=== writeback_stage ===
writeback_stage/class_map.png
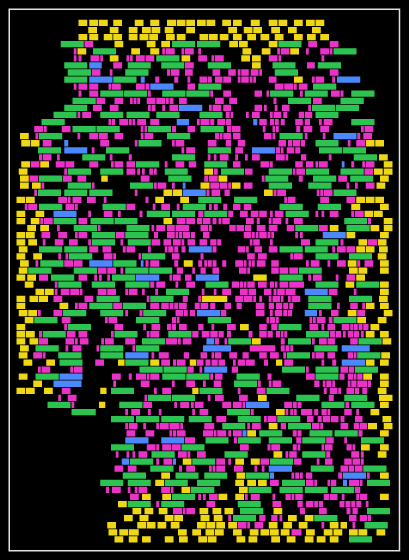

**src/rtl/writeback_stage.sv**
```systemverilog
// MEM/WB pipeline register and writeback datapath: load extension,
// source select, register-file write port and retired-instruction counter.
module writeback_stage #(
   parameter int DATA_W   = 32,
   parameter int RA_W     = 5,
   parameter int LINK_OFS = 8
) (
   input  logic              clk,
   input  logic              reset,
   input  logic              stall_w,
   input  logic              flush_w,
   input  logic              m_valid,
   input  logic              m_reg_we,
   input  logic [RA_W-1:0]   m_reg_addr,
   input  logic [2:0]        m_wb_sel,
   input  logic [2:0]        m_load_type,
   input  logic [1:0]        m_byte_ofs,
   input  logic [DATA_W-1:0] m_alu,
   input  logic [DATA_W-1:0] m_mem_rdata,
   input  logic [DATA_W-1:0] m_pc,
   input  logic [DATA_W-1:0] m_hi,
   input  logic [DATA_W-1:0] m_lo,
   input  logic [DATA_W-1:0] m_cp0,
   input  logic              cnt_clr,
   output logic              rf_we,
   output logic [RA_W-1:0]   rf_waddr,
   output logic [DATA_W-1:0] rf_wdata,
   output logic              w_valid,
   output logic              w_misalign,
   output logic [31:0]       retire_cnt
);

   localparam logic [2:0] SEL_ALU  = 3'd0;
   localparam logic [2:0] SEL_MEM  = 3'd1;
   localparam logic [2:0] SEL_LINK = 3'd2;
   localparam logic [2:0] SEL_HI   = 3'd3;
   localparam logic [2:0] SEL_LO   = 3'd4;
   localparam logic [2:0] SEL_CP0  = 3'd5;

   localparam logic [2:0] LT_LB  = 3'd1;
   localparam logic [2:0] LT_LBU = 3'd2;
   localparam logic [2:0] LT_LH  = 3'd3;
   localparam logic [2:0] LT_LHU = 3'd4;

   localparam logic [DATA_W-1:0] LP_LINK = DATA_W'(LINK_OFS);

   logic              r_valid;
   logic              r_reg_we;
   logic [RA_W-1:0]   r_reg_addr;
   logic [2:0]        r_wb_sel;
   logic [2:0]        r_load_type;
   logic [1:0]        r_byte_ofs;
   logic [DATA_W-1:0] r_alu;
   logic [DATA_W-1:0] r_mem;
   logic [DATA_W-1:0] r_pc;
   logic [DATA_W-1:0] r_hi;
   logic [DATA_W-1:0] r_lo;
   logic [DATA_W-1:0] r_cp0;
   logic [31:0]       r_retire_cnt;

   logic [7:0]        w_byte;
   logic [15:0]       w_half;
   logic [DATA_W-1:0] w_load;
   logic              w_mis_raw;
   logic              w_retire;

   always_ff @(posedge clk or posedge reset) begin
      if (reset) begin
         r_valid     <= 1'b0;
         r_reg_we    <= 1'b0;
         r_reg_addr  <= '0;
         r_wb_sel    <= '0;
         r_load_type <= '0;
         r_byte_ofs  <= '0;
         r_alu       <= '0;
         r_mem       <= '0;
         r_pc        <= '0;
         r_hi        <= '0;
         r_lo        <= '0;
         r_cp0       <= '0;
      end else if (flush_w) begin
         r_valid     <= 1'b0;
         r_reg_we    <= 1'b0;
         r_reg_addr  <= '0;
         r_wb_sel    <= '0;
         r_load_type <= '0;
         r_byte_ofs  <= '0;
         r_alu       <= '0;
         r_mem       <= '0;
         r_pc        <= '0;
         r_hi        <= '0;
         r_lo        <= '0;
         r_cp0       <= '0;
      end else if (!stall_w) begin
         r_valid     <= m_valid;
         r_reg_we    <= m_reg_we;
         r_reg_addr  <= m_reg_addr;
         r_wb_sel    <= m_wb_sel;
         r_load_type <= m_load_type;
         r_byte_ofs  <= m_byte_ofs;
         r_alu       <= m_alu;
         r_mem       <= m_mem_rdata;
         r_pc        <= m_pc;
         r_hi        <= m_hi;
         r_lo        <= m_lo;
         r_cp0       <= m_cp0;
      end
   end

   // Little-endian lane pick from the captured word
   always_comb begin
      w_byte = r_mem[7:0];
      case (r_byte_ofs)
         2'd1:    w_byte = r_mem[15:8];
         2'd2:    w_byte = r_mem[23:16];
         2'd3:    w_byte = r_mem[31:24];
         default: w_byte = r_mem[7:0];
      endcase
      w_half = r_byte_ofs[1] ? r_mem[31:16] : r_mem[15:0];
   end

   always_comb begin
      w_load    = r_mem;
      w_mis_raw = 1'b0;
      case (r_load_type)
         LT_LB:  w_load = {{(DATA_W-8){w_byte[7]}}, w_byte};
         LT_LBU: w_load = {{(DATA_W-8){1'b0}}, w_byte};
         LT_LH: begin
            w_load    = {{(DATA_W-16){w_half[15]}}, w_half};
            w_mis_raw = r_byte_ofs[0];
         end
         LT_LHU: begin
            w_load    = {{(DATA_W-16){1'b0}}, w_half};
            w_mis_raw = r_byte_ofs[0];
         end
         default: begin
            w_load    = r_mem;
            w_mis_raw = (r_byte_ofs != 2'd0);
         end
      endcase
   end

   always_comb begin
      rf_wdata = '0;
      case (r_wb_sel)
         SEL_ALU:  rf_wdata = r_alu;
         SEL_MEM:  rf_wdata = w_load;
         SEL_LINK: rf_wdata = r_pc + LP_LINK;
         SEL_HI:   rf_wdata = r_hi;
         SEL_LO:   rf_wdata = r_lo;
         SEL_CP0:  rf_wdata = r_cp0;
         default:  rf_wdata = '0;
      endcase
   end

   assign w_misalign = r_valid & (r_wb_sel == SEL_MEM) & w_mis_raw;
   assign rf_we      = r_valid & r_reg_we & (r_reg_addr != '0) & ~w_misalign;
   assign rf_waddr   = r_reg_addr;
   assign w_valid    = r_valid;

   // An instruction retires on the edge it leaves W
   assign w_retire = r_valid & ~stall_w & ~w_misalign;

   always_ff @(posedge clk or posedge reset) begin
      if (reset)
         r_retire_cnt <= '0;
      else if (cnt_clr)
         r_retire_cnt <= '0;
      else if (w_retire)
         r_retire_cnt <= r_retire_cnt + 32'd1;
   end

   assign retire_cnt = r_retire_cnt;

endmodule

```
**config.mk**
```make
export PLATFORM = sky130hd
export DESIGN_NAME = writeback_stage
export DESIGN_NICKNAME = d
export VERILOG_FILES = /design/src/rtl/writeback_stage.sv
export SDC_FILE = /design/constraint.sdc
export NUM_CORES = 1
export LEC_CHECK = 0
export ABC_CLOCK_PERIOD_IN_PS = 12090
export CAP_MARGIN = 20
export CELL_PAD_IN_SITES_DETAIL_PLACEMENT = 0
export CELL_PAD_IN_SITES_GLOBAL_PLACEMENT = 1
export CORE_ASPECT_RATIO = 1.4
export CORE_MARGIN = 2
export CORE_UTILIZATION = 42
export CTS_CLUSTER_SIZE = 24
export DETAILED_ROUTE_END_ITERATION = 8
export PLACE_DENSITY = 0.84
export SETUP_SLACK_MARGIN = 0.02
export SYNTH_ARGS = -nofsm -noshare
export SYNTH_HDL_FRONTEND = slang
export SYNTH_SLANG_ARGS = --single-unit
export TNS_END_PERCENT = 30
```
**constraint.sdc**
```tcl
create_clock -name clk -period 12.09 [get_ports clk]
set_input_delay 2.418 -clock clk [delete_from_list [all_inputs] [get_ports clk]]
set_output_delay 2.418 -clock clk [all_outputs]
set_load 0.05 [all_outputs]
```
=== mips_mc_ctrl_flat ===
`config.mk`:
```
export PLATFORM = sky130hd
export DESIGN_NAME = mips_mc_ctrl_flat
export DESIGN_NICKNAME = d
export VERILOG_FILES = /design/src/rtl/mips_pkg.sv /design/src/rtl/mips_mc_ctrl_if.sv /design/src/rtl/mips_mc_decode.sv /design/src/rtl/mips_mc_ctrl.sv /design/src/flat_wrapper.sv
export SDC_FILE = /design/constraint.sdc
export NUM_CORES = 1
export LEC_CHECK = 0
export CORE_MARGIN = 5
export CORE_UTILIZATION = 41
export CTS_CLUSTER_DIAMETER = 60
export CTS_CLUSTER_SIZE = 8
export DETAILED_ROUTE_END_ITERATION = 7
export PLACE_DENSITY = 0.84
export SYNTH_ARGS = -nofsm -noshare
export SYNTH_HDL_FRONTEND = slang
export SYNTH_SLANG_ARGS = --single-unit
```
`constraint.sdc`:
```
create_clock -name clk -period 1.7 [get_ports clk]
set_input_delay 0.17 -clock clk [delete_from_list [all_inputs] [get_ports clk]]
set_output_delay 0.17 -clock clk [all_outputs]
set_load 0.02 [all_outputs]
```
`src/rtl/mips_pkg.sv`:
```
// Shared encodings for the MIPS subset: opcodes, functs, datapath selects,
// control-unit states and the Moore output decode of the multicycle controller.
package mips_pkg;

  localparam int unsigned OP_W  = 6;
  localparam int unsigned FN_W  = 6;
  localparam int unsigned ST_W  = 4;
  localparam int unsigned SEL_W = 2;

  localparam logic [OP_W-1:0] OP_RTYPE = 6'h00;
  localparam logic [OP_W-1:0] OP_BEQ   = 6'h04;
  localparam logic [OP_W-1:0] OP_BNE   = 6'h05;
  localparam logic [OP_W-1:0] OP_ADDI  = 6'h08;
  localparam logic [OP_W-1:0] OP_SLTI  = 6'h0A;
  localparam logic [OP_W-1:0] OP_LW    = 6'h23;
  localparam logic [OP_W-1:0] OP_SW    = 6'h2B;

  localparam logic [FN_W-1:0] FN_ADD = 6'h20;
  localparam logic [FN_W-1:0] FN_SUB = 6'h22;
  localparam logic [FN_W-1:0] FN_SLT = 6'h2A;

  localparam logic [SEL_W-1:0] ALU_ADD = 2'd0;
  localparam logic [SEL_W-1:0] ALU_SUB = 2'd1;

  localparam logic [SEL_W-1:0] SRCB_B       = 2'd0;
  localparam logic [SEL_W-1:0] SRCB_4       = 2'd1;
  localparam logic [SEL_W-1:0] SRCB_IMM     = 2'd2;
  localparam logic [SEL_W-1:0] SRCB_IMM_SH2 = 2'd3;

  localparam logic [SEL_W-1:0] WB_ALUOUT = 2'd0;
  localparam logic [SEL_W-1:0] WB_MDR    = 2'd1;
  localparam logic [SEL_W-1:0] WB_SLT    = 2'd2;

  typedef enum logic [ST_W-1:0] {
    RST      = 4'd0,
    FETCH    = 4'd1,
    DECODE   = 4'd2,
    EXEC_R   = 4'd3,
    EXEC_I   = 4'd4,
    WB_R     = 4'd5,
    WB_I     = 4'd6,
    MEM_ADDR = 4'd7,
    MEM_RD   = 4'd8,
    MEM_WR   = 4'd9,
    WB_LW    = 4'd10,
    TRAP     = 4'd11,
    BRANCH   = 4'd12
  } state_e;

  // Arithmetic (variant 1 = sub), set-less-than, load/store (1 = store), branch (1 = bne)
  typedef enum logic [1:0] {
    CLS_ARITH = 2'd0,
    CLS_SLT   = 2'd1,
    CLS_MEM   = 2'd2,
    CLS_BR    = 2'd3
  } cls_e;

  typedef struct packed {
    logic             mem_req;
    logic             mem_wr;
    logic             iord;
    logic             pc_src;
    logic             alu_src_a;
    logic [SEL_W-1:0] alu_src_b;
    logic [SEL_W-1:0] alu_sel;
    logic             rf_wr;
    logic             reg_dst;
    logic [SEL_W-1:0] wb_sel;
    logic             trap;
  } ctrl_t;

  // Pure state-driven strobes; handshake-qualified strobes live in the controller.
  function automatic ctrl_t moore_out(state_e s, cls_e c, logic v);
    ctrl_t o;
    o = '0;
    case (s)
      FETCH: begin
        o.mem_req   = 1'b1;
        o.alu_src_b = SRCB_4;
      end
      DECODE: o.alu_src_b = SRCB_IMM_SH2;
      EXEC_R, EXEC_I: begin
        o.alu_src_a = 1'b1;
        o.alu_src_b = (s == EXEC_R) ? SRCB_B : SRCB_IMM;
        o.alu_sel   = (c == CLS_SLT || v) ? ALU_SUB : ALU_ADD;
      end
      WB_R, WB_I: begin
        o.rf_wr   = 1'b1;
        o.reg_dst = (s == WB_R);
        o.wb_sel  = (c == CLS_SLT) ? WB_SLT : WB_ALUOUT;
      end
      MEM_ADDR: begin
        o.alu_src_a = 1'b1;
        o.alu_src_b = SRCB_IMM;
      end
      MEM_RD, MEM_WR: begin
        o.mem_req = 1'b1;
        o.mem_wr  = (s == MEM_WR);
        o.iord    = 1'b1;
      end
      WB_LW: begin
        o.rf_wr  = 1'b1;
        o.wb_sel = WB_MDR;
      end
      BRANCH: begin
        o.alu_src_a = 1'b1;
        o.alu_src_b = SRCB_B;
        o.alu_sel   = ALU_SUB;
        o.pc_src    = 1'b1;
      end
      TRAP:    o.trap = 1'b1;
      default: o = '0;
    endcase
    return o;
  endfunction

endpackage

```
`src/rtl/mips_mc_ctrl_if.sv`:
```
// Control/status bundle between the multicycle controller and its datapath.
interface mips_mc_ctrl_if;
  import mips_pkg::*;

  logic [OP_W-1:0]  opcode;
  logic [FN_W-1:0]  funct;
  logic             alu_z;
  logic             mem_ready;
  logic             mem_req;
  logic             mem_wr;
  logic             iord;
  logic             ir_wr;
  logic             mdr_wr;
  logic             pc_wr;
  logic             pc_src;
  logic             alu_src_a;
  logic [SEL_W-1:0] alu_src_b;
  logic [SEL_W-1:0] alu_sel;
  logic             rf_wr;
  logic             reg_dst;
  logic [SEL_W-1:0] wb_sel;
  logic             trap;
  logic [ST_W-1:0]  state;

  modport master (
    input  opcode, funct, alu_z, mem_ready,
    output mem_req, mem_wr, iord, ir_wr, mdr_wr, pc_wr, pc_src, alu_src_a,
           alu_src_b, alu_sel, rf_wr, reg_dst, wb_sel, trap, state
  );

  modport slave (
    output opcode, funct, alu_z, mem_ready,
    input  mem_req, mem_wr, iord, ir_wr, mdr_wr, pc_wr, pc_src, alu_src_a,
           alu_src_b, alu_sel, rf_wr, reg_dst, wb_sel, trap, state
  );
endinterface

```
`src/rtl/mips_mc_decode.sv`:
```
// Opcode/funct to instruction class, variant and illegal flag.
module mips_mc_decode
  import mips_pkg::*;
(
  input  logic [OP_W-1:0] opcode,
  input  logic [FN_W-1:0] funct,
  output cls_e            cls,
  output logic            variant,
  output logic            illegal
);

  always_comb begin
    cls     = CLS_ARITH;
    variant = 1'b0;
    illegal = 1'b0;
    case (opcode)
      OP_RTYPE: begin
        case (funct)
          FN_ADD:  cls = CLS_ARITH;
          FN_SUB:  variant = 1'b1;
          FN_SLT:  cls = CLS_SLT;
          default: illegal = 1'b1;
        endcase
      end
      OP_ADDI: cls = CLS_ARITH;
      OP_SLTI: cls = CLS_SLT;
      OP_LW:   cls = CLS_MEM;
      OP_SW: begin
        cls     = CLS_MEM;
        variant = 1'b1;
      end
      OP_BEQ: cls = CLS_BR;
      OP_BNE: begin
        cls     = CLS_BR;
        variant = 1'b1;
      end
      default: illegal = 1'b1;
    endcase
  end

endmodule

```
`src/rtl/mips_mc_ctrl.sv`:
```
// Multicycle control FSM: sequences fetch/decode/execute/memory/writeback and
// drives every datapath select and strobe, stalling on the memory handshake.
module mips_mc_ctrl
  import mips_pkg::*;
(
  input  logic          clk,
  input  logic          rst_n,
  mips_mc_ctrl_if.master bus
);

  state_e state_q, state_d;
  cls_e   cls_q, cls_d, cls_dec;
  logic   var_q, var_d, var_dec, illegal;
  ctrl_t  out_q;

  mips_mc_decode u_decode (
    .opcode  (bus.opcode),
    .funct   (bus.funct),
    .cls     (cls_dec),
    .variant (var_dec),
    .illegal (illegal)
  );

  function automatic state_e next_state(state_e s, logic vq, cls_e cd, logic ill,
                                        logic rtype, logic rdy);
    state_e n;
    n = s;
    case (s)
      RST:    n = FETCH;
      FETCH:  if (rdy) n = DECODE;
      DECODE: begin
        if (ill)                   n = TRAP;
        else if (cd == CLS_MEM)    n = MEM_ADDR;
        else if (cd == CLS_BR)     n = BRANCH;
        else if (rtype)            n = EXEC_R;
        else                       n = EXEC_I;
      end
      EXEC_R:   n = WB_R;
      EXEC_I:   n = WB_I;
      MEM_ADDR: begin
        if (vq) n = MEM_WR;
        else    n = MEM_RD;
      end
      MEM_RD:   if (rdy) n = WB_LW;
      MEM_WR:   if (rdy) n = FETCH;
      WB_R, WB_I, WB_LW, BRANCH: n = FETCH;
      default:  n = TRAP;
    endcase
    return n;
  endfunction

  // Class/variant are captured once in DECODE so later states ignore the live IR
  assign cls_d   = (state_q == DECODE) ? cls_dec : cls_q;
  assign var_d   = (state_q == DECODE) ? var_dec : var_q;
  assign state_d = next_state(state_q, var_q, cls_dec, illegal,
                              bus.opcode == OP_RTYPE, bus.mem_ready);

  always_ff @(posedge clk or negedge rst_n) begin
    if (!rst_n) begin
      state_q <= RST;
      cls_q   <= CLS_ARITH;
      var_q   <= 1'b0;
      out_q   <= '0;
    end else begin
      state_q <= state_d;
      cls_q   <= cls_d;
      var_q   <= var_d;
      out_q   <= moore_out(state_d, cls_d, var_d);
    end
  end

  assign bus.mem_req   = out_q.mem_req;
  assign bus.mem_wr    = out_q.mem_wr;
  assign bus.iord      = out_q.iord;
  assign bus.pc_src    = out_q.pc_src;
  assign bus.alu_src_a = out_q.alu_src_a;
  assign bus.alu_src_b = out_q.alu_src_b;
  assign bus.alu_sel   = out_q.alu_sel;
  assign bus.rf_wr     = out_q.rf_wr;
  assign bus.reg_dst   = out_q.reg_dst;
  assign bus.wb_sel    = out_q.wb_sel;
  assign bus.trap      = out_q.trap;
  assign bus.state     = state_q;

  // Strobes qualified by the current-cycle handshake or ALU zero flag
  assign bus.ir_wr  = (state_q == FETCH) && bus.mem_ready;
  assign bus.mdr_wr = (state_q == MEM_RD) && bus.mem_ready;
  assign bus.pc_wr  = ((state_q == FETCH) && bus.mem_ready) ||
                      ((state_q == BRANCH) && (bus.alu_z ^ var_q));

endmodule

```
`src/flat_wrapper.sv`:
```
// flat-port wrapper written by rule: the top's interface ports become plain ports
module mips_mc_ctrl_flat import mips_pkg::*;
  (clk, rst_n, bus_opcode, bus_funct, bus_alu_z, bus_mem_ready, bus_mem_req, bus_mem_wr, bus_iord, bus_ir_wr, bus_mdr_wr, bus_pc_wr, bus_pc_src, bus_alu_src_a, bus_alu_src_b, bus_alu_sel, bus_rf_wr, bus_reg_dst, bus_wb_sel, bus_trap, bus_state);
  mips_mc_ctrl_if bus_i ();
  input  logic clk;
  input  logic rst_n;
  input wire logic [$bits(bus_i.opcode)-1:0] bus_opcode;
  input wire logic [$bits(bus_i.funct)-1:0] bus_funct;
  input wire logic [$bits(bus_i.alu_z)-1:0] bus_alu_z;
  input wire logic [$bits(bus_i.mem_ready)-1:0] bus_mem_ready;
  output wire logic [$bits(bus_i.mem_req)-1:0] bus_mem_req;
  output wire logic [$bits(bus_i.mem_wr)-1:0] bus_mem_wr;
  output wire logic [$bits(bus_i.iord)-1:0] bus_iord;
  output wire logic [$bits(bus_i.ir_wr)-1:0] bus_ir_wr;
  output wire logic [$bits(bus_i.mdr_wr)-1:0] bus_mdr_wr;
  output wire logic [$bits(bus_i.pc_wr)-1:0] bus_pc_wr;
  output wire logic [$bits(bus_i.pc_src)-1:0] bus_pc_src;
  output wire logic [$bits(bus_i.alu_src_a)-1:0] bus_alu_src_a;
  output wire logic [$bits(bus_i.alu_src_b)-1:0] bus_alu_src_b;
  output wire logic [$bits(bus_i.alu_sel)-1:0] bus_alu_sel;
  output wire logic [$bits(bus_i.rf_wr)-1:0] bus_rf_wr;
  output wire logic [$bits(bus_i.reg_dst)-1:0] bus_reg_dst;
  output wire logic [$bits(bus_i.wb_sel)-1:0] bus_wb_sel;
  output wire logic [$bits(bus_i.trap)-1:0] bus_trap;
  output wire logic [$bits(bus_i.state)-1:0] bus_state;
  assign bus_i.opcode = bus_opcode;
  assign bus_i.funct = bus_funct;
  assign bus_i.alu_z = bus_alu_z;
  assign bus_i.mem_ready = bus_mem_ready;
  assign bus_mem_req = bus_i.mem_req;
  assign bus_mem_wr = bus_i.mem_wr;
  assign bus_iord = bus_i.iord;
  assign bus_ir_wr = bus_i.ir_wr;
  assign bus_mdr_wr = bus_i.mdr_wr;
  assign bus_pc_wr = bus_i.pc_wr;
  assign bus_pc_src = bus_i.pc_src;
  assign bus_alu_src_a = bus_i.alu_src_a;
  assign bus_alu_src_b = bus_i.alu_src_b;
  assign bus_alu_sel = bus_i.alu_sel;
  assign bus_rf_wr = bus_i.rf_wr;
  assign bus_reg_dst = bus_i.reg_dst;
  assign bus_wb_sel = bus_i.wb_sel;
  assign bus_trap = bus_i.trap;
  assign bus_state = bus_i.state;
  mips_mc_ctrl u_core (.clk(clk), .rst_n(rst_n), .bus(bus_i));
endmodule
```
=== instr_dispatch_fsm ===
### src/rtl/instr_dispatch_fsm.sv
// instr_dispatch_fsm: fetches and decodes instruction words, strobes the matching
// MOV/ALU/JMP engine and waits for its done before advancing the PC.
module instr_dispatch_fsm #(
    parameter int PC_W    = 8,
    parameter int INSTR_W = 16,
    parameter int TMO_CYC = 64
) (
    input  logic               clk,
    input  logic               reset,
    input  logic               run,
    output logic [PC_W-1:0]    pmAddr,
    output logic               pmRdEn,
    input  logic [INSTR_W-1:0] pmData,
    output logic [3:0]         opCode,
    output logic               MOVstr,
    output logic               ALUstr,
    output logic               JMPstr,
    input  logic               MOVdone,
    input  logic               ALUdone,
    input  logic               JMPdone,
    input  logic               jmpTake,
    input  logic [PC_W-1:0]    jmpTarget,
    output logic               halted,
    output logic               err
);
    localparam int WD_W = $clog2(TMO_CYC);

    typedef enum logic [2:0] {S_IDLE, S_FETCH, S_LOAD, S_DECODE, S_EXEC, S_HALT} state_t;

    state_t             r_state, w_next;
    logic [PC_W-1:0]    r_pc;
    logic [INSTR_W-1:0] r_ir;
    logic [WD_W-1:0]    r_wd;
    logic               r_movstr, r_alustr, r_jmpstr, r_err;
    logic [3:0]         w_ld_op, w_op;
    logic               w_done, w_tmo, w_unused;

    assign w_ld_op  = pmData[INSTR_W-1 -: 4];
    assign w_op     = r_ir[INSTR_W-1 -: 4];
    assign w_unused = ^r_ir[INSTR_W-5:0];
    // only the engine selected by the held opcode can complete the instruction
    assign w_done   = (!w_op[3] && ALUdone) || (w_op[3:2] == 2'b10 && MOVdone) ||
                      (w_op[3:2] == 2'b11 && JMPdone);
    assign w_tmo    = r_wd == WD_W'(TMO_CYC - 1);

    always_comb begin
        w_next = r_state;
        case (r_state)
            S_IDLE:   w_next = run ? S_FETCH : S_IDLE;
            S_FETCH:  w_next = S_LOAD;
            S_LOAD:   w_next = S_DECODE;
            S_DECODE: w_next = (w_op == 4'hF) ? S_HALT : S_EXEC;
            S_EXEC:   w_next = w_done ? (run ? S_FETCH : S_IDLE) : (w_tmo ? S_HALT : S_EXEC);
            S_HALT:   w_next = S_HALT;
            default:  w_next = S_IDLE;
        endcase
    end

    always_ff @(posedge clk or negedge reset) begin
        if (!reset) begin
            r_state  <= S_IDLE;
            r_pc     <= '0;
            r_ir     <= '0;
            r_wd     <= '0;
            r_movstr <= 1'b0;
            r_alustr <= 1'b0;
            r_jmpstr <= 1'b0;
            r_err    <= 1'b0;
        end else begin
            r_state  <= w_next;
            if (r_state == S_LOAD) r_ir <= pmData;
            // strobes are set while loading so they are high exactly in the DECODE cycle
            r_movstr <= r_state == S_LOAD && w_ld_op[3:2] == 2'b10;
            r_alustr <= r_state == S_LOAD && !w_ld_op[3];
            r_jmpstr <= r_state == S_LOAD && w_ld_op[3:2] == 2'b11 && w_ld_op != 4'hF;
            if (r_state == S_DECODE) r_wd <= '0;
            else if (r_state == S_EXEC && !w_done) r_wd <= r_wd + 1'b1;
            if (r_state == S_EXEC && w_done)
                r_pc <= (w_op[3:2] == 2'b11 && jmpTake) ? jmpTarget : r_pc + 1'b1;
            if (r_state == S_EXEC && !w_done && w_tmo) r_err <= 1'b1;
        end
    end

    assign pmAddr = r_pc;
    assign pmRdEn = r_state == S_FETCH;
    assign opCode = w_op;
    assign MOVstr = r_movstr;
    assign ALUstr = r_alustr;
    assign JMPstr = r_jmpstr;
    assign halted = r_state == S_HALT;
    assign err    = r_err;
endmodule

### config.mk
export PLATFORM = sky130hd
export DESIGN_NAME = instr_dispatch_fsm
export DESIGN_NICKNAME = d
export VERILOG_FILES = /design/src/rtl/instr_dispatch_fsm.sv
export SDC_FILE = /design/constraint.sdc
export NUM_CORES = 1
export LEC_CHECK = 0
export CAP_MARGIN = 25
export CELL_PAD_IN_SITES_DETAIL_PLACEMENT = 1
export CELL_PAD_IN_SITES_GLOBAL_PLACEMENT = 1
export CORE_ASPECT_RATIO = 1.75
export CORE_UTILIZATION = 32
export CTS_CLUSTER_DIAMETER = 40
export CTS_CLUSTER_SIZE = 14
export DETAILED_ROUTE_END_ITERATION = 10
export HOLD_SLACK_MARGIN = 0.12
export PLACE_DENSITY = 0.83
export SLEW_MARGIN = 40
export SYNTH_ARGS = -nofsm -noshare
export SYNTH_HDL_FRONTEND = slang
export SYNTH_SLANG_ARGS = --single-unit
### constraint.sdc
create_clock -name clk -period 1.8 [get_ports clk]
set_input_delay 0.27 -clock clk [delete_from_list [all_inputs] [get_ports clk]]
set_output_delay 0.27 -clock clk [all_outputs]
set_load 0.01 [all_outputs]
mips_mc_ctrl_flat/class_map.png
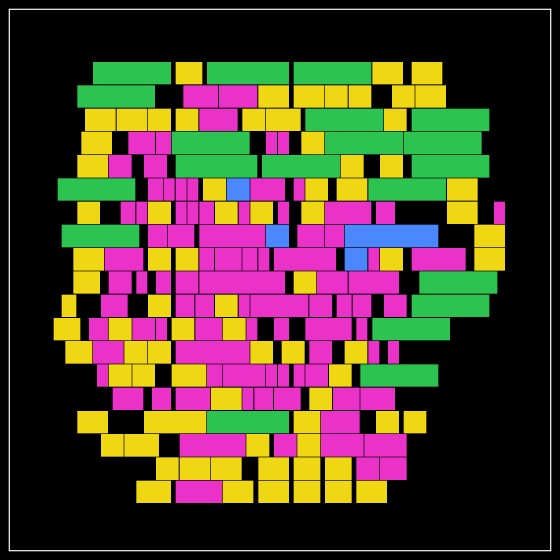
registers -> green  # cells 20, share of their area 25%
remaining logic cells -> magenta  # cells 90, share of their area 37%
clock drivers and dummy loads -> blue  # cells 4, share of their area 2.6%
remaining buffers and delay cells -> yellow  # cells 79, share of their area 35%

==> impl.org, mips_mc_ctrl_flat <==
#+TITLE: Implementation results

** Synthesis
- Yosys reports a chip area of roughly 1200 µm².
- Post-synthesis simple-gate area fraction :: 28.51%
- Mapped Avg Cell Area :: 9.988 µm²
- Sequential elements use between 40% and 50% of the synthesized area.

** Place
- The HPWL after detailed placement is 2689 µm.
- Port buffering added 35 buffers.

** Floorplan
- Die width :: 63.16 µm
- Initial core utilization :: 42.38%
- Top Ports :: 37
- Height of the die :: 63.16 µm

** Final timing
- Endpoints with negative setup slack in the final report add up to 10.
- Total count of hold-check failures in the final report :: 0
- In the post-route analysis, the smallest setup slack over all paths is -244.5 ps.
- Setup repair after global routing missed its margin :: yes

** Clock tree
- Clock Latency Late Sink :: 310 ps

** Final layout
- Non-filler instance count after layout :: 224
- Signal inverters :: 7
- N_diodes :: 0
- Layout cells sized above 1 :: 43.52%
- Number of sequential cells :: 20
- Summing all multi-input logic gate instances after layout gives 716.9 µm².

** Status
- Outcome :: finished, violations left
- Failing checks :: negative setup slack

** Power
- Peak supply drop :: 1341 µV
- Proportion of power drawn by the clock network :: 12.8%

** Setup path
- Looking at the reg2reg group, the worst path starts from u_core.bus.state[2].

** Job
- Max Cap Violations :: 0
- Tool warnings :: 29

** GRT
- In the global route stage, overall resource usage came out at 21.23%.
- First-pass GRT wire length :: 6824 µm

** Routing
- Routed via count :: 1,275
==> mips_mc_ctrl_flat: state kept, by name, summed over array words and instances (netlist names), 2 cells and up <==
signal,flops
u_core.bus.wb_sel,2
u_core.bus.alu_src_b,2
u_core.bus.state,4
u_core.cls_q,2
==> mips_mc_ctrl_flat: critical path, cell delays in order, from the launching register on <==
cell	delay, ps
dfrtp_2	470
or4b_4	580
a2111o_1	320
o211ai_1	120
nor2_1	100
a221oi_2	280
==> mips_mc_ctrl_flat: power groups by stage <==
stage | logic, µW | clock network (µW) | registers [µW]
4_1_cts | 1810 | 400 | 722
3_5_place_dp | 1550 | 0 | 733
3_3_place_gp | 1520 | 0 | 732
6_report | 2000 | 400 | 732
5_1_grt | 2110 | 434 | 750
2_1_floorplan | 700 | 0 | 876
==> mips_mc_ctrl_flat: what timing repair did <==
item	CTS	global route
gates cloned	0	0
pin swaps	8	3
setup buffers	8	2
gates resized	42	12
setup endpoints to repair	16	15
==> mips_mc_ctrl_flat: routing by layer <==
metal | share of wire, % | wire (µm)
met1 | 42 | 1727
met2 | 50 | 2060
met3 | 5.3 | 218
met4 | 1.9 | 78
met5 | 0 | 0
writeback_stage/congestion_map.png
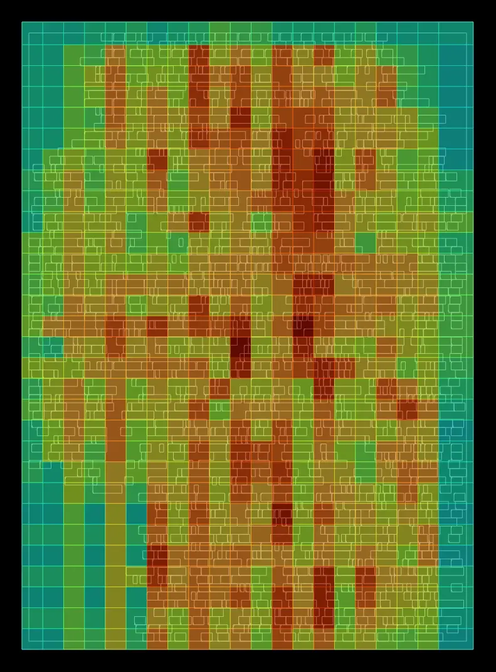
GR Util met1: 33.79%
Global Route met3 Usage: 2.681%
Finished Core Util: 56.00%
routed length per instance: 21.48 µm

writeback_stage/clock_wires.png
The bar under the picture is 50 µm long.
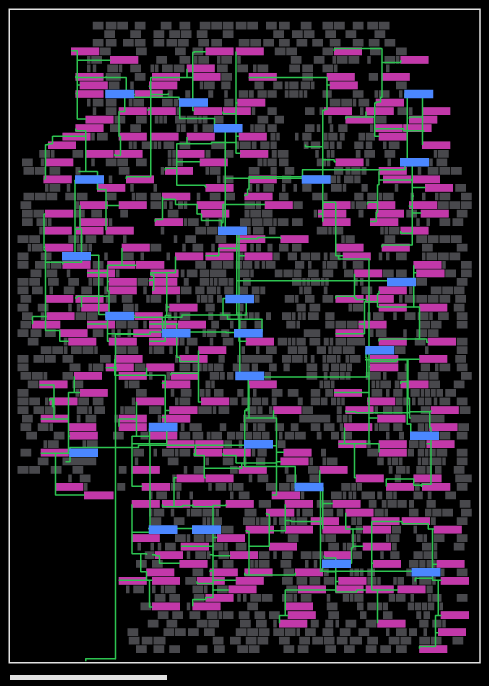
clock wires -> green  # length 3,090 µm
clock-net drivers -> blue  # count 25
flip-flops -> magenta  # count 239
flops lie = all over the die
routed clock nets = 26

About writeback_stage/class_map.png:
clock drivers and dummy loads -> blue  # cells 43, share of their area 5.2%
remaining logic cells -> magenta  # cells 903, share of their area 39%
registers -> green  # cells 239, share of their area 38%
remaining buffers and delay cells -> yellow  # cells 293, share of their area 19%

==> impl.org, writeback_stage <==
#+TITLE: Implementation results

** Power
- In the power breakdown, the internal column shows 1460 µW.
- Proportion of power drawn by the clock network :: 38.7%
- Total Power Consumption :: 2020 µW
- Per report_power, the sequential group accounts for 43.8% of the total.

** Setup path
- The worst register-to-register path depth is 5.
- Req. time, crit path :: 9670 ps
- Start point of the critical path :: r_wb_sel[2]

** Clock tree
- The tree built by TritonCTS fans out to approximately 240 sinks.
- Clk pin slew, worst setup/hold paths :: 60 ps

** Place
- Timing analysis after detailed placement gives a worst setup slack of 6110 ps.

** Floorplan
- Number of cell rows :: 74
- Die footprint :: 31,030 µm²
- Top Ports :: roughly 280

** Synthesis
- Adders+Majority by Area :: less than 1%
- Top cell type's share of synthesized area :: 48.08%
- Most used flip-flop cell after synthesis :: dfrtp_1
- Mux share of post-synthesis cell area :: 20.54%

** Final timing
- Across all setup checks in the final design, the least slack found is 5491 ps.
- The final critical path takes up 54.58% of the cycle.

** Worst hold path
- The worst hold path belongs to the class reg -> reg.

** GRT
- The first global-routing pass estimated 60,580 µm of wire.

** Routing
- The violation tally recorded at the end of detailed-routing iteration 0 is 764.

** Status
- Outcome :: finished, final reports clean

** Job
- The number of maximum-capacitance violations recorded for the run is 0.

** Final layout
- Sequential cell area :: 5983 µm²
[writeback_stage: layer usage]
layer / wire [µm] / vias to the layer above
li1: - / 4795
met1: 16460 / 5070
met2: 20000 / 385
met3: 2255 / 60
met4: 1298 / 0
met5: 0 / -
[writeback_stage: power groups by stage]
stage / Combinational [µW] / Sequential, µW / Clock (µW)
2_1_floorplan: 208 / 878 / 0
3_3_place_gp: 348 / 897 / 0
3_5_place_dp: 351 / 897 / 0
4_1_cts: 352 / 883 / 796
5_1_grt: 376 / 888 / 827
6_report: 353 / 885 / 782
[writeback_stage: registers in the layout, summed over array words and instances, names as in the netlist]
| signal | count |
|---|---|
| r_pc | 32 |
| r_hi | 32 |
| r_wb_sel | 3 |
| r_mem | 32 |
| rf_waddr | 5 |
| r_alu | 32 |
| r_lo | 32 |
| retire_cnt | 32 |
| r_reg_we | 1 |
| w_valid | 1 |
| r_cp0 | 32 |
| r_load_type | 3 |
| r_byte_ofs | 2 |
[writeback_stage: cell type report]
type / instances / area share, %
multi-input combinational: 892 / 37.05
sequential: 239 / 36.63
timing repair buffer: 293 / 18.01
clock buffer: 32 / 4.175
tap: 380 / 2.911
clock inverter: 11 / 0.8427
inverter: 11 / 0.2988
antenna: 5 / 0.07660
instr_dispatch_fsm/clock_wires.png
The bar under the picture is 20 µm long.
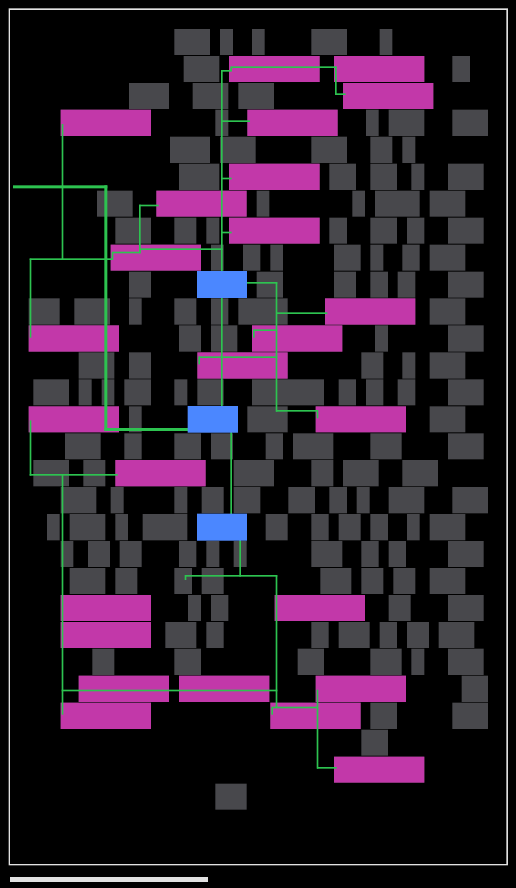
clock wires -> green  # length 306 µm
clock-net drivers -> blue  # count 3
flip-flops -> magenta  # count 25
routed clock nets = 4

instr_dispatch_fsm/layers.png
The bar under the picture is 20 µm long.
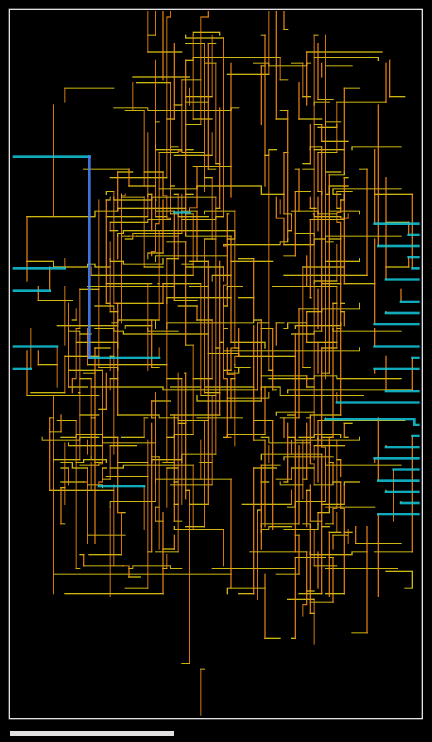
M1 -> yellow  # wire length 1,360 µm
M4 -> blue  # wire length 24.5 µm
M2 -> orange  # wire length 2,230 µm
M3 -> cyan  # wire length 138 µm

==> impl.org, instr_dispatch_fsm <==
#+TITLE: Implementation results

** Setup path
- STA classifies the critical path endpoint as a register.
- FF-to-FF Start :: r_state[0]
- Logic depth of the worst path, buffers included :: 4
- Critical-path cell list :: or3b_4 > a211oi_4 > nand4_1 > mux2i_1
- Req. time, crit path :: 1960 ps
- The timing report notes that buffer and inverter cells on the critical path total 0.
- Start point of the critical path :: r_state[0]

** Final timing
- The final max-slew violation count recorded for this run is 0.
- The final timing summary puts the cycle share of the worst path at between 90 and 100%.

** Status
- Outcome :: finished, final reports clean

** Synthesis
- Synthesized Nets :: between 150 and 200
- Post-synthesis share of cell area spent on xor and xnor gates :: 0.6757%
- In the post-synthesis netlist, the cell with the most instances is dfrtp_1.
- Async set-or-reset flop fraction in the synthesized netlist :: 100.0%
- Yosys shows that the main logic family after synthesis is simple AND/OR/NAND/NOR gates.

** Place
- As logged by OpenROAD, the buffers inserted on ports number 36.
- Sum of net half-perimeters after detailed placement :: 2880 µm

** Floorplan
- 49 I/O pins were placed.
- According to the floorplan report, the die height is ~86 µm.

** Clock tree
- Per the TritonCTS log, the buffer count is 3.
- The skew report gives the latency at the later pin of the worst-skew pair as 270 ps.
- Num Clock Sinks :: 25

** Final layout
- The net count of the finished layout is 215.
- The layout summary lists the proportion of cells stronger than drive strength 1 as 12.71%.
- Dominant logic cell types in the final layout :: clkdlybuf4s50_1 (34), dfrtp_1 (25), nand2_1 (19), buf_4 (11), o21ai_0 (10)

** GRT
- Maximum number of pins on one net before global-route repair :: 26
- First-pass GRT wire length :: 6237 µm
- Global Route met3 Usage :: 2.281%
- Global routing used roughly 39% of the available met2 tracks.

** Power
- Total Power Consumption :: about 2600 µW
- Lkg Pwr :: 0.0008253 µW

** Routing
- Routed wire length :: 3753 µm
- In this run, the number of DRC markers left after iteration 0 of detailed routing was 12.
- In this run the top signal layer used is met4.
- Vias/cell :: 5.301
instr_dispatch_fsm: area by class of cell:
type / count / area [µm²] / area share [%]
inverters: 3 / 11.26 / 0.6139
flip-flops and latches: 25 / 625.6 / 34.11
repair buffers: 47 / 440.4 / 24.01
clock buffers: 3 / 41.29 / 2.251
multi-input cells: 102 / 650.6 / 35.47
clock inverters: 1 / 5.005 / 0.2729
well taps: 48 / 60.06 / 3.274
instr_dispatch_fsm: through the flow:
| stage | setup WS (ps) | cell area [µm²] | TNS [ps] | utilization, % | instances |
|---|---|---|---|---|---|
| floorplan | 213.0 | 1296 | 0 | - | 134 |
| global placement | -42.38 | 1783 | -79.56 | 46.12 | 225 |
| detailed placement | -66.53 | 1783 | -182.6 | 46.12 | 225 |
| CTS | 72.59 | 1834 | 0 | 47.44 | 229 |
| global route | 27.29 | 1834 | 0 | 47.44 | 229 |
| finish | 72.89 | 1834 | 0 | 47.44 | 229 |
instr_dispatch_fsm: where the power goes:
group / internal [µW] / switching, µW
Combinational: 682 / 634
Sequential: 750 / 239
Clock: 155 / 174

=== rob_queue ===
rob_queue/class_map.png
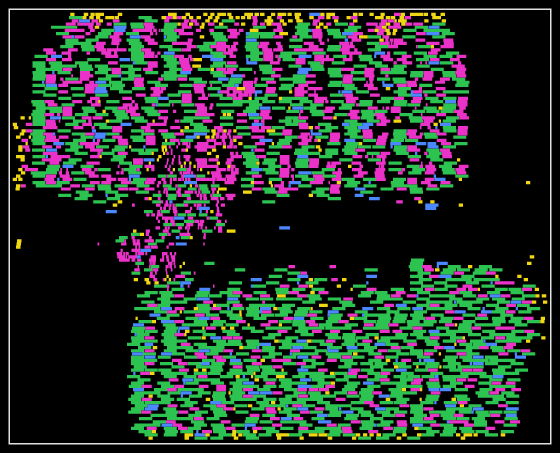

===== src/rtl/rob_queue_pkg.sv =====
// Shared ROB sizing, exception encoding and the per-entry bookkeeping record.
package rob_queue_pkg;
    localparam int ROB_ADDR_W  = 4;
    localparam int ROB_DEPTH   = 2 ** ROB_ADDR_W;
    localparam int ROB_COUNT_W = ROB_ADDR_W + 1;

    localparam int EXC_TYPE_W = 4;
    localparam logic [EXC_TYPE_W-1:0] EXC_TYPE_NULL = '0;

    // Fields captured at allocation; the result word is stored separately.
    typedef struct packed {
        logic                  reg_write_en;
        logic [4:0]            reg_write_addr;
        logic [EXC_TYPE_W-1:0] exception_type;
        logic                  is_delayslot;
        logic [31:0]           pc;
    } rob_entry_t;
endpackage


===== src/rtl/rob_read_port.sv =====
// One operand-lookup port: stored result, or the writeback arriving this cycle.
module rob_read_port #(
    parameter int ADDR_WIDTH = 4,
    parameter int DATA_WIDTH = 32
) (
    input  logic [2**ADDR_WIDTH-1:0]                 valid,
    input  logic [2**ADDR_WIDTH-1:0]                 done,
    input  logic [2**ADDR_WIDTH-1:0][DATA_WIDTH-1:0] entry_data,
    input  logic                                     wb_en,
    input  logic [ADDR_WIDTH-1:0]                    wb_addr,
    input  logic [DATA_WIDTH-1:0]                    wb_data,
    input  logic [ADDR_WIDTH-1:0]                    read_addr,
    output logic                                     ready,
    output logic [DATA_WIDTH-1:0]                    data
);
    logic bypass;

    // A writeback to a flushed slot must not look like a live result.
    assign bypass = wb_en && (wb_addr == read_addr) && valid[read_addr];

    always_comb begin
        ready = bypass || (valid[read_addr] && done[read_addr]);
        data  = bypass ? wb_data : entry_data[read_addr];
    end
endmodule


===== src/rtl/rob_queue.sv =====
// Circular reorder buffer: in-order allocate, out-of-order completion, in-order commit.
module rob_queue
    import rob_queue_pkg::*;
#(
    parameter int ADDR_WIDTH = ROB_ADDR_W,
    parameter int DATA_WIDTH = 32
) (
    input  logic                  clk,
    input  logic                  rst,
    input  logic                  flush,
    input  logic                  write_en,
    output logic                  can_write,
    output logic [ADDR_WIDTH-1:0] write_addr,
    input  logic                  write_reg_write_en,
    input  logic [4:0]            write_reg_write_addr,
    input  logic [EXC_TYPE_W-1:0] write_exception_type,
    input  logic                  write_is_delayslot,
    input  logic [31:0]           write_pc,
    input  logic                  wb_en,
    input  logic [ADDR_WIDTH-1:0] wb_addr,
    input  logic [DATA_WIDTH-1:0] wb_data,
    input  logic                  commit_en,
    output logic                  can_commit,
    output logic                  commit_reg_write_en,
    output logic [4:0]            commit_reg_write_addr,
    output logic [DATA_WIDTH-1:0] commit_reg_write_data,
    output logic [EXC_TYPE_W-1:0] commit_exception_type,
    output logic                  commit_is_delayslot,
    output logic [31:0]           commit_pc,
    input  logic [ADDR_WIDTH-1:0] read_addr_1,
    input  logic [ADDR_WIDTH-1:0] read_addr_2,
    output logic                  read_ready_1,
    output logic                  read_ready_2,
    output logic [DATA_WIDTH-1:0] read_data_1,
    output logic [DATA_WIDTH-1:0] read_data_2
);
    localparam int DEPTH = 2 ** ADDR_WIDTH;
    localparam logic [ADDR_WIDTH:0] FULL_CNT = {1'b1, {ADDR_WIDTH{1'b0}}};

    logic [DEPTH-1:0]                 valid;
    logic [DEPTH-1:0]                 done;
    logic [DEPTH-1:0][DATA_WIDTH-1:0] data;
    rob_entry_t                       ent [DEPTH];

    logic [ADDR_WIDTH-1:0] head, tail;
    logic [ADDR_WIDTH:0]   count;
    logic                  live, do_alloc, do_commit, do_wb;

    assign can_write  = (count != FULL_CNT);
    assign write_addr = tail;
    assign can_commit = (count != '0) && done[head];

    // Reset and flush both shadow every state update in the same cycle.
    assign live      = rst && !flush;
    assign do_alloc  = live && write_en && can_write;
    assign do_commit = live && commit_en && can_commit;
    assign do_wb     = live && wb_en && valid[wb_addr];

    always_ff @(posedge clk) begin
        if (!rst || flush) begin
            valid <= '0;
            done  <= '0;
            head  <= '0;
            tail  <= '0;
            count <= '0;
        end else begin
            if (do_wb)
                done[wb_addr] <= 1'b1;
            // Committing clears the head after any same-cycle writeback to it.
            if (do_commit) begin
                valid[head] <= 1'b0;
                done[head]  <= 1'b0;
                head        <= head + 1'b1;
            end
            // Faulting instructions never execute, so they are born complete.
            if (do_alloc) begin
                valid[tail] <= 1'b1;
                done[tail]  <= (write_exception_type != EXC_TYPE_NULL);
                tail        <= tail + 1'b1;
            end
            if (do_alloc && !do_commit)
                count <= count + 1'b1;
            else if (do_commit && !do_alloc)
                count <= count - 1'b1;
        end
    end

    // Payload storage carries no reset; valid/done decide what is meaningful.
    always_ff @(posedge clk) begin
        if (do_wb)
            data[wb_addr] <= wb_data;
        if (do_alloc)
            ent[tail] <= '{reg_write_en:   write_reg_write_en,
                           reg_write_addr: write_reg_write_addr,
                           exception_type: write_exception_type,
                           is_delayslot:   write_is_delayslot,
                           pc:             write_pc};
    end

    always_comb begin
        commit_reg_write_en   = ent[head].reg_write_en;
        commit_reg_write_addr = ent[head].reg_write_addr;
        commit_reg_write_data = data[head];
        commit_exception_type = ent[head].exception_type;
        commit_is_delayslot   = ent[head].is_delayslot;
        commit_pc             = ent[head].pc;
    end

    logic [1:0][ADDR_WIDTH-1:0] rd_addr;
    logic [1:0]                 rd_ready;
    logic [1:0][DATA_WIDTH-1:0] rd_data;

    assign rd_addr      = {read_addr_2, read_addr_1};
    assign read_ready_1 = rd_ready[0];
    assign read_ready_2 = rd_ready[1];
    assign read_data_1  = rd_data[0];
    assign read_data_2  = rd_data[1];

    for (genvar g = 0; g < 2; g++) begin : g_rd
        rob_read_port #(
            .ADDR_WIDTH (ADDR_WIDTH),
            .DATA_WIDTH (DATA_WIDTH)
        ) u_rd (
            .valid      (valid),
            .done       (done),
            .entry_data (data),
            .wb_en      (wb_en),
            .wb_addr    (wb_addr),
            .wb_data    (wb_data),
            .read_addr  (rd_addr[g]),
            .ready      (rd_ready[g]),
            .data       (rd_data[g])
        );
    end
endmodule


===== config.mk =====
export PLATFORM = sky130hd
export DESIGN_NAME = rob_queue
export DESIGN_NICKNAME = d
export VERILOG_FILES = /design/src/rtl/rob_queue_pkg.sv /design/src/rtl/rob_read_port.sv /design/src/rtl/rob_queue.sv
export SDC_FILE = /design/constraint.sdc
export NUM_CORES = 1
export LEC_CHECK = 0
export CAP_MARGIN = 20
export CORE_ASPECT_RATIO = 0.8
export CORE_MARGIN = 2
export CORE_UTILIZATION = 35
export DETAILED_ROUTE_END_ITERATION = 10
export PLACE_DENSITY = 0.61
export RECOVER_POWER = 100
export SKIP_CTS_REPAIR_TIMING = 1
export SYNTH_ARGS = -nofsm -noshare
export SYNTH_HDL_FRONTEND = slang
export SYNTH_HIERARCHICAL = 1
export SYNTH_SLANG_ARGS = --single-unit
export TNS_END_PERCENT = 1

===== constraint.sdc =====
create_clock -name clk -period 6.65 [get_ports clk]
set_input_delay 1.33 -clock clk [delete_from_list [all_inputs] [get_ports clk]]
set_output_delay 1.33 -clock clk [all_outputs]
set_load 0.005 [all_outputs]

=== spi_slave_ctrl_flat ===
--- src/rtl/spi_slave_ctrl_if.sv ---
// Strobe/enable bundle between the SPI input conditioner, the slave controller and its datapath.
interface spi_slave_ctrl_if;
  logic sclk_rise;
  logic sclk_fall;
  logic cs;
  logic mosi;
  logic miso_buff;
  logic addr_we;
  logic sr_we;
  logic dm_we;
  logic addr_inc;
  logic frame_err;

  modport slave (
    input  sclk_rise, sclk_fall, cs, mosi,
    output miso_buff, addr_we, sr_we, dm_we, addr_inc, frame_err
  );

  modport master (
    output sclk_rise, sclk_fall, cs, mosi,
    input  miso_buff, addr_we, sr_we, dm_we, addr_inc, frame_err
  );
endinterface

--- src/rtl/spi_slave_ctrl.sv ---
// SPI slave transaction controller: address / R-W / data framing with abort and framing-error detection.
// Define SPI_SLAVE_BURST_EN to keep transferring words with address auto-increment until cs rises.
module spi_slave_ctrl #(
  parameter int ADDR_W = 7,
  parameter int DATA_W = 8
) (
  input  logic             clk,
  input  logic             rst_n,
  spi_slave_ctrl_if.slave  bus
);

`ifdef SPI_SLAVE_BURST_EN
  localparam bit BURST = 1'b1;
`else
  localparam bit BURST = 1'b0;
`endif

  localparam int MAXW = (ADDR_W > DATA_W) ? ADDR_W : DATA_W;
  localparam int CW   = $clog2(MAXW + 1);

  typedef enum logic [2:0] {S_IDLE, S_ADDR, S_RW, S_READ, S_WRITE, S_DONE} state_t;

  state_t        state_q, state_d;
  logic [CW-1:0] cnt_q, cnt_d, cnt_inc;
  logic          miso_buff_q, miso_buff_d;
  logic          addr_we_q, addr_we_d;
  logic          sr_we_q, sr_we_d;
  logic          dm_we_q, dm_we_d;
  logic          addr_inc_q, addr_inc_d;
  logic          frame_err_q, frame_err_d;

  logic rise, fall, abort, addr_last, wr_last, rd_last;

  // A coincident fall is dropped so a glitched strobe pair counts as a single rise.
  assign rise      = bus.sclk_rise;
  assign fall      = bus.sclk_fall & ~bus.sclk_rise;
  assign cnt_inc   = cnt_q + CW'(1);
  assign abort     = bus.cs && (state_q != S_IDLE) && (state_q != S_DONE);
  assign addr_last = rise && (cnt_inc == CW'(ADDR_W));
  assign wr_last   = rise && (cnt_inc == CW'(DATA_W));
  assign rd_last   = fall && (cnt_inc == CW'(DATA_W));

  always_ff @(posedge clk or negedge rst_n) begin
    if (!rst_n) begin
      state_q     <= S_IDLE;
      cnt_q       <= '0;
      miso_buff_q <= 1'b0;
      addr_we_q   <= 1'b0;
      sr_we_q     <= 1'b0;
      dm_we_q     <= 1'b0;
      addr_inc_q  <= 1'b0;
      frame_err_q <= 1'b0;
    end else begin
      state_q     <= state_d;
      cnt_q       <= cnt_d;
      miso_buff_q <= miso_buff_d;
      addr_we_q   <= addr_we_d;
      sr_we_q     <= sr_we_d;
      dm_we_q     <= dm_we_d;
      addr_inc_q  <= addr_inc_d;
      frame_err_q <= frame_err_d;
    end
  end

  always_comb begin
    state_d = state_q;
    cnt_d   = cnt_q;
    if (abort) begin
      state_d = S_IDLE;
    end else begin
      case (state_q)
        S_IDLE:  if (!bus.cs) state_d = S_ADDR;
        S_ADDR:  if (addr_last) state_d = S_RW;
                 else if (rise) cnt_d = cnt_inc;
        S_RW:    if (rise) state_d = bus.mosi ? S_READ : S_WRITE;
        S_READ:  if (rd_last) begin
                   cnt_d = '0;
                   if (!BURST) state_d = S_DONE;
                 end else if (fall) cnt_d = cnt_inc;
        S_WRITE: if (wr_last) begin
                   cnt_d = '0;
                   if (!BURST) state_d = S_DONE;
                 end else if (rise) cnt_d = cnt_inc;
        S_DONE:  if (bus.cs) state_d = S_IDLE;
        default: state_d = S_IDLE;
      endcase
    end
    if (state_d != state_q) cnt_d = '0;
  end

  // Output next-state; the burst reload trails addr_inc by one clk so the latch settles first.
  always_comb begin
    miso_buff_d = 1'b0;
    addr_we_d   = 1'b0;
    sr_we_d     = 1'b0;
    dm_we_d     = 1'b0;
    addr_inc_d  = 1'b0;
    if (!abort) begin
      case (state_q)
        S_IDLE:  addr_we_d = !bus.cs;
        S_ADDR:  addr_we_d = !addr_last;
        S_RW:    if (rise && bus.mosi) begin
                   sr_we_d     = 1'b1;
                   miso_buff_d = 1'b1;
                 end
        S_READ:  begin
                   miso_buff_d = BURST || !rd_last;
                   addr_inc_d  = BURST && rd_last;
                   sr_we_d     = addr_inc_q;
                 end
        S_WRITE: begin
                   dm_we_d    = wr_last;
                   addr_inc_d = BURST && dm_we_q;
                 end
        default: ;
      endcase
    end
    // A read word that completes on the same clk cs rises has been fully shifted out.
    frame_err_d = abort && ((state_q == S_ADDR) || (state_q == S_RW) ||
                            ((cnt_q != '0) && !((state_q == S_READ) && rd_last)));
  end

  assign bus.miso_buff = miso_buff_q;
  assign bus.addr_we   = addr_we_q;
  assign bus.sr_we     = sr_we_q;
  assign bus.dm_we     = dm_we_q;
  assign bus.frame_err = frame_err_q;
`ifdef SPI_SLAVE_BURST_EN
  assign bus.addr_inc  = addr_inc_q;
`else
  assign bus.addr_inc  = 1'b0;
`endif

endmodule

--- src/flat_wrapper.sv ---
// flat-port wrapper written by rule: the top's interface ports become plain ports
module spi_slave_ctrl_flat 
#(
  parameter int ADDR_W = 7,
  parameter int DATA_W = 8
)
  (clk, rst_n, bus_sclk_rise, bus_sclk_fall, bus_cs, bus_mosi, bus_miso_buff, bus_addr_we, bus_sr_we, bus_dm_we, bus_addr_inc, bus_frame_err);
  spi_slave_ctrl_if bus_i ();
  input  logic clk;
  input  logic rst_n;
  input wire logic [$bits(bus_i.sclk_rise)-1:0] bus_sclk_rise;
  input wire logic [$bits(bus_i.sclk_fall)-1:0] bus_sclk_fall;
  input wire logic [$bits(bus_i.cs)-1:0] bus_cs;
  input wire logic [$bits(bus_i.mosi)-1:0] bus_mosi;
  output wire logic [$bits(bus_i.miso_buff)-1:0] bus_miso_buff;
  output wire logic [$bits(bus_i.addr_we)-1:0] bus_addr_we;
  output wire logic [$bits(bus_i.sr_we)-1:0] bus_sr_we;
  output wire logic [$bits(bus_i.dm_we)-1:0] bus_dm_we;
  output wire logic [$bits(bus_i.addr_inc)-1:0] bus_addr_inc;
  output wire logic [$bits(bus_i.frame_err)-1:0] bus_frame_err;
  assign bus_i.sclk_rise = bus_sclk_rise;
  assign bus_i.sclk_fall = bus_sclk_fall;
  assign bus_i.cs = bus_cs;
  assign bus_i.mosi = bus_mosi;
  assign bus_miso_buff = bus_i.miso_buff;
  assign bus_addr_we = bus_i.addr_we;
  assign bus_sr_we = bus_i.sr_we;
  assign bus_dm_we = bus_i.dm_we;
  assign bus_addr_inc = bus_i.addr_inc;
  assign bus_frame_err = bus_i.frame_err;
  spi_slave_ctrl #(.ADDR_W(ADDR_W), .DATA_W(DATA_W)) u_core (.clk(clk), .rst_n(rst_n), .bus(bus_i));
endmodule
--- config.mk ---
export PLATFORM = sky130hd
export DESIGN_NAME = spi_slave_ctrl_flat
export DESIGN_NICKNAME = d
export VERILOG_FILES = /design/src/rtl/spi_slave_ctrl_if.sv /design/src/rtl/spi_slave_ctrl.sv /design/src/flat_wrapper.sv
export SDC_FILE = /design/constraint.sdc
export NUM_CORES = 1
export LEC_CHECK = 0
export ABC_AREA = 1
export CAP_MARGIN = 0
export CORE_AREA = 10 10 63 65
export CTS_BUF_LIST = sky130_fd_sc_hd__clkbuf_2
export DETAILED_ROUTE_END_ITERATION = 12
export DIE_AREA = 0 0 73 75
export GPL_ROUTABILITY_DRIVEN = 0
export PLACE_DENSITY = 0.65
export SKIP_LAST_GASP = 1
export SLEW_MARGIN = 20
export SYNTH_ARGS = -nofsm -noshare
export SYNTH_HDL_FRONTEND = slang
export SYNTH_SLANG_ARGS = --single-unit
--- constraint.sdc ---
create_clock -name clk -period 1.55 [get_ports clk]
set_input_delay 0.465 -clock clk [delete_from_list [all_inputs] [get_ports clk]]
set_output_delay 0.465 -clock clk [all_outputs]
set_load 0.01 [all_outputs]
=== key_entry_ctrl ===
--- src/rtl/elelock_pkg.sv ---
// Shared definitions for the electronic lock: key indices, the PIN-entry
// controller state encoding and the BCD digit type.
package elelock_pkg;

  localparam int unsigned NKEYS   = 12;
  localparam int unsigned KEY_CLR = 10;
  localparam int unsigned KEY_ENT = 11;

  typedef logic [3:0] bcd_t;

  typedef enum logic [1:0] {
    StLocked,
    StCheck,
    StOpen,
    StLockout
  } state_e;

endpackage

--- src/rtl/key_decode.sv ---
// Combinational key decoder: checks that exactly one key pulse is active and
// encodes it. Also used by the display driver.
//   key_pulse_i : one pulse bit per key (0-9 digits, 10 CLR, 11 ENT)
//   valid_o     : exactly one bit of key_pulse_i is set
//   is_digit_o  : valid digit key
//   is_clr_o    : valid CLR key
//   is_ent_o    : valid ENT key
//   digit_o     : BCD value of the digit key (0 when not a digit)
module key_decode
  import elelock_pkg::*;
(
  input  logic [NKEYS-1:0] key_pulse_i,
  output logic             valid_o,
  output logic             is_digit_o,
  output logic             is_clr_o,
  output logic             is_ent_o,
  output bcd_t             digit_o
);

  logic       onehot;
  logic [3:0] idx;

  always_comb begin
    // x & (x - 1) clears the lowest set bit; zero afterwards means at most one bit
    onehot = (key_pulse_i != '0) &&
             ((key_pulse_i & (key_pulse_i - NKEYS'(1))) == '0);
    idx = '0;
    for (int i = 0; i < NKEYS; i++) begin
      if (key_pulse_i[i]) idx = 4'(i);
    end
    valid_o    = onehot;
    is_clr_o   = onehot && key_pulse_i[KEY_CLR];
    is_ent_o   = onehot && key_pulse_i[KEY_ENT];
    is_digit_o = onehot && (key_pulse_i[9:0] != '0);
    digit_o    = is_digit_o ? idx : '0;
  end

endmodule

--- src/rtl/key_entry_ctrl.sv ---
// PIN-entry controller for the electronic lock. Collects a DIGITS-long BCD code,
// compares it with the stored PIN, drives the lock, counts failed attempts and
// enforces a timed lockout. The PIN can be changed while the lock is open.
// Optional build macro ELELOCK_AUTOLOCK_EN: relock after AUTOLOCK_CYC idle
// cycles in the open state.
//   CLK           : clock
//   RST           : asynchronous active-low reset
//   key_pulse     : one-cycle key pulses (0-9 digits, 10 CLR, 11 ENT)
//   unlocked      : lock actuator drive, high while open
//   alarm         : high during lockout
//   err_pulse     : one-cycle pulse on a rejected entry or mismatch
//   pin_set_pulse : one-cycle pulse when a new PIN is stored
//   digit_cnt     : digits currently buffered
//   entry         : entry buffer, last digit in the LSB nibble
module key_entry_ctrl
  import elelock_pkg::*;
#(
  parameter int unsigned         DIGITS       = 4,
  parameter logic [4*DIGITS-1:0] PIN_INIT     = 16'h1234,
  parameter int unsigned         MAX_FAIL     = 3,
  parameter int unsigned         LOCKOUT_CYC  = 1000,
  parameter int unsigned         AUTOLOCK_CYC = 5000
) (
  input  logic                CLK,
  input  logic                RST,
  input  logic [NKEYS-1:0]    key_pulse,
  output logic                unlocked,
  output logic                alarm,
  output logic                err_pulse,
  output logic                pin_set_pulse,
  output logic [3:0]          digit_cnt,
  output logic [4*DIGITS-1:0] entry
);

  localparam int unsigned EntryW  = 4 * DIGITS;
  localparam int unsigned LkW     = (LOCKOUT_CYC > 1) ? $clog2(LOCKOUT_CYC) : 1;
  localparam logic [LkW-1:0] LkLoad = LkW'(LOCKOUT_CYC - 1);
  localparam logic [3:0]  DigitsC  = 4'(DIGITS);
  localparam logic [3:0]  MaxFailC = 4'(MAX_FAIL);

  logic kd_valid, kd_is_digit, kd_is_clr, kd_is_ent;
  bcd_t kd_digit;

  key_decode u_key_decode (
    .key_pulse_i (key_pulse),
    .valid_o     (kd_valid),
    .is_digit_o  (kd_is_digit),
    .is_clr_o    (kd_is_clr),
    .is_ent_o    (kd_is_ent),
    .digit_o     (kd_digit)
  );

  state_e            state_q, state_d;
  logic [EntryW-1:0] entry_q, entry_d;
  logic [EntryW-1:0] pin_q, pin_d;
  logic [3:0]        digit_cnt_q, digit_cnt_d;
  logic [3:0]        fail_cnt_q, fail_cnt_d;
  logic [LkW-1:0]    lk_tmr_q, lk_tmr_d;
  logic              unlocked_q, unlocked_d;
  logic              alarm_q, alarm_d;
  logic              err_q, err_d;
  logic              pin_set_q, pin_set_d;

`ifdef ELELOCK_AUTOLOCK_EN
  localparam int unsigned AlW = (AUTOLOCK_CYC > 1) ? $clog2(AUTOLOCK_CYC) : 1;
  localparam logic [AlW-1:0] AlLoad = AlW'(AUTOLOCK_CYC - 1);
  logic [AlW-1:0] auto_tmr_q, auto_tmr_d;
`endif

  logic full, digit_ok;

  always_comb begin
    full     = (digit_cnt_q == DigitsC);
    digit_ok = kd_is_digit && (digit_cnt_q < DigitsC);

    state_d     = state_q;
    entry_d     = entry_q;
    pin_d       = pin_q;
    digit_cnt_d = digit_cnt_q;
    fail_cnt_d  = fail_cnt_q;
    lk_tmr_d    = lk_tmr_q;
    err_d       = 1'b0;
    pin_set_d   = 1'b0;
    // Status outputs trail the state by one register stage
    unlocked_d  = (state_q == StOpen);
    alarm_d     = (state_q == StLockout);
`ifdef ELELOCK_AUTOLOCK_EN
    auto_tmr_d  = auto_tmr_q;
`endif

    unique case (state_q)
      StLocked: begin
        if (kd_valid) begin
          if (digit_ok) begin
            entry_d     = (entry_q << 4) | EntryW'(kd_digit);
            digit_cnt_d = digit_cnt_q + 4'd1;
          end else if (kd_is_clr) begin
            entry_d     = '0;
            digit_cnt_d = '0;
          end else if (kd_is_ent) begin
            if (full) begin
              state_d = StCheck;
            end else begin
              // Short entry: rejected without counting as a failed attempt
              err_d       = 1'b1;
              entry_d     = '0;
              digit_cnt_d = '0;
            end
          end
        end
      end

      StCheck: begin
        entry_d     = '0;
        digit_cnt_d = '0;
        if (entry_q == pin_q) begin
          state_d    = StOpen;
          fail_cnt_d = '0;
`ifdef ELELOCK_AUTOLOCK_EN
          auto_tmr_d = AlLoad;
`endif
        end else begin
          err_d      = 1'b1;
          fail_cnt_d = fail_cnt_q + 4'd1;
          if (fail_cnt_d == MaxFailC) begin
            state_d  = StLockout;
            lk_tmr_d = LkLoad;
          end else begin
            state_d = StLocked;
          end
        end
      end

      StOpen: begin
        if (kd_valid) begin
          if (digit_ok) begin
            entry_d     = (entry_q << 4) | EntryW'(kd_digit);
            digit_cnt_d = digit_cnt_q + 4'd1;
          end else if (kd_is_clr) begin
            if (digit_cnt_q != '0) begin
              entry_d     = '0;
              digit_cnt_d = '0;
            end else begin
              state_d = StLocked;
            end
          end else if (kd_is_ent) begin
            if (full) begin
              pin_d     = entry_q;
              pin_set_d = 1'b1;
            end else begin
              err_d = 1'b1;
            end
            entry_d     = '0;
            digit_cnt_d = '0;
          end
        end
`ifdef ELELOCK_AUTOLOCK_EN
        // A key in the expiry cycle reloads the timer and keeps the lock open
        if (kd_valid) begin
          auto_tmr_d = AlLoad;
        end else if (auto_tmr_q == '0) begin
          state_d     = StLocked;
          entry_d     = '0;
          digit_cnt_d = '0;
        end else begin
          auto_tmr_d = auto_tmr_q - AlW'(1);
        end
`endif
      end

      StLockout: begin
        if (lk_tmr_q == '0) begin
          state_d    = StLocked;
          fail_cnt_d = '0;
        end else begin
          lk_tmr_d = lk_tmr_q - LkW'(1);
        end
      end

      default: state_d = StLocked;
    endcase
  end

  always_ff @(posedge CLK or negedge RST) begin
    if (!RST) begin
      state_q     <= StLocked;
      entry_q     <= '0;
      pin_q       <= PIN_INIT;
      digit_cnt_q <= '0;
      fail_cnt_q  <= '0;
      lk_tmr_q    <= '0;
      unlocked_q  <= 1'b0;
      alarm_q     <= 1'b0;
      err_q       <= 1'b0;
      pin_set_q   <= 1'b0;
`ifdef ELELOCK_AUTOLOCK_EN
      auto_tmr_q  <= '0;
`endif
    end else begin
      state_q     <= state_d;
      entry_q     <= entry_d;
      pin_q       <= pin_d;
      digit_cnt_q <= digit_cnt_d;
      fail_cnt_q  <= fail_cnt_d;
      lk_tmr_q    <= lk_tmr_d;
      unlocked_q  <= unlocked_d;
      alarm_q     <= alarm_d;
      err_q       <= err_d;
      pin_set_q   <= pin_set_d;
`ifdef ELELOCK_AUTOLOCK_EN
      auto_tmr_q  <= auto_tmr_d;
`endif
    end
  end

  assign unlocked      = unlocked_q;
  assign alarm         = alarm_q;
  assign err_pulse     = err_q;
  assign pin_set_pulse = pin_set_q;
  assign digit_cnt     = digit_cnt_q;
  assign entry         = entry_q;

endmodule

--- config.mk ---
export PLATFORM = sky130hd
export DESIGN_NAME = key_entry_ctrl
export DESIGN_NICKNAME = d
export VERILOG_FILES = /design/src/rtl/elelock_pkg.sv /design/src/rtl/key_decode.sv /design/src/rtl/key_entry_ctrl.sv
export SDC_FILE = /design/constraint.sdc
export NUM_CORES = 1
export LEC_CHECK = 0
export CAP_MARGIN = 20
export CORE_MARGIN = 8
export CORE_UTILIZATION = 25
export CTS_BUF_LIST = sky130_fd_sc_hd__clkbuf_8
export DETAILED_ROUTE_END_ITERATION = 12
export PLACE_DENSITY = 0.44
export SYNTH_ARGS = -nofsm -noshare
export SYNTH_HDL_FRONTEND = slang
export SYNTH_HIERARCHICAL = 1
export SYNTH_SLANG_ARGS = --single-unit
--- constraint.sdc ---
create_clock -name CLK -period 2.8 [get_ports CLK]
set_input_delay 0.7 -clock CLK [delete_from_list [all_inputs] [get_ports CLK]]
set_output_delay 0.7 -clock CLK [all_outputs]
set_load 0.01 [all_outputs]
=== macpu_mem_bridge ===
### config.mk
export PLATFORM = sky130hd
export DESIGN_NAME = macpu_mem_bridge
export DESIGN_NICKNAME = d
export VERILOG_FILES = /design/src/rtl/macpu_mem_bridge.sv
export SDC_FILE = /design/constraint.sdc
export NUM_CORES = 1
export LEC_CHECK = 0
export CORE_MARGIN = 5
export CORE_UTILIZATION = 39
export DETAILED_ROUTE_END_ITERATION = 16
export HOLD_SLACK_MARGIN = 0.02
export PLACE_DENSITY = 0.8
export SETUP_SLACK_MARGIN = 0.4
export SKIP_LAST_GASP = 1
export SYNTH_ARGS = -nofsm -noshare
export SYNTH_HDL_FRONTEND = slang
export SYNTH_SLANG_ARGS = --single-unit
### constraint.sdc
create_clock -name clk -period 1.9 [get_ports clk]
set_clock_uncertainty 0.15 [all_clocks]
set_input_delay 0.285 -clock clk [delete_from_list [all_inputs] [get_ports clk]]
set_output_delay 0.285 -clock clk [all_outputs]
set_load 0.1 [all_outputs]
### src/rtl/macpu_mem_bridge.sv
// macpu_mem_bridge: MACPU external bus to req/ack memory port bridge.
// Optional abort-on-timeout: define MACPU_MEM_BRIDGE_TIMEOUT_EN.
module macpu_mem_bridge #(
    parameter int                ADDR_W  = 16,
    parameter int                DATA_W  = 16,
    parameter int                TIMEOUT = 255,
    parameter logic [DATA_W-1:0] TO_DATA = DATA_W'(16'hFFFF)
) (
    input  logic              clk,
    input  logic              rst,
    input  logic              cpu_rw,
    input  logic [ADDR_W-1:0] cpu_addr,
    input  logic [DATA_W-1:0] cpu_wdata,
    input  logic              cpu_lock_in,
    output logic [DATA_W-1:0] cpu_rdata,
    output logic              cpu_rdata_oe,
    output logic              cpu_lock_out,
    output logic              mem_req,
    output logic              mem_we,
    output logic [ADDR_W-1:0] mem_addr,
    output logic [DATA_W-1:0] mem_wdata,
    input  logic              mem_ack,
    input  logic [DATA_W-1:0] mem_rdata,
    output logic              busy,
    output logic              err
);

    typedef enum logic [1:0] {
        IDLE = 2'd0,
        REQ  = 2'd1,
        RESP = 2'd2
    } state_t;

    state_t state;

`ifdef MACPU_MEM_BRIDGE_TIMEOUT_EN
    localparam int CNT_W = (TIMEOUT > 255) ? $clog2(TIMEOUT + 1) : 8;

    logic [CNT_W-1:0] to_cnt;
    logic             to_hit;

    // Last waiting REQ cycle: the count reaches TIMEOUT at this edge.
    assign to_hit = (to_cnt == CNT_W'(TIMEOUT - 1));
`else
    logic unused_cfg;

    // Timeout parameters have no role without the abort logic.
    assign unused_cfg = ^{TO_DATA, TIMEOUT[0]};
    assign err        = 1'b0;
`endif

    // Transaction FSM; every output is a register updated here.
    always_ff @(posedge clk) begin
        if (rst) begin
            state        <= IDLE;
            mem_req      <= 1'b0;
            mem_we       <= 1'b0;
            mem_addr     <= '0;
            mem_wdata    <= '0;
            cpu_rdata    <= '0;
            cpu_rdata_oe <= 1'b0;
            cpu_lock_out <= 1'b0;
            busy         <= 1'b0;
`ifdef MACPU_MEM_BRIDGE_TIMEOUT_EN
            to_cnt       <= '0;
            err          <= 1'b0;
`endif
        end else begin
            unique case (state)
                IDLE: begin
                    if (!cpu_lock_in) begin
                        state        <= REQ;
                        mem_req      <= 1'b1;
                        cpu_lock_out <= 1'b1;
                        busy         <= 1'b1;
                        mem_we       <= cpu_rw;
                        mem_addr     <= cpu_addr;
                        mem_wdata    <= cpu_wdata;
`ifdef MACPU_MEM_BRIDGE_TIMEOUT_EN
                        to_cnt       <= '0;
`endif
                    end
                end
                REQ: begin
                    if (mem_ack) begin
                        state        <= RESP;
                        mem_req      <= 1'b0;
                        cpu_lock_out <= 1'b0;
                        cpu_rdata_oe <= !mem_we;
                        if (!mem_we) begin
                            cpu_rdata <= mem_rdata;
                        end
                    end
`ifdef MACPU_MEM_BRIDGE_TIMEOUT_EN
                    else if (to_hit) begin
                        state        <= RESP;
                        mem_req      <= 1'b0;
                        cpu_lock_out <= 1'b0;
                        cpu_rdata_oe <= !mem_we;
                        err          <= 1'b1;
                        if (!mem_we) begin
                            cpu_rdata <= TO_DATA;
                        end
                    end else begin
                        to_cnt <= to_cnt + 1'b1;
                    end
`endif
                end
                RESP: begin
                    state        <= IDLE;
                    cpu_rdata_oe <= 1'b0;
                    busy         <= 1'b0;
                end
                default: begin
                    state <= IDLE;
                end
            endcase
        end
    end

endmodule

key_entry_ctrl/class_map.png
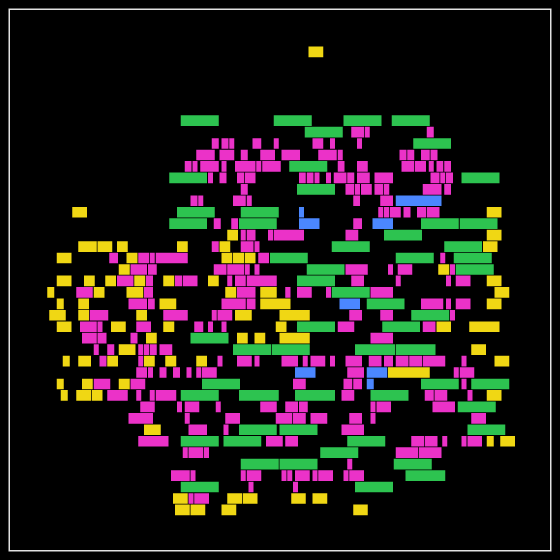
registers -> green  # cells 56, share of their area 35%
remaining buffers and delay cells -> yellow  # cells 80, share of their area 19%
clock drivers and dummy loads -> blue  # cells 8, share of their area 2.7%
remaining logic cells -> magenta  # cells 239, share of their area 44%

==> impl.org, key_entry_ctrl <==
#+TITLE: Implementation results

** Status
- The run finished, with violations left.
- The final reports fail on negative setup slack.

** Synthesis
- Adders+Majority by Area :: 2.660%
- For this run, the number of Yosys warnings is 6.
- The post-synth count of flops with an enable pin is 0.
- The synthesis report gives the async set-or-reset register share as 100.0%.
- Of the total synthesized cell area, the portion taken by AND, OR, NAND and NOR gates is 17.43%.
- The synthesized netlist devotes 4.724% of its cell area to XOR and XNOR gates.
- The synthesized design contains around 56 register bits.

** Clock tree
- CTS placed an instance of clkbuf_8 at the clock tree root.
- Num Clock Sinks :: 56

** Floorplan
- Number of cell rows :: 41
- According to the floorplan report, the total die area is 16,460 µm².

** Place
- Placed Cells incl. Taps :: 537

** Job
- Max Cap Violations :: 0

** Setup path
- Setup slack of the most critical reg-to-reg path :: 640 ps
- Slowest library cell on the worst path :: or4_4
- The longest incremental delay of any stage on the critical path is reported as 540 ps.

** Final timing
- Across all setup checks in the final design, the least slack found is -264.8 ps.
- Total of endpoints with negative setup slack in the final report :: 38

** GRT
- Met2 capacity usage during global routing :: 15.29%
## key_entry_ctrl: synth_stat cells (2+ instances only)
library cell	n	share of area, %
a21oi_1	12	1.9
a22o_1	2	0.56
a22oi_1	2	0.48
a32oi_1	2	0.56
and3_1	3	0.60
buf_2	5	0.79
buf_6	5	1.8
dfrtp_1	51	40
dfstp_2	5	4.2
ha_1	5	2.0
inv_1	29	3.5
mux2_2	7	2.5
mux2_4	9	4.3
mux2i_1	20	6.4
nand2_1	31	3.7
nand2b_1	3	0.60
nand3_1	7	1.1
nand4_1	2	0.40
nor2_1	16	1.9
nor2b_1	2	0.40
nor3_1	10	1.6
nor3b_1	3	0.71
nor4_1	8	1.6
o211ai_1	2	0.48
o21ai_0	7	1.1
o31ai_1	3	0.71
or4_4	2	0.71
xor2_1	16	4.4
## key_entry_ctrl: where the power goes
part / switching, µW / internal, µW / leakage, µW / total [µW]
clock: 253 / 262 / 0.0000593 / 516
combinational: 48.4 / 42.7 / 0.00120 / 91.1
sequential: 0.0165 / 808 / 0.000665 / 808
total: 302 / 1110 / 0.00192 / 1420
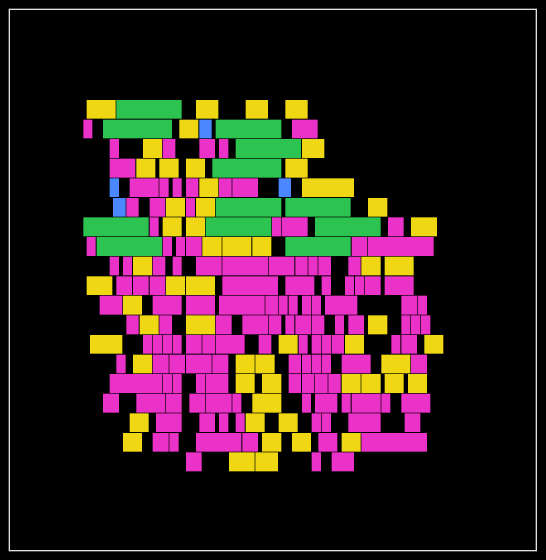
spi_slave_ctrl_flat/class_map.png
remaining logic cells -> magenta  # cells 135, share of their area 53%
registers -> green  # cells 12, share of their area 18%
clock drivers and dummy loads -> blue  # cells 4, share of their area 1.1%
remaining buffers and delay cells -> yellow  # cells 56, share of their area 28%

==> impl.org, spi_slave_ctrl_flat <==
#+TITLE: Implementation results

** Final layout
- Plain + repair buffers :: approximately 56
- N_diodes :: 0
- Top register by number of flip-flops :: u_core.cnt_q
- Clock buffer instance count of the final layout :: 3

** Final timing
- Across all setup checks in the final design, the least slack found is -178.8 ps.
- For this run, the final setup violation count is recorded as 8.
- Fin Hold WS :: 510.6 ps

** Status
- The checks that failed: negative setup slack.
- The flow ran to the end, but the final reports show violations.

** Clock tree
- Longest Clk Path Bufs :: 2

** Floorplan
- Core Box Area :: between 2000 and 3000 µm²
- Height of the die :: 75 µm

** Power
- Per the OpenROAD power report, leakage power amounts to roughly 0.0009 µW.

** Routing
- Post-detailed-route count of antenna-violating nets :: 0
- The routed design shows a wire length per standard cell of 13.64 µm.
## spi_slave_ctrl_flat: power by group
part	switching (µW)	leakage (µW)	internal [µW]	total, µW
Clock	113	0.0000140	56.0	169
Combinational	740	0.000722	624	1360
Sequential	101	0.000158	388	489
Total	954	0.000895	1070	2020
## spi_slave_ctrl_flat: repair_timing
action                                 in CTS  in global routing
setup endpoints to repair                  11                 10
gates resized                              20                 33
endpoints found under the hold margin       0                  0
pin swaps                                  13                 19
gates cloned                                0                  0
setup buffers                               6                  5
## spi_slave_ctrl_flat: synth_stat cells, types with 2 or more instances
library cell  count
a21oi_1           5
dfrtp_1          12
ha_1              4
inv_1            17
inv_2             6
nand2_1          40
nand2_2           6
nand3_1          18
nand3_2           3
nand4_1           5
nor2_1            7
nor2_2            5
nor2_4            3
nor3_2            4
o21ai_1           2
## spi_slave_ctrl_flat: critical path: cells and delay by family (launching register included)
kind	cells	cell delay, ps
AND/OR/NAND/NOR	8	850
flip-flops	1	440
buffers and inverters	3	200
adder cells (fa/ha/maj)	1	150
## spi_slave_ctrl_flat: routing by layer
layer / wire (µm) / global-route usage, %
met1: 1228 / 11.63
met2: 1790 / 23.11
met3: 181 / 2.628
met4: 46 / 3.797
met5: 0 / 0
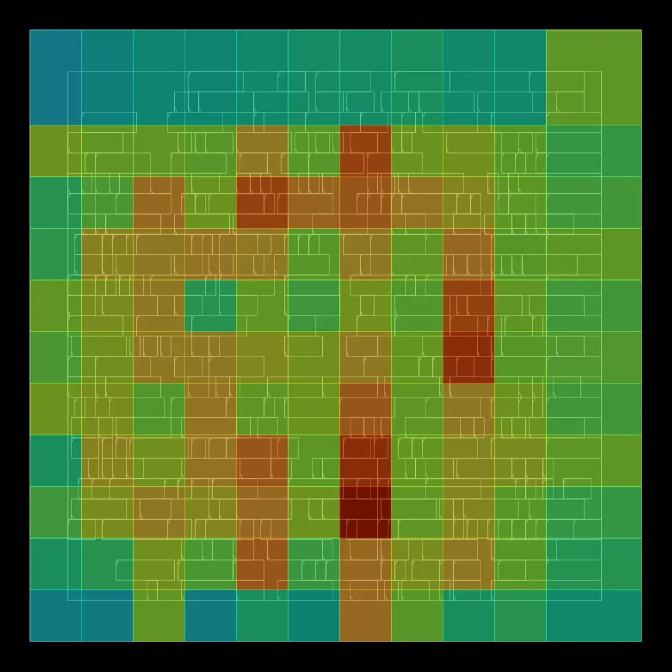
macpu_mem_bridge/congestion_map.png
most used routing layer: met2
GR Util met1: 17.58%

macpu_mem_bridge/class_map.png
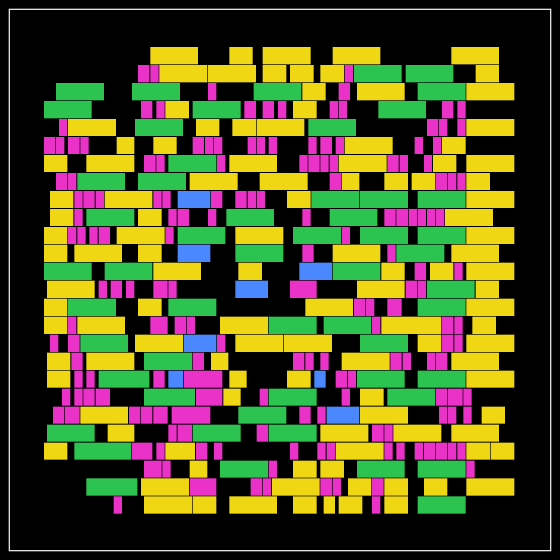
remaining logic cells -> magenta  # cells 169, share of their area 21%
remaining buffers and delay cells -> yellow  # cells 114, share of their area 46%
clock drivers and dummy loads -> blue  # cells 8, share of their area 2.6%
registers -> green  # cells 54, share of their area 30%

==> impl.org, macpu_mem_bridge <==
#+TITLE: Implementation results

** Floorplan
- Number of cell rows :: 26

** Synthesis
- Post-synthesis simple-gate area fraction :: between 20% and 30%
- The synthesis report names the predominant flop master as dfxtp_1.
- Post-synth area hogs :: dfxtp_1 (54%), nand2_1 (18%), a21oi_1 (13%)
- For reference, compound AND-OR and OR-AND cells occupy between 10% and 20% of the area reported after synthesis.

** Clock tree
- The clock reaches the later pin of the worst-skew pair after 290 ps.
- CTS buffer count :: 5
- Num Clock Sinks :: roughly 54
- No sink is reached through more buffers than the 2 on the longest clock path.

** Status
- The run finished with clean final reports.

** Final layout
- Looking at the area split, the leading class of cells is buffers.
- Per the layout area report, the register area comes to 1089 µm².
- The final layout contains a sequential cell count of ~54.
- In the final layout, flip-flops and latches take up 29.18% of the cell area.
- Signal inverters :: 1
- Number of nets in the final layout :: ~400
- 168 cells are multi-input combinational gates.
- Leaving out fill and tap cells, the most frequent cell in the layout is nand2_1.
- Plain + repair buffers :: 114

** GRT
- The global routing report lists met3 layer usage as 5.263%.
- Met2 capacity usage during global routing :: 32.90%
- Maximum number of pins on one net before global-route repair :: 34

** Setup path
- Data arrival time of the critical path :: ~1500 ps
- Together, buffers and inverters on the worst path number 1.
- STA lists the maximum fanout along the critical path as 17.

** Final timing
- The routed design could run at a clock period as short as 1393 ps.
- The tightest hold path in the finished design has a slack of approximately 270 ps.
- Endpoints with negative setup slack in the final report add up to 0.

** Place
- As logged by OpenROAD, the buffers inserted on ports number 105.
[macpu_mem_bridge: stage by stage]
step                instance area (µm²)  setup WS, ps
detailed placement                 3572         85.23
floorplan                          2011         425.9
global route                       3730         453.4
global placement                   3572         152.3
finish                             3730         506.7
CTS                                3670         375.4
[macpu_mem_bridge: report_power, final]
part | switching [µW] | internal (µW) | leakage [µW] | total (µW)
registers | 79.5 | 1200 | 0.000444 | 1280
logic | 654 | 418 | 0.000934 | 1070
clock network | 360 | 295 | 0.0000515 | 655
total | 1090 | 1910 | 0.00143 | 3010
[macpu_mem_bridge: registers in the layout, indices dropped and copies added, names as in the netlist]
name          count
cpu_rdata        16
state             2
mem_addr         16
mem_req           1
mem_wdata        16
busy              1
mem_we            1
cpu_rdata_oe      1
[macpu_mem_bridge: path summary, 6_finish.rpt]
kind | from | to | slack [ps] | cells after the start
worst max-delay path | mem_ack | cpu_rdata[12] | 510 | 4
worst min-delay path | rst | cpu_rdata[8] | 270 | 2
worst max register to register | state[0] | mem_wdata[7] | 510 | 3
worst min register to register | cpu_rdata[15] | cpu_rdata[15] | 350 | 2
rob_queue/congestion_map.png
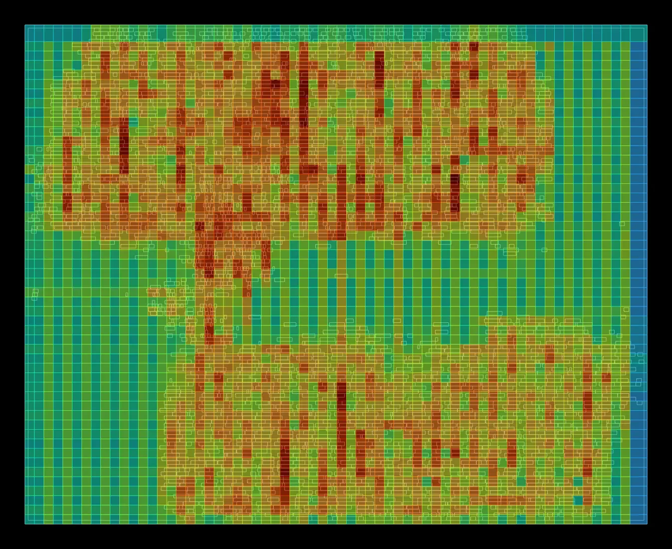
global router's overall resource usage: 18.94%
met2 capacity usage during global routing: 29.63%
most used routing layer: met2

About rob_queue/class_map.png:
remaining buffers and delay cells -> yellow  # cells 352, share of their area 5.0%
clock drivers and dummy loads -> blue  # cells 237, share of their area 6.8%
remaining logic cells -> magenta  # cells 1,195, share of their area 30%
registers -> green  # cells 1,249, share of their area 59%

==> impl.org, rob_queue <==
#+TITLE: Implementation results

** Status
- Outcome :: finished, violations left
- Failing checks :: max-capacitance violations, max-slew violations

** GRT
- Overall overflow remaining after global route :: 0
- The initial antenna violation count was 20.

** Floorplan
- In this run the standard cell core region covers 161,400 µm².
- Initial core utilization :: between 30% and 40%
- The die covers 165,300 µm².

** Setup path
- Tracing the worst setup path back leads to its startpoint at read_addr_2[2].
- Critical path's top delay family :: buffers and inverters
- Slowest library cell on the worst path :: dlygate4sd3_1
- The worst register-to-register path depth is 12.
- Slowest cell delay on critical path :: just under 700 ps

** Power
- Summed over all cells, the static leakage comes to roughly 0.02 µW.
- Per report_power, the Clock row totals 7390 µW.
- Top power consumer group :: sequential cells
- The combinational power reported by the tool is slightly above 800 µW.
- The analysis attributes to net switching a power of 3598 µW.
- Internal power contribution :: 13,240 µW

** Synthesis
- After synthesis the cells add up to 56,710 µm².
- Synth warn :: 6
- The synthesis run shows multiplexers occupying 27.90% of the cell area.
- Among the non-sequential cells, multiplexers take the most area.
- The post-synth count of flops with an enable pin is ~1,200.
- The largest total area in the synthesized netlist belongs to edfxtp_1.

** Job
- Max Cap Violations :: 39
- Tool warnings :: 34

** Place
- Placed Cells incl. Taps :: between 4,000 and 5,000
- Input and output buffers added on the ports amount to between 200 and 250.

** Final timing
- Per the final report, max-transition violations number 1,078.
- Post-Route Setup TNS :: 0 ps
- Setup clock skew after layout :: 26.35 ps
- Post-layout period usage :: ~94%

** Routing
- Detailed-routing wirelength on met1 :: 65,920 µm
- The first detailed-routing pass ran for 5 iterations.
- The routed design uses 74,960 µm of met2 wire.

** Final layout
- Counting only logic cells after layout, the most numerous master is edfxtp_1.

** Clock tree
- The CTS report gives the tree buffer count as about 130.
rob_queue: final cells by class:
cell class | count | area [µm²] | share of cell area [%]
flip-flops and latches | 1249 | 37040 | 56.22
multi-input cells | 1176 | 18580 | 28.20
clock buffers | 160 | 3451 | 5.239
repair buffers | 352 | 3184 | 4.834
well taps | 2144 | 2683 | 4.072
clock inverters | 77 | 858.3 | 1.303
inverters | 19 | 72.57 | 0.1102
diodes | 4 | 10.01 | 0.01520
rob_queue: cells in the mapped netlist, types with 4 or more instances:
library cell,number
nand2b_1,5
xor2_1,11
mux2_2,6
a31oi_1,7
a22oi_1,128
buf_1,32
mux4_2,647
clkbuf_1,106
nor2b_1,7
nand4_1,5
o21ai_0,25
inv_1,19
and3_1,5
buf_2,58
o21a_1,7
mux2_4,60
mux4_1,4
o22ai_1,6
nand2_1,84
a21oi_1,12
nor4_1,7
nand3_1,27
mux2i_1,15
nor3_1,11
ha_1,13
a31o_2,5
buf_12,6
nor2_1,31
edfxtp_1,1200
dfxtp_1,49
rob_queue: kinds of logic after synthesis:
logic type,after synthesis
fa+ha+maj,14
xor+xnor,14
buf+inv,225
compound gates,213
mux,734
flops,1249
simple gates,201

==> notes/layouts.md <==
Pictures saved along the way, in no particular order.

Routed metal, one colour a layer.
shot_01.png
The bar under the picture is 100 µm long.
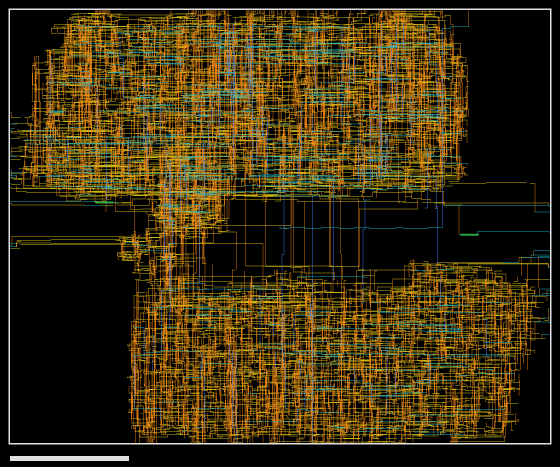
shot_02.png
The bar under the picture is 20 µm long.
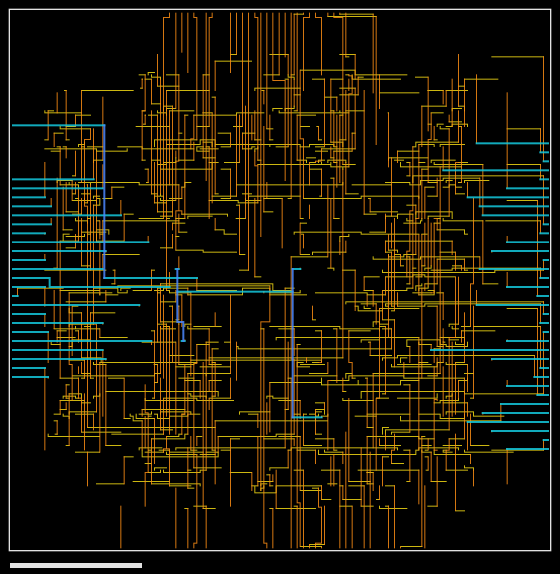
shot_03.png
The bar under the picture is 50 µm long.
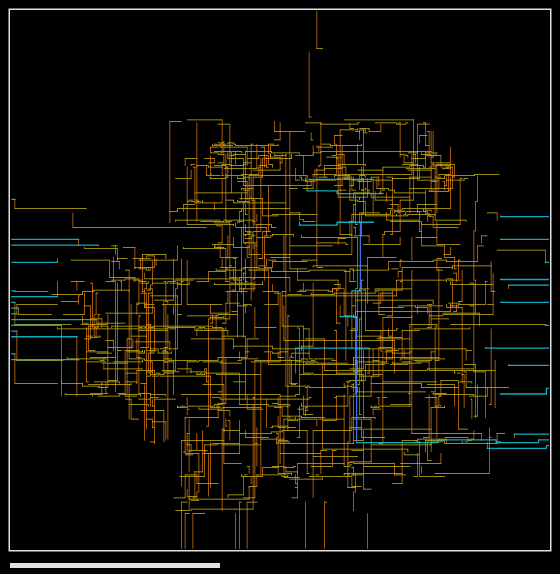
shot_04.png
The bar under the picture is 20 µm long.
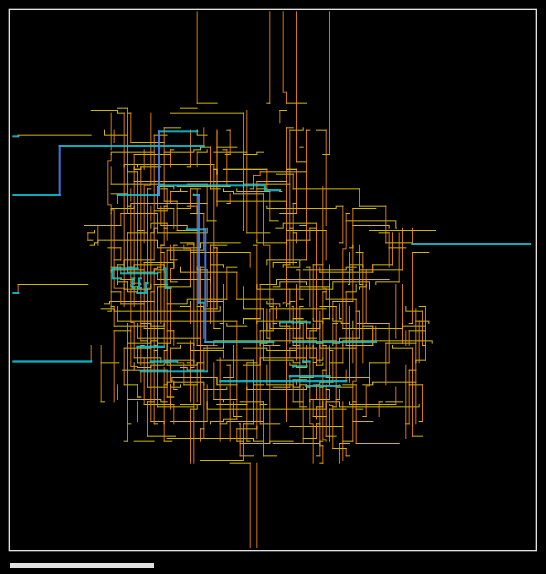
spi_slave_ctrl_flat: shot_04.png
macpu_mem_bridge: shot_02.png
key_entry_ctrl: shot_03.png
rob_queue: shot_01.png
- largest die: shot_01.png

Key to shot_03.png:
M4 -> blue  # wire length 46.2 µm
M3 -> cyan  # wire length 367 µm
M1 -> yellow  # wire length 3,640 µm
M2 -> orange  # wire length 3,450 µm



## Gallery

Track usage over the die.
(a)
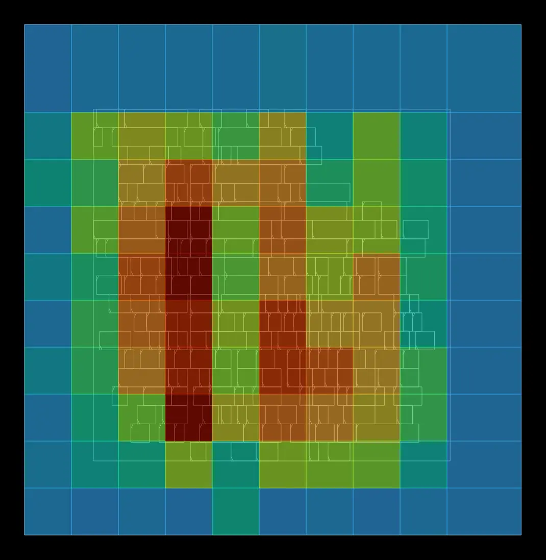
(b)
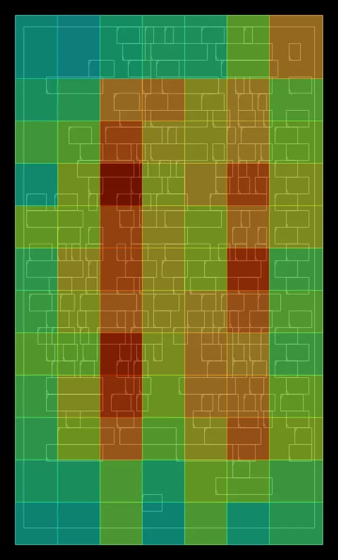
(c)
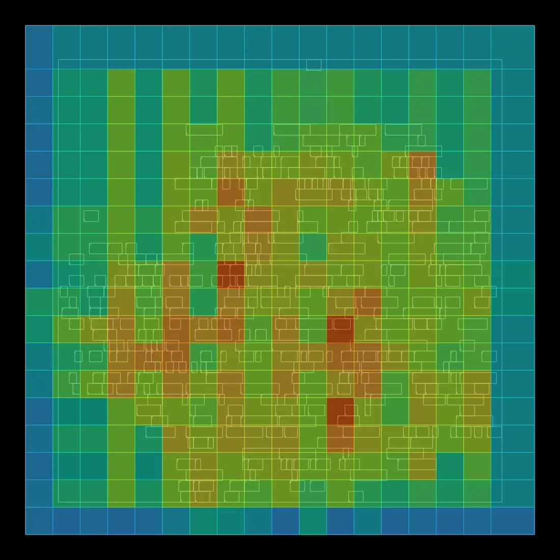
(d)
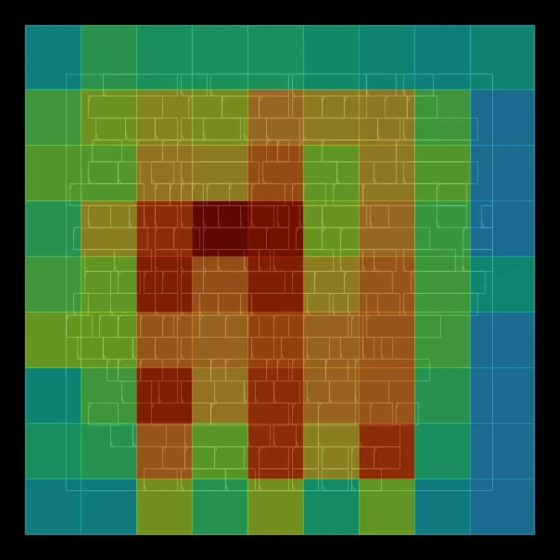
| from | picture |
|---|---|
| key_entry_ctrl | (c) |
| spi_slave_ctrl_flat | (a) |
| mips_mc_ctrl_flat | (d) |
| instr_dispatch_fsm | (b) |
- lowest track usage: (c)
- highest utilization: (d)


## Gallery

Routed clock nets over the placement.
Plate I
The bar under the picture is 50 µm long.
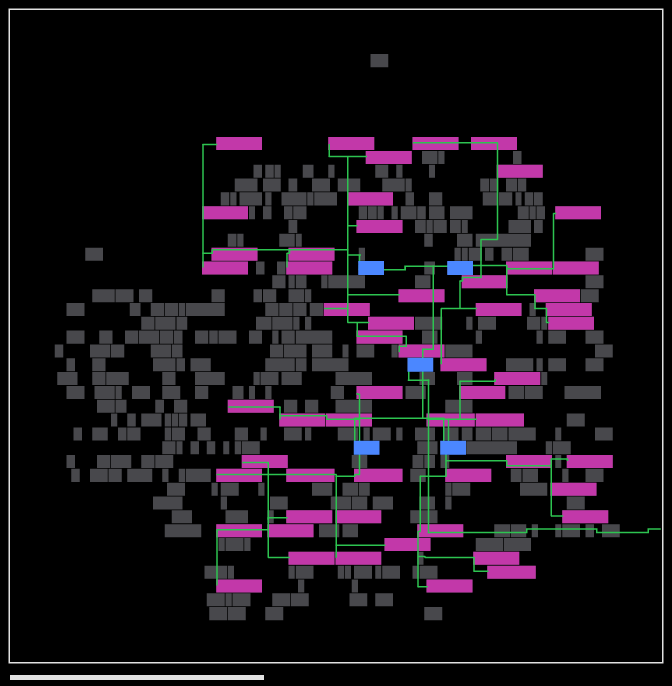
Plate II
The bar under the picture is 20 µm long.
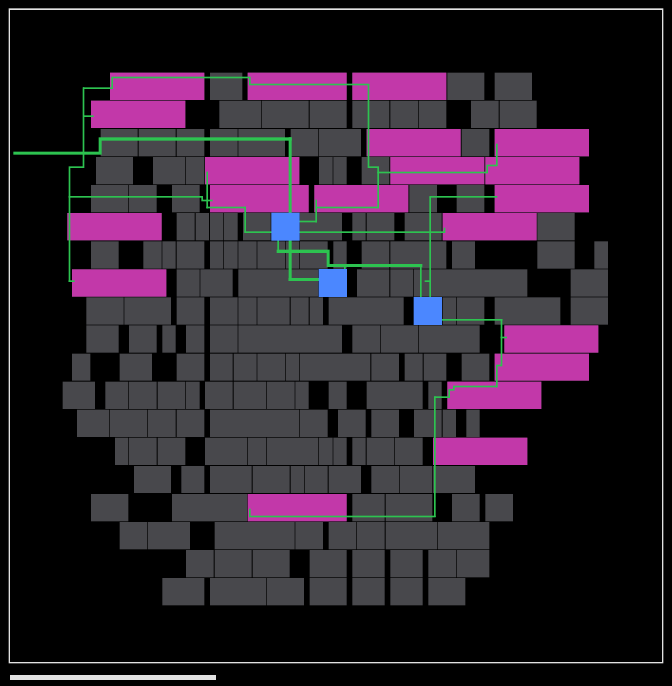
Plate III
The bar under the picture is 20 µm long.
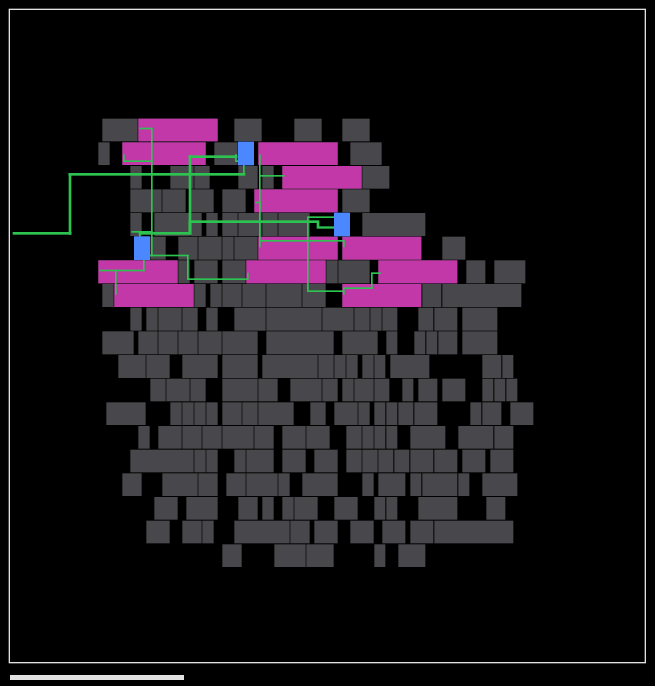
Plate IV
The bar under the picture is 20 µm long.
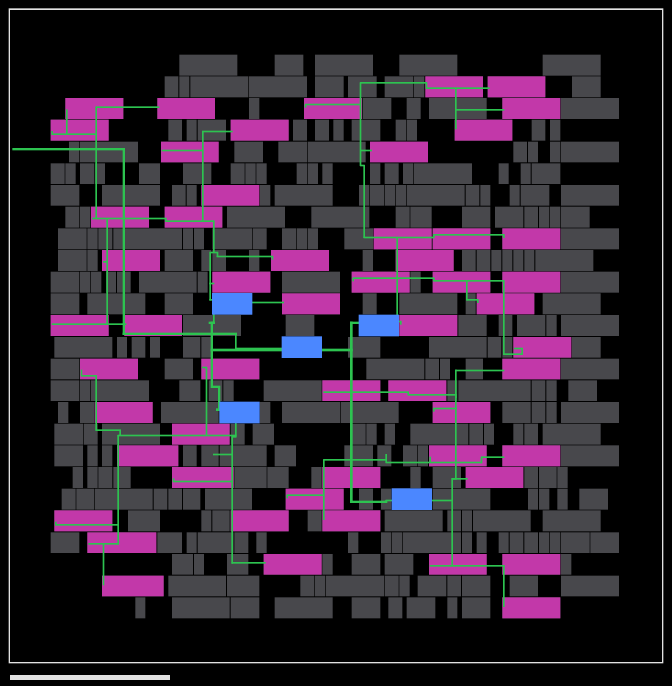
Plate V
The bar under the picture is 100 µm long.
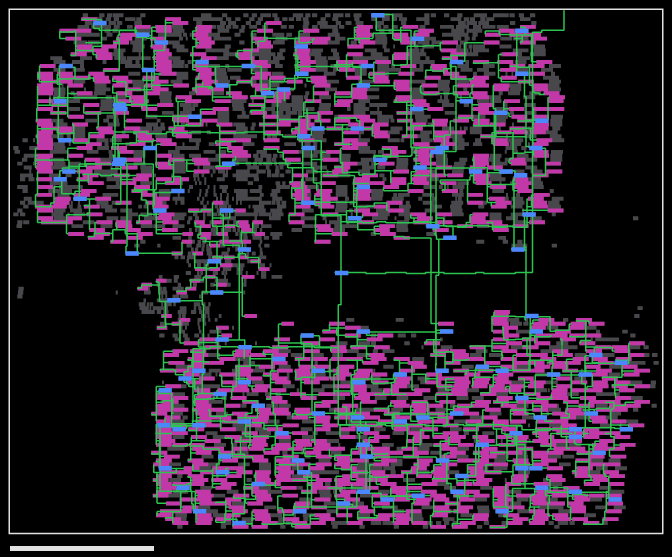
macpu_mem_bridge -> Plate IV
rob_queue -> Plate V
key_entry_ctrl -> Plate I
mips_mc_ctrl_flat -> Plate II
spi_slave_ctrl_flat -> Plate III

Power is estimated from default activity; no workload was simulated.
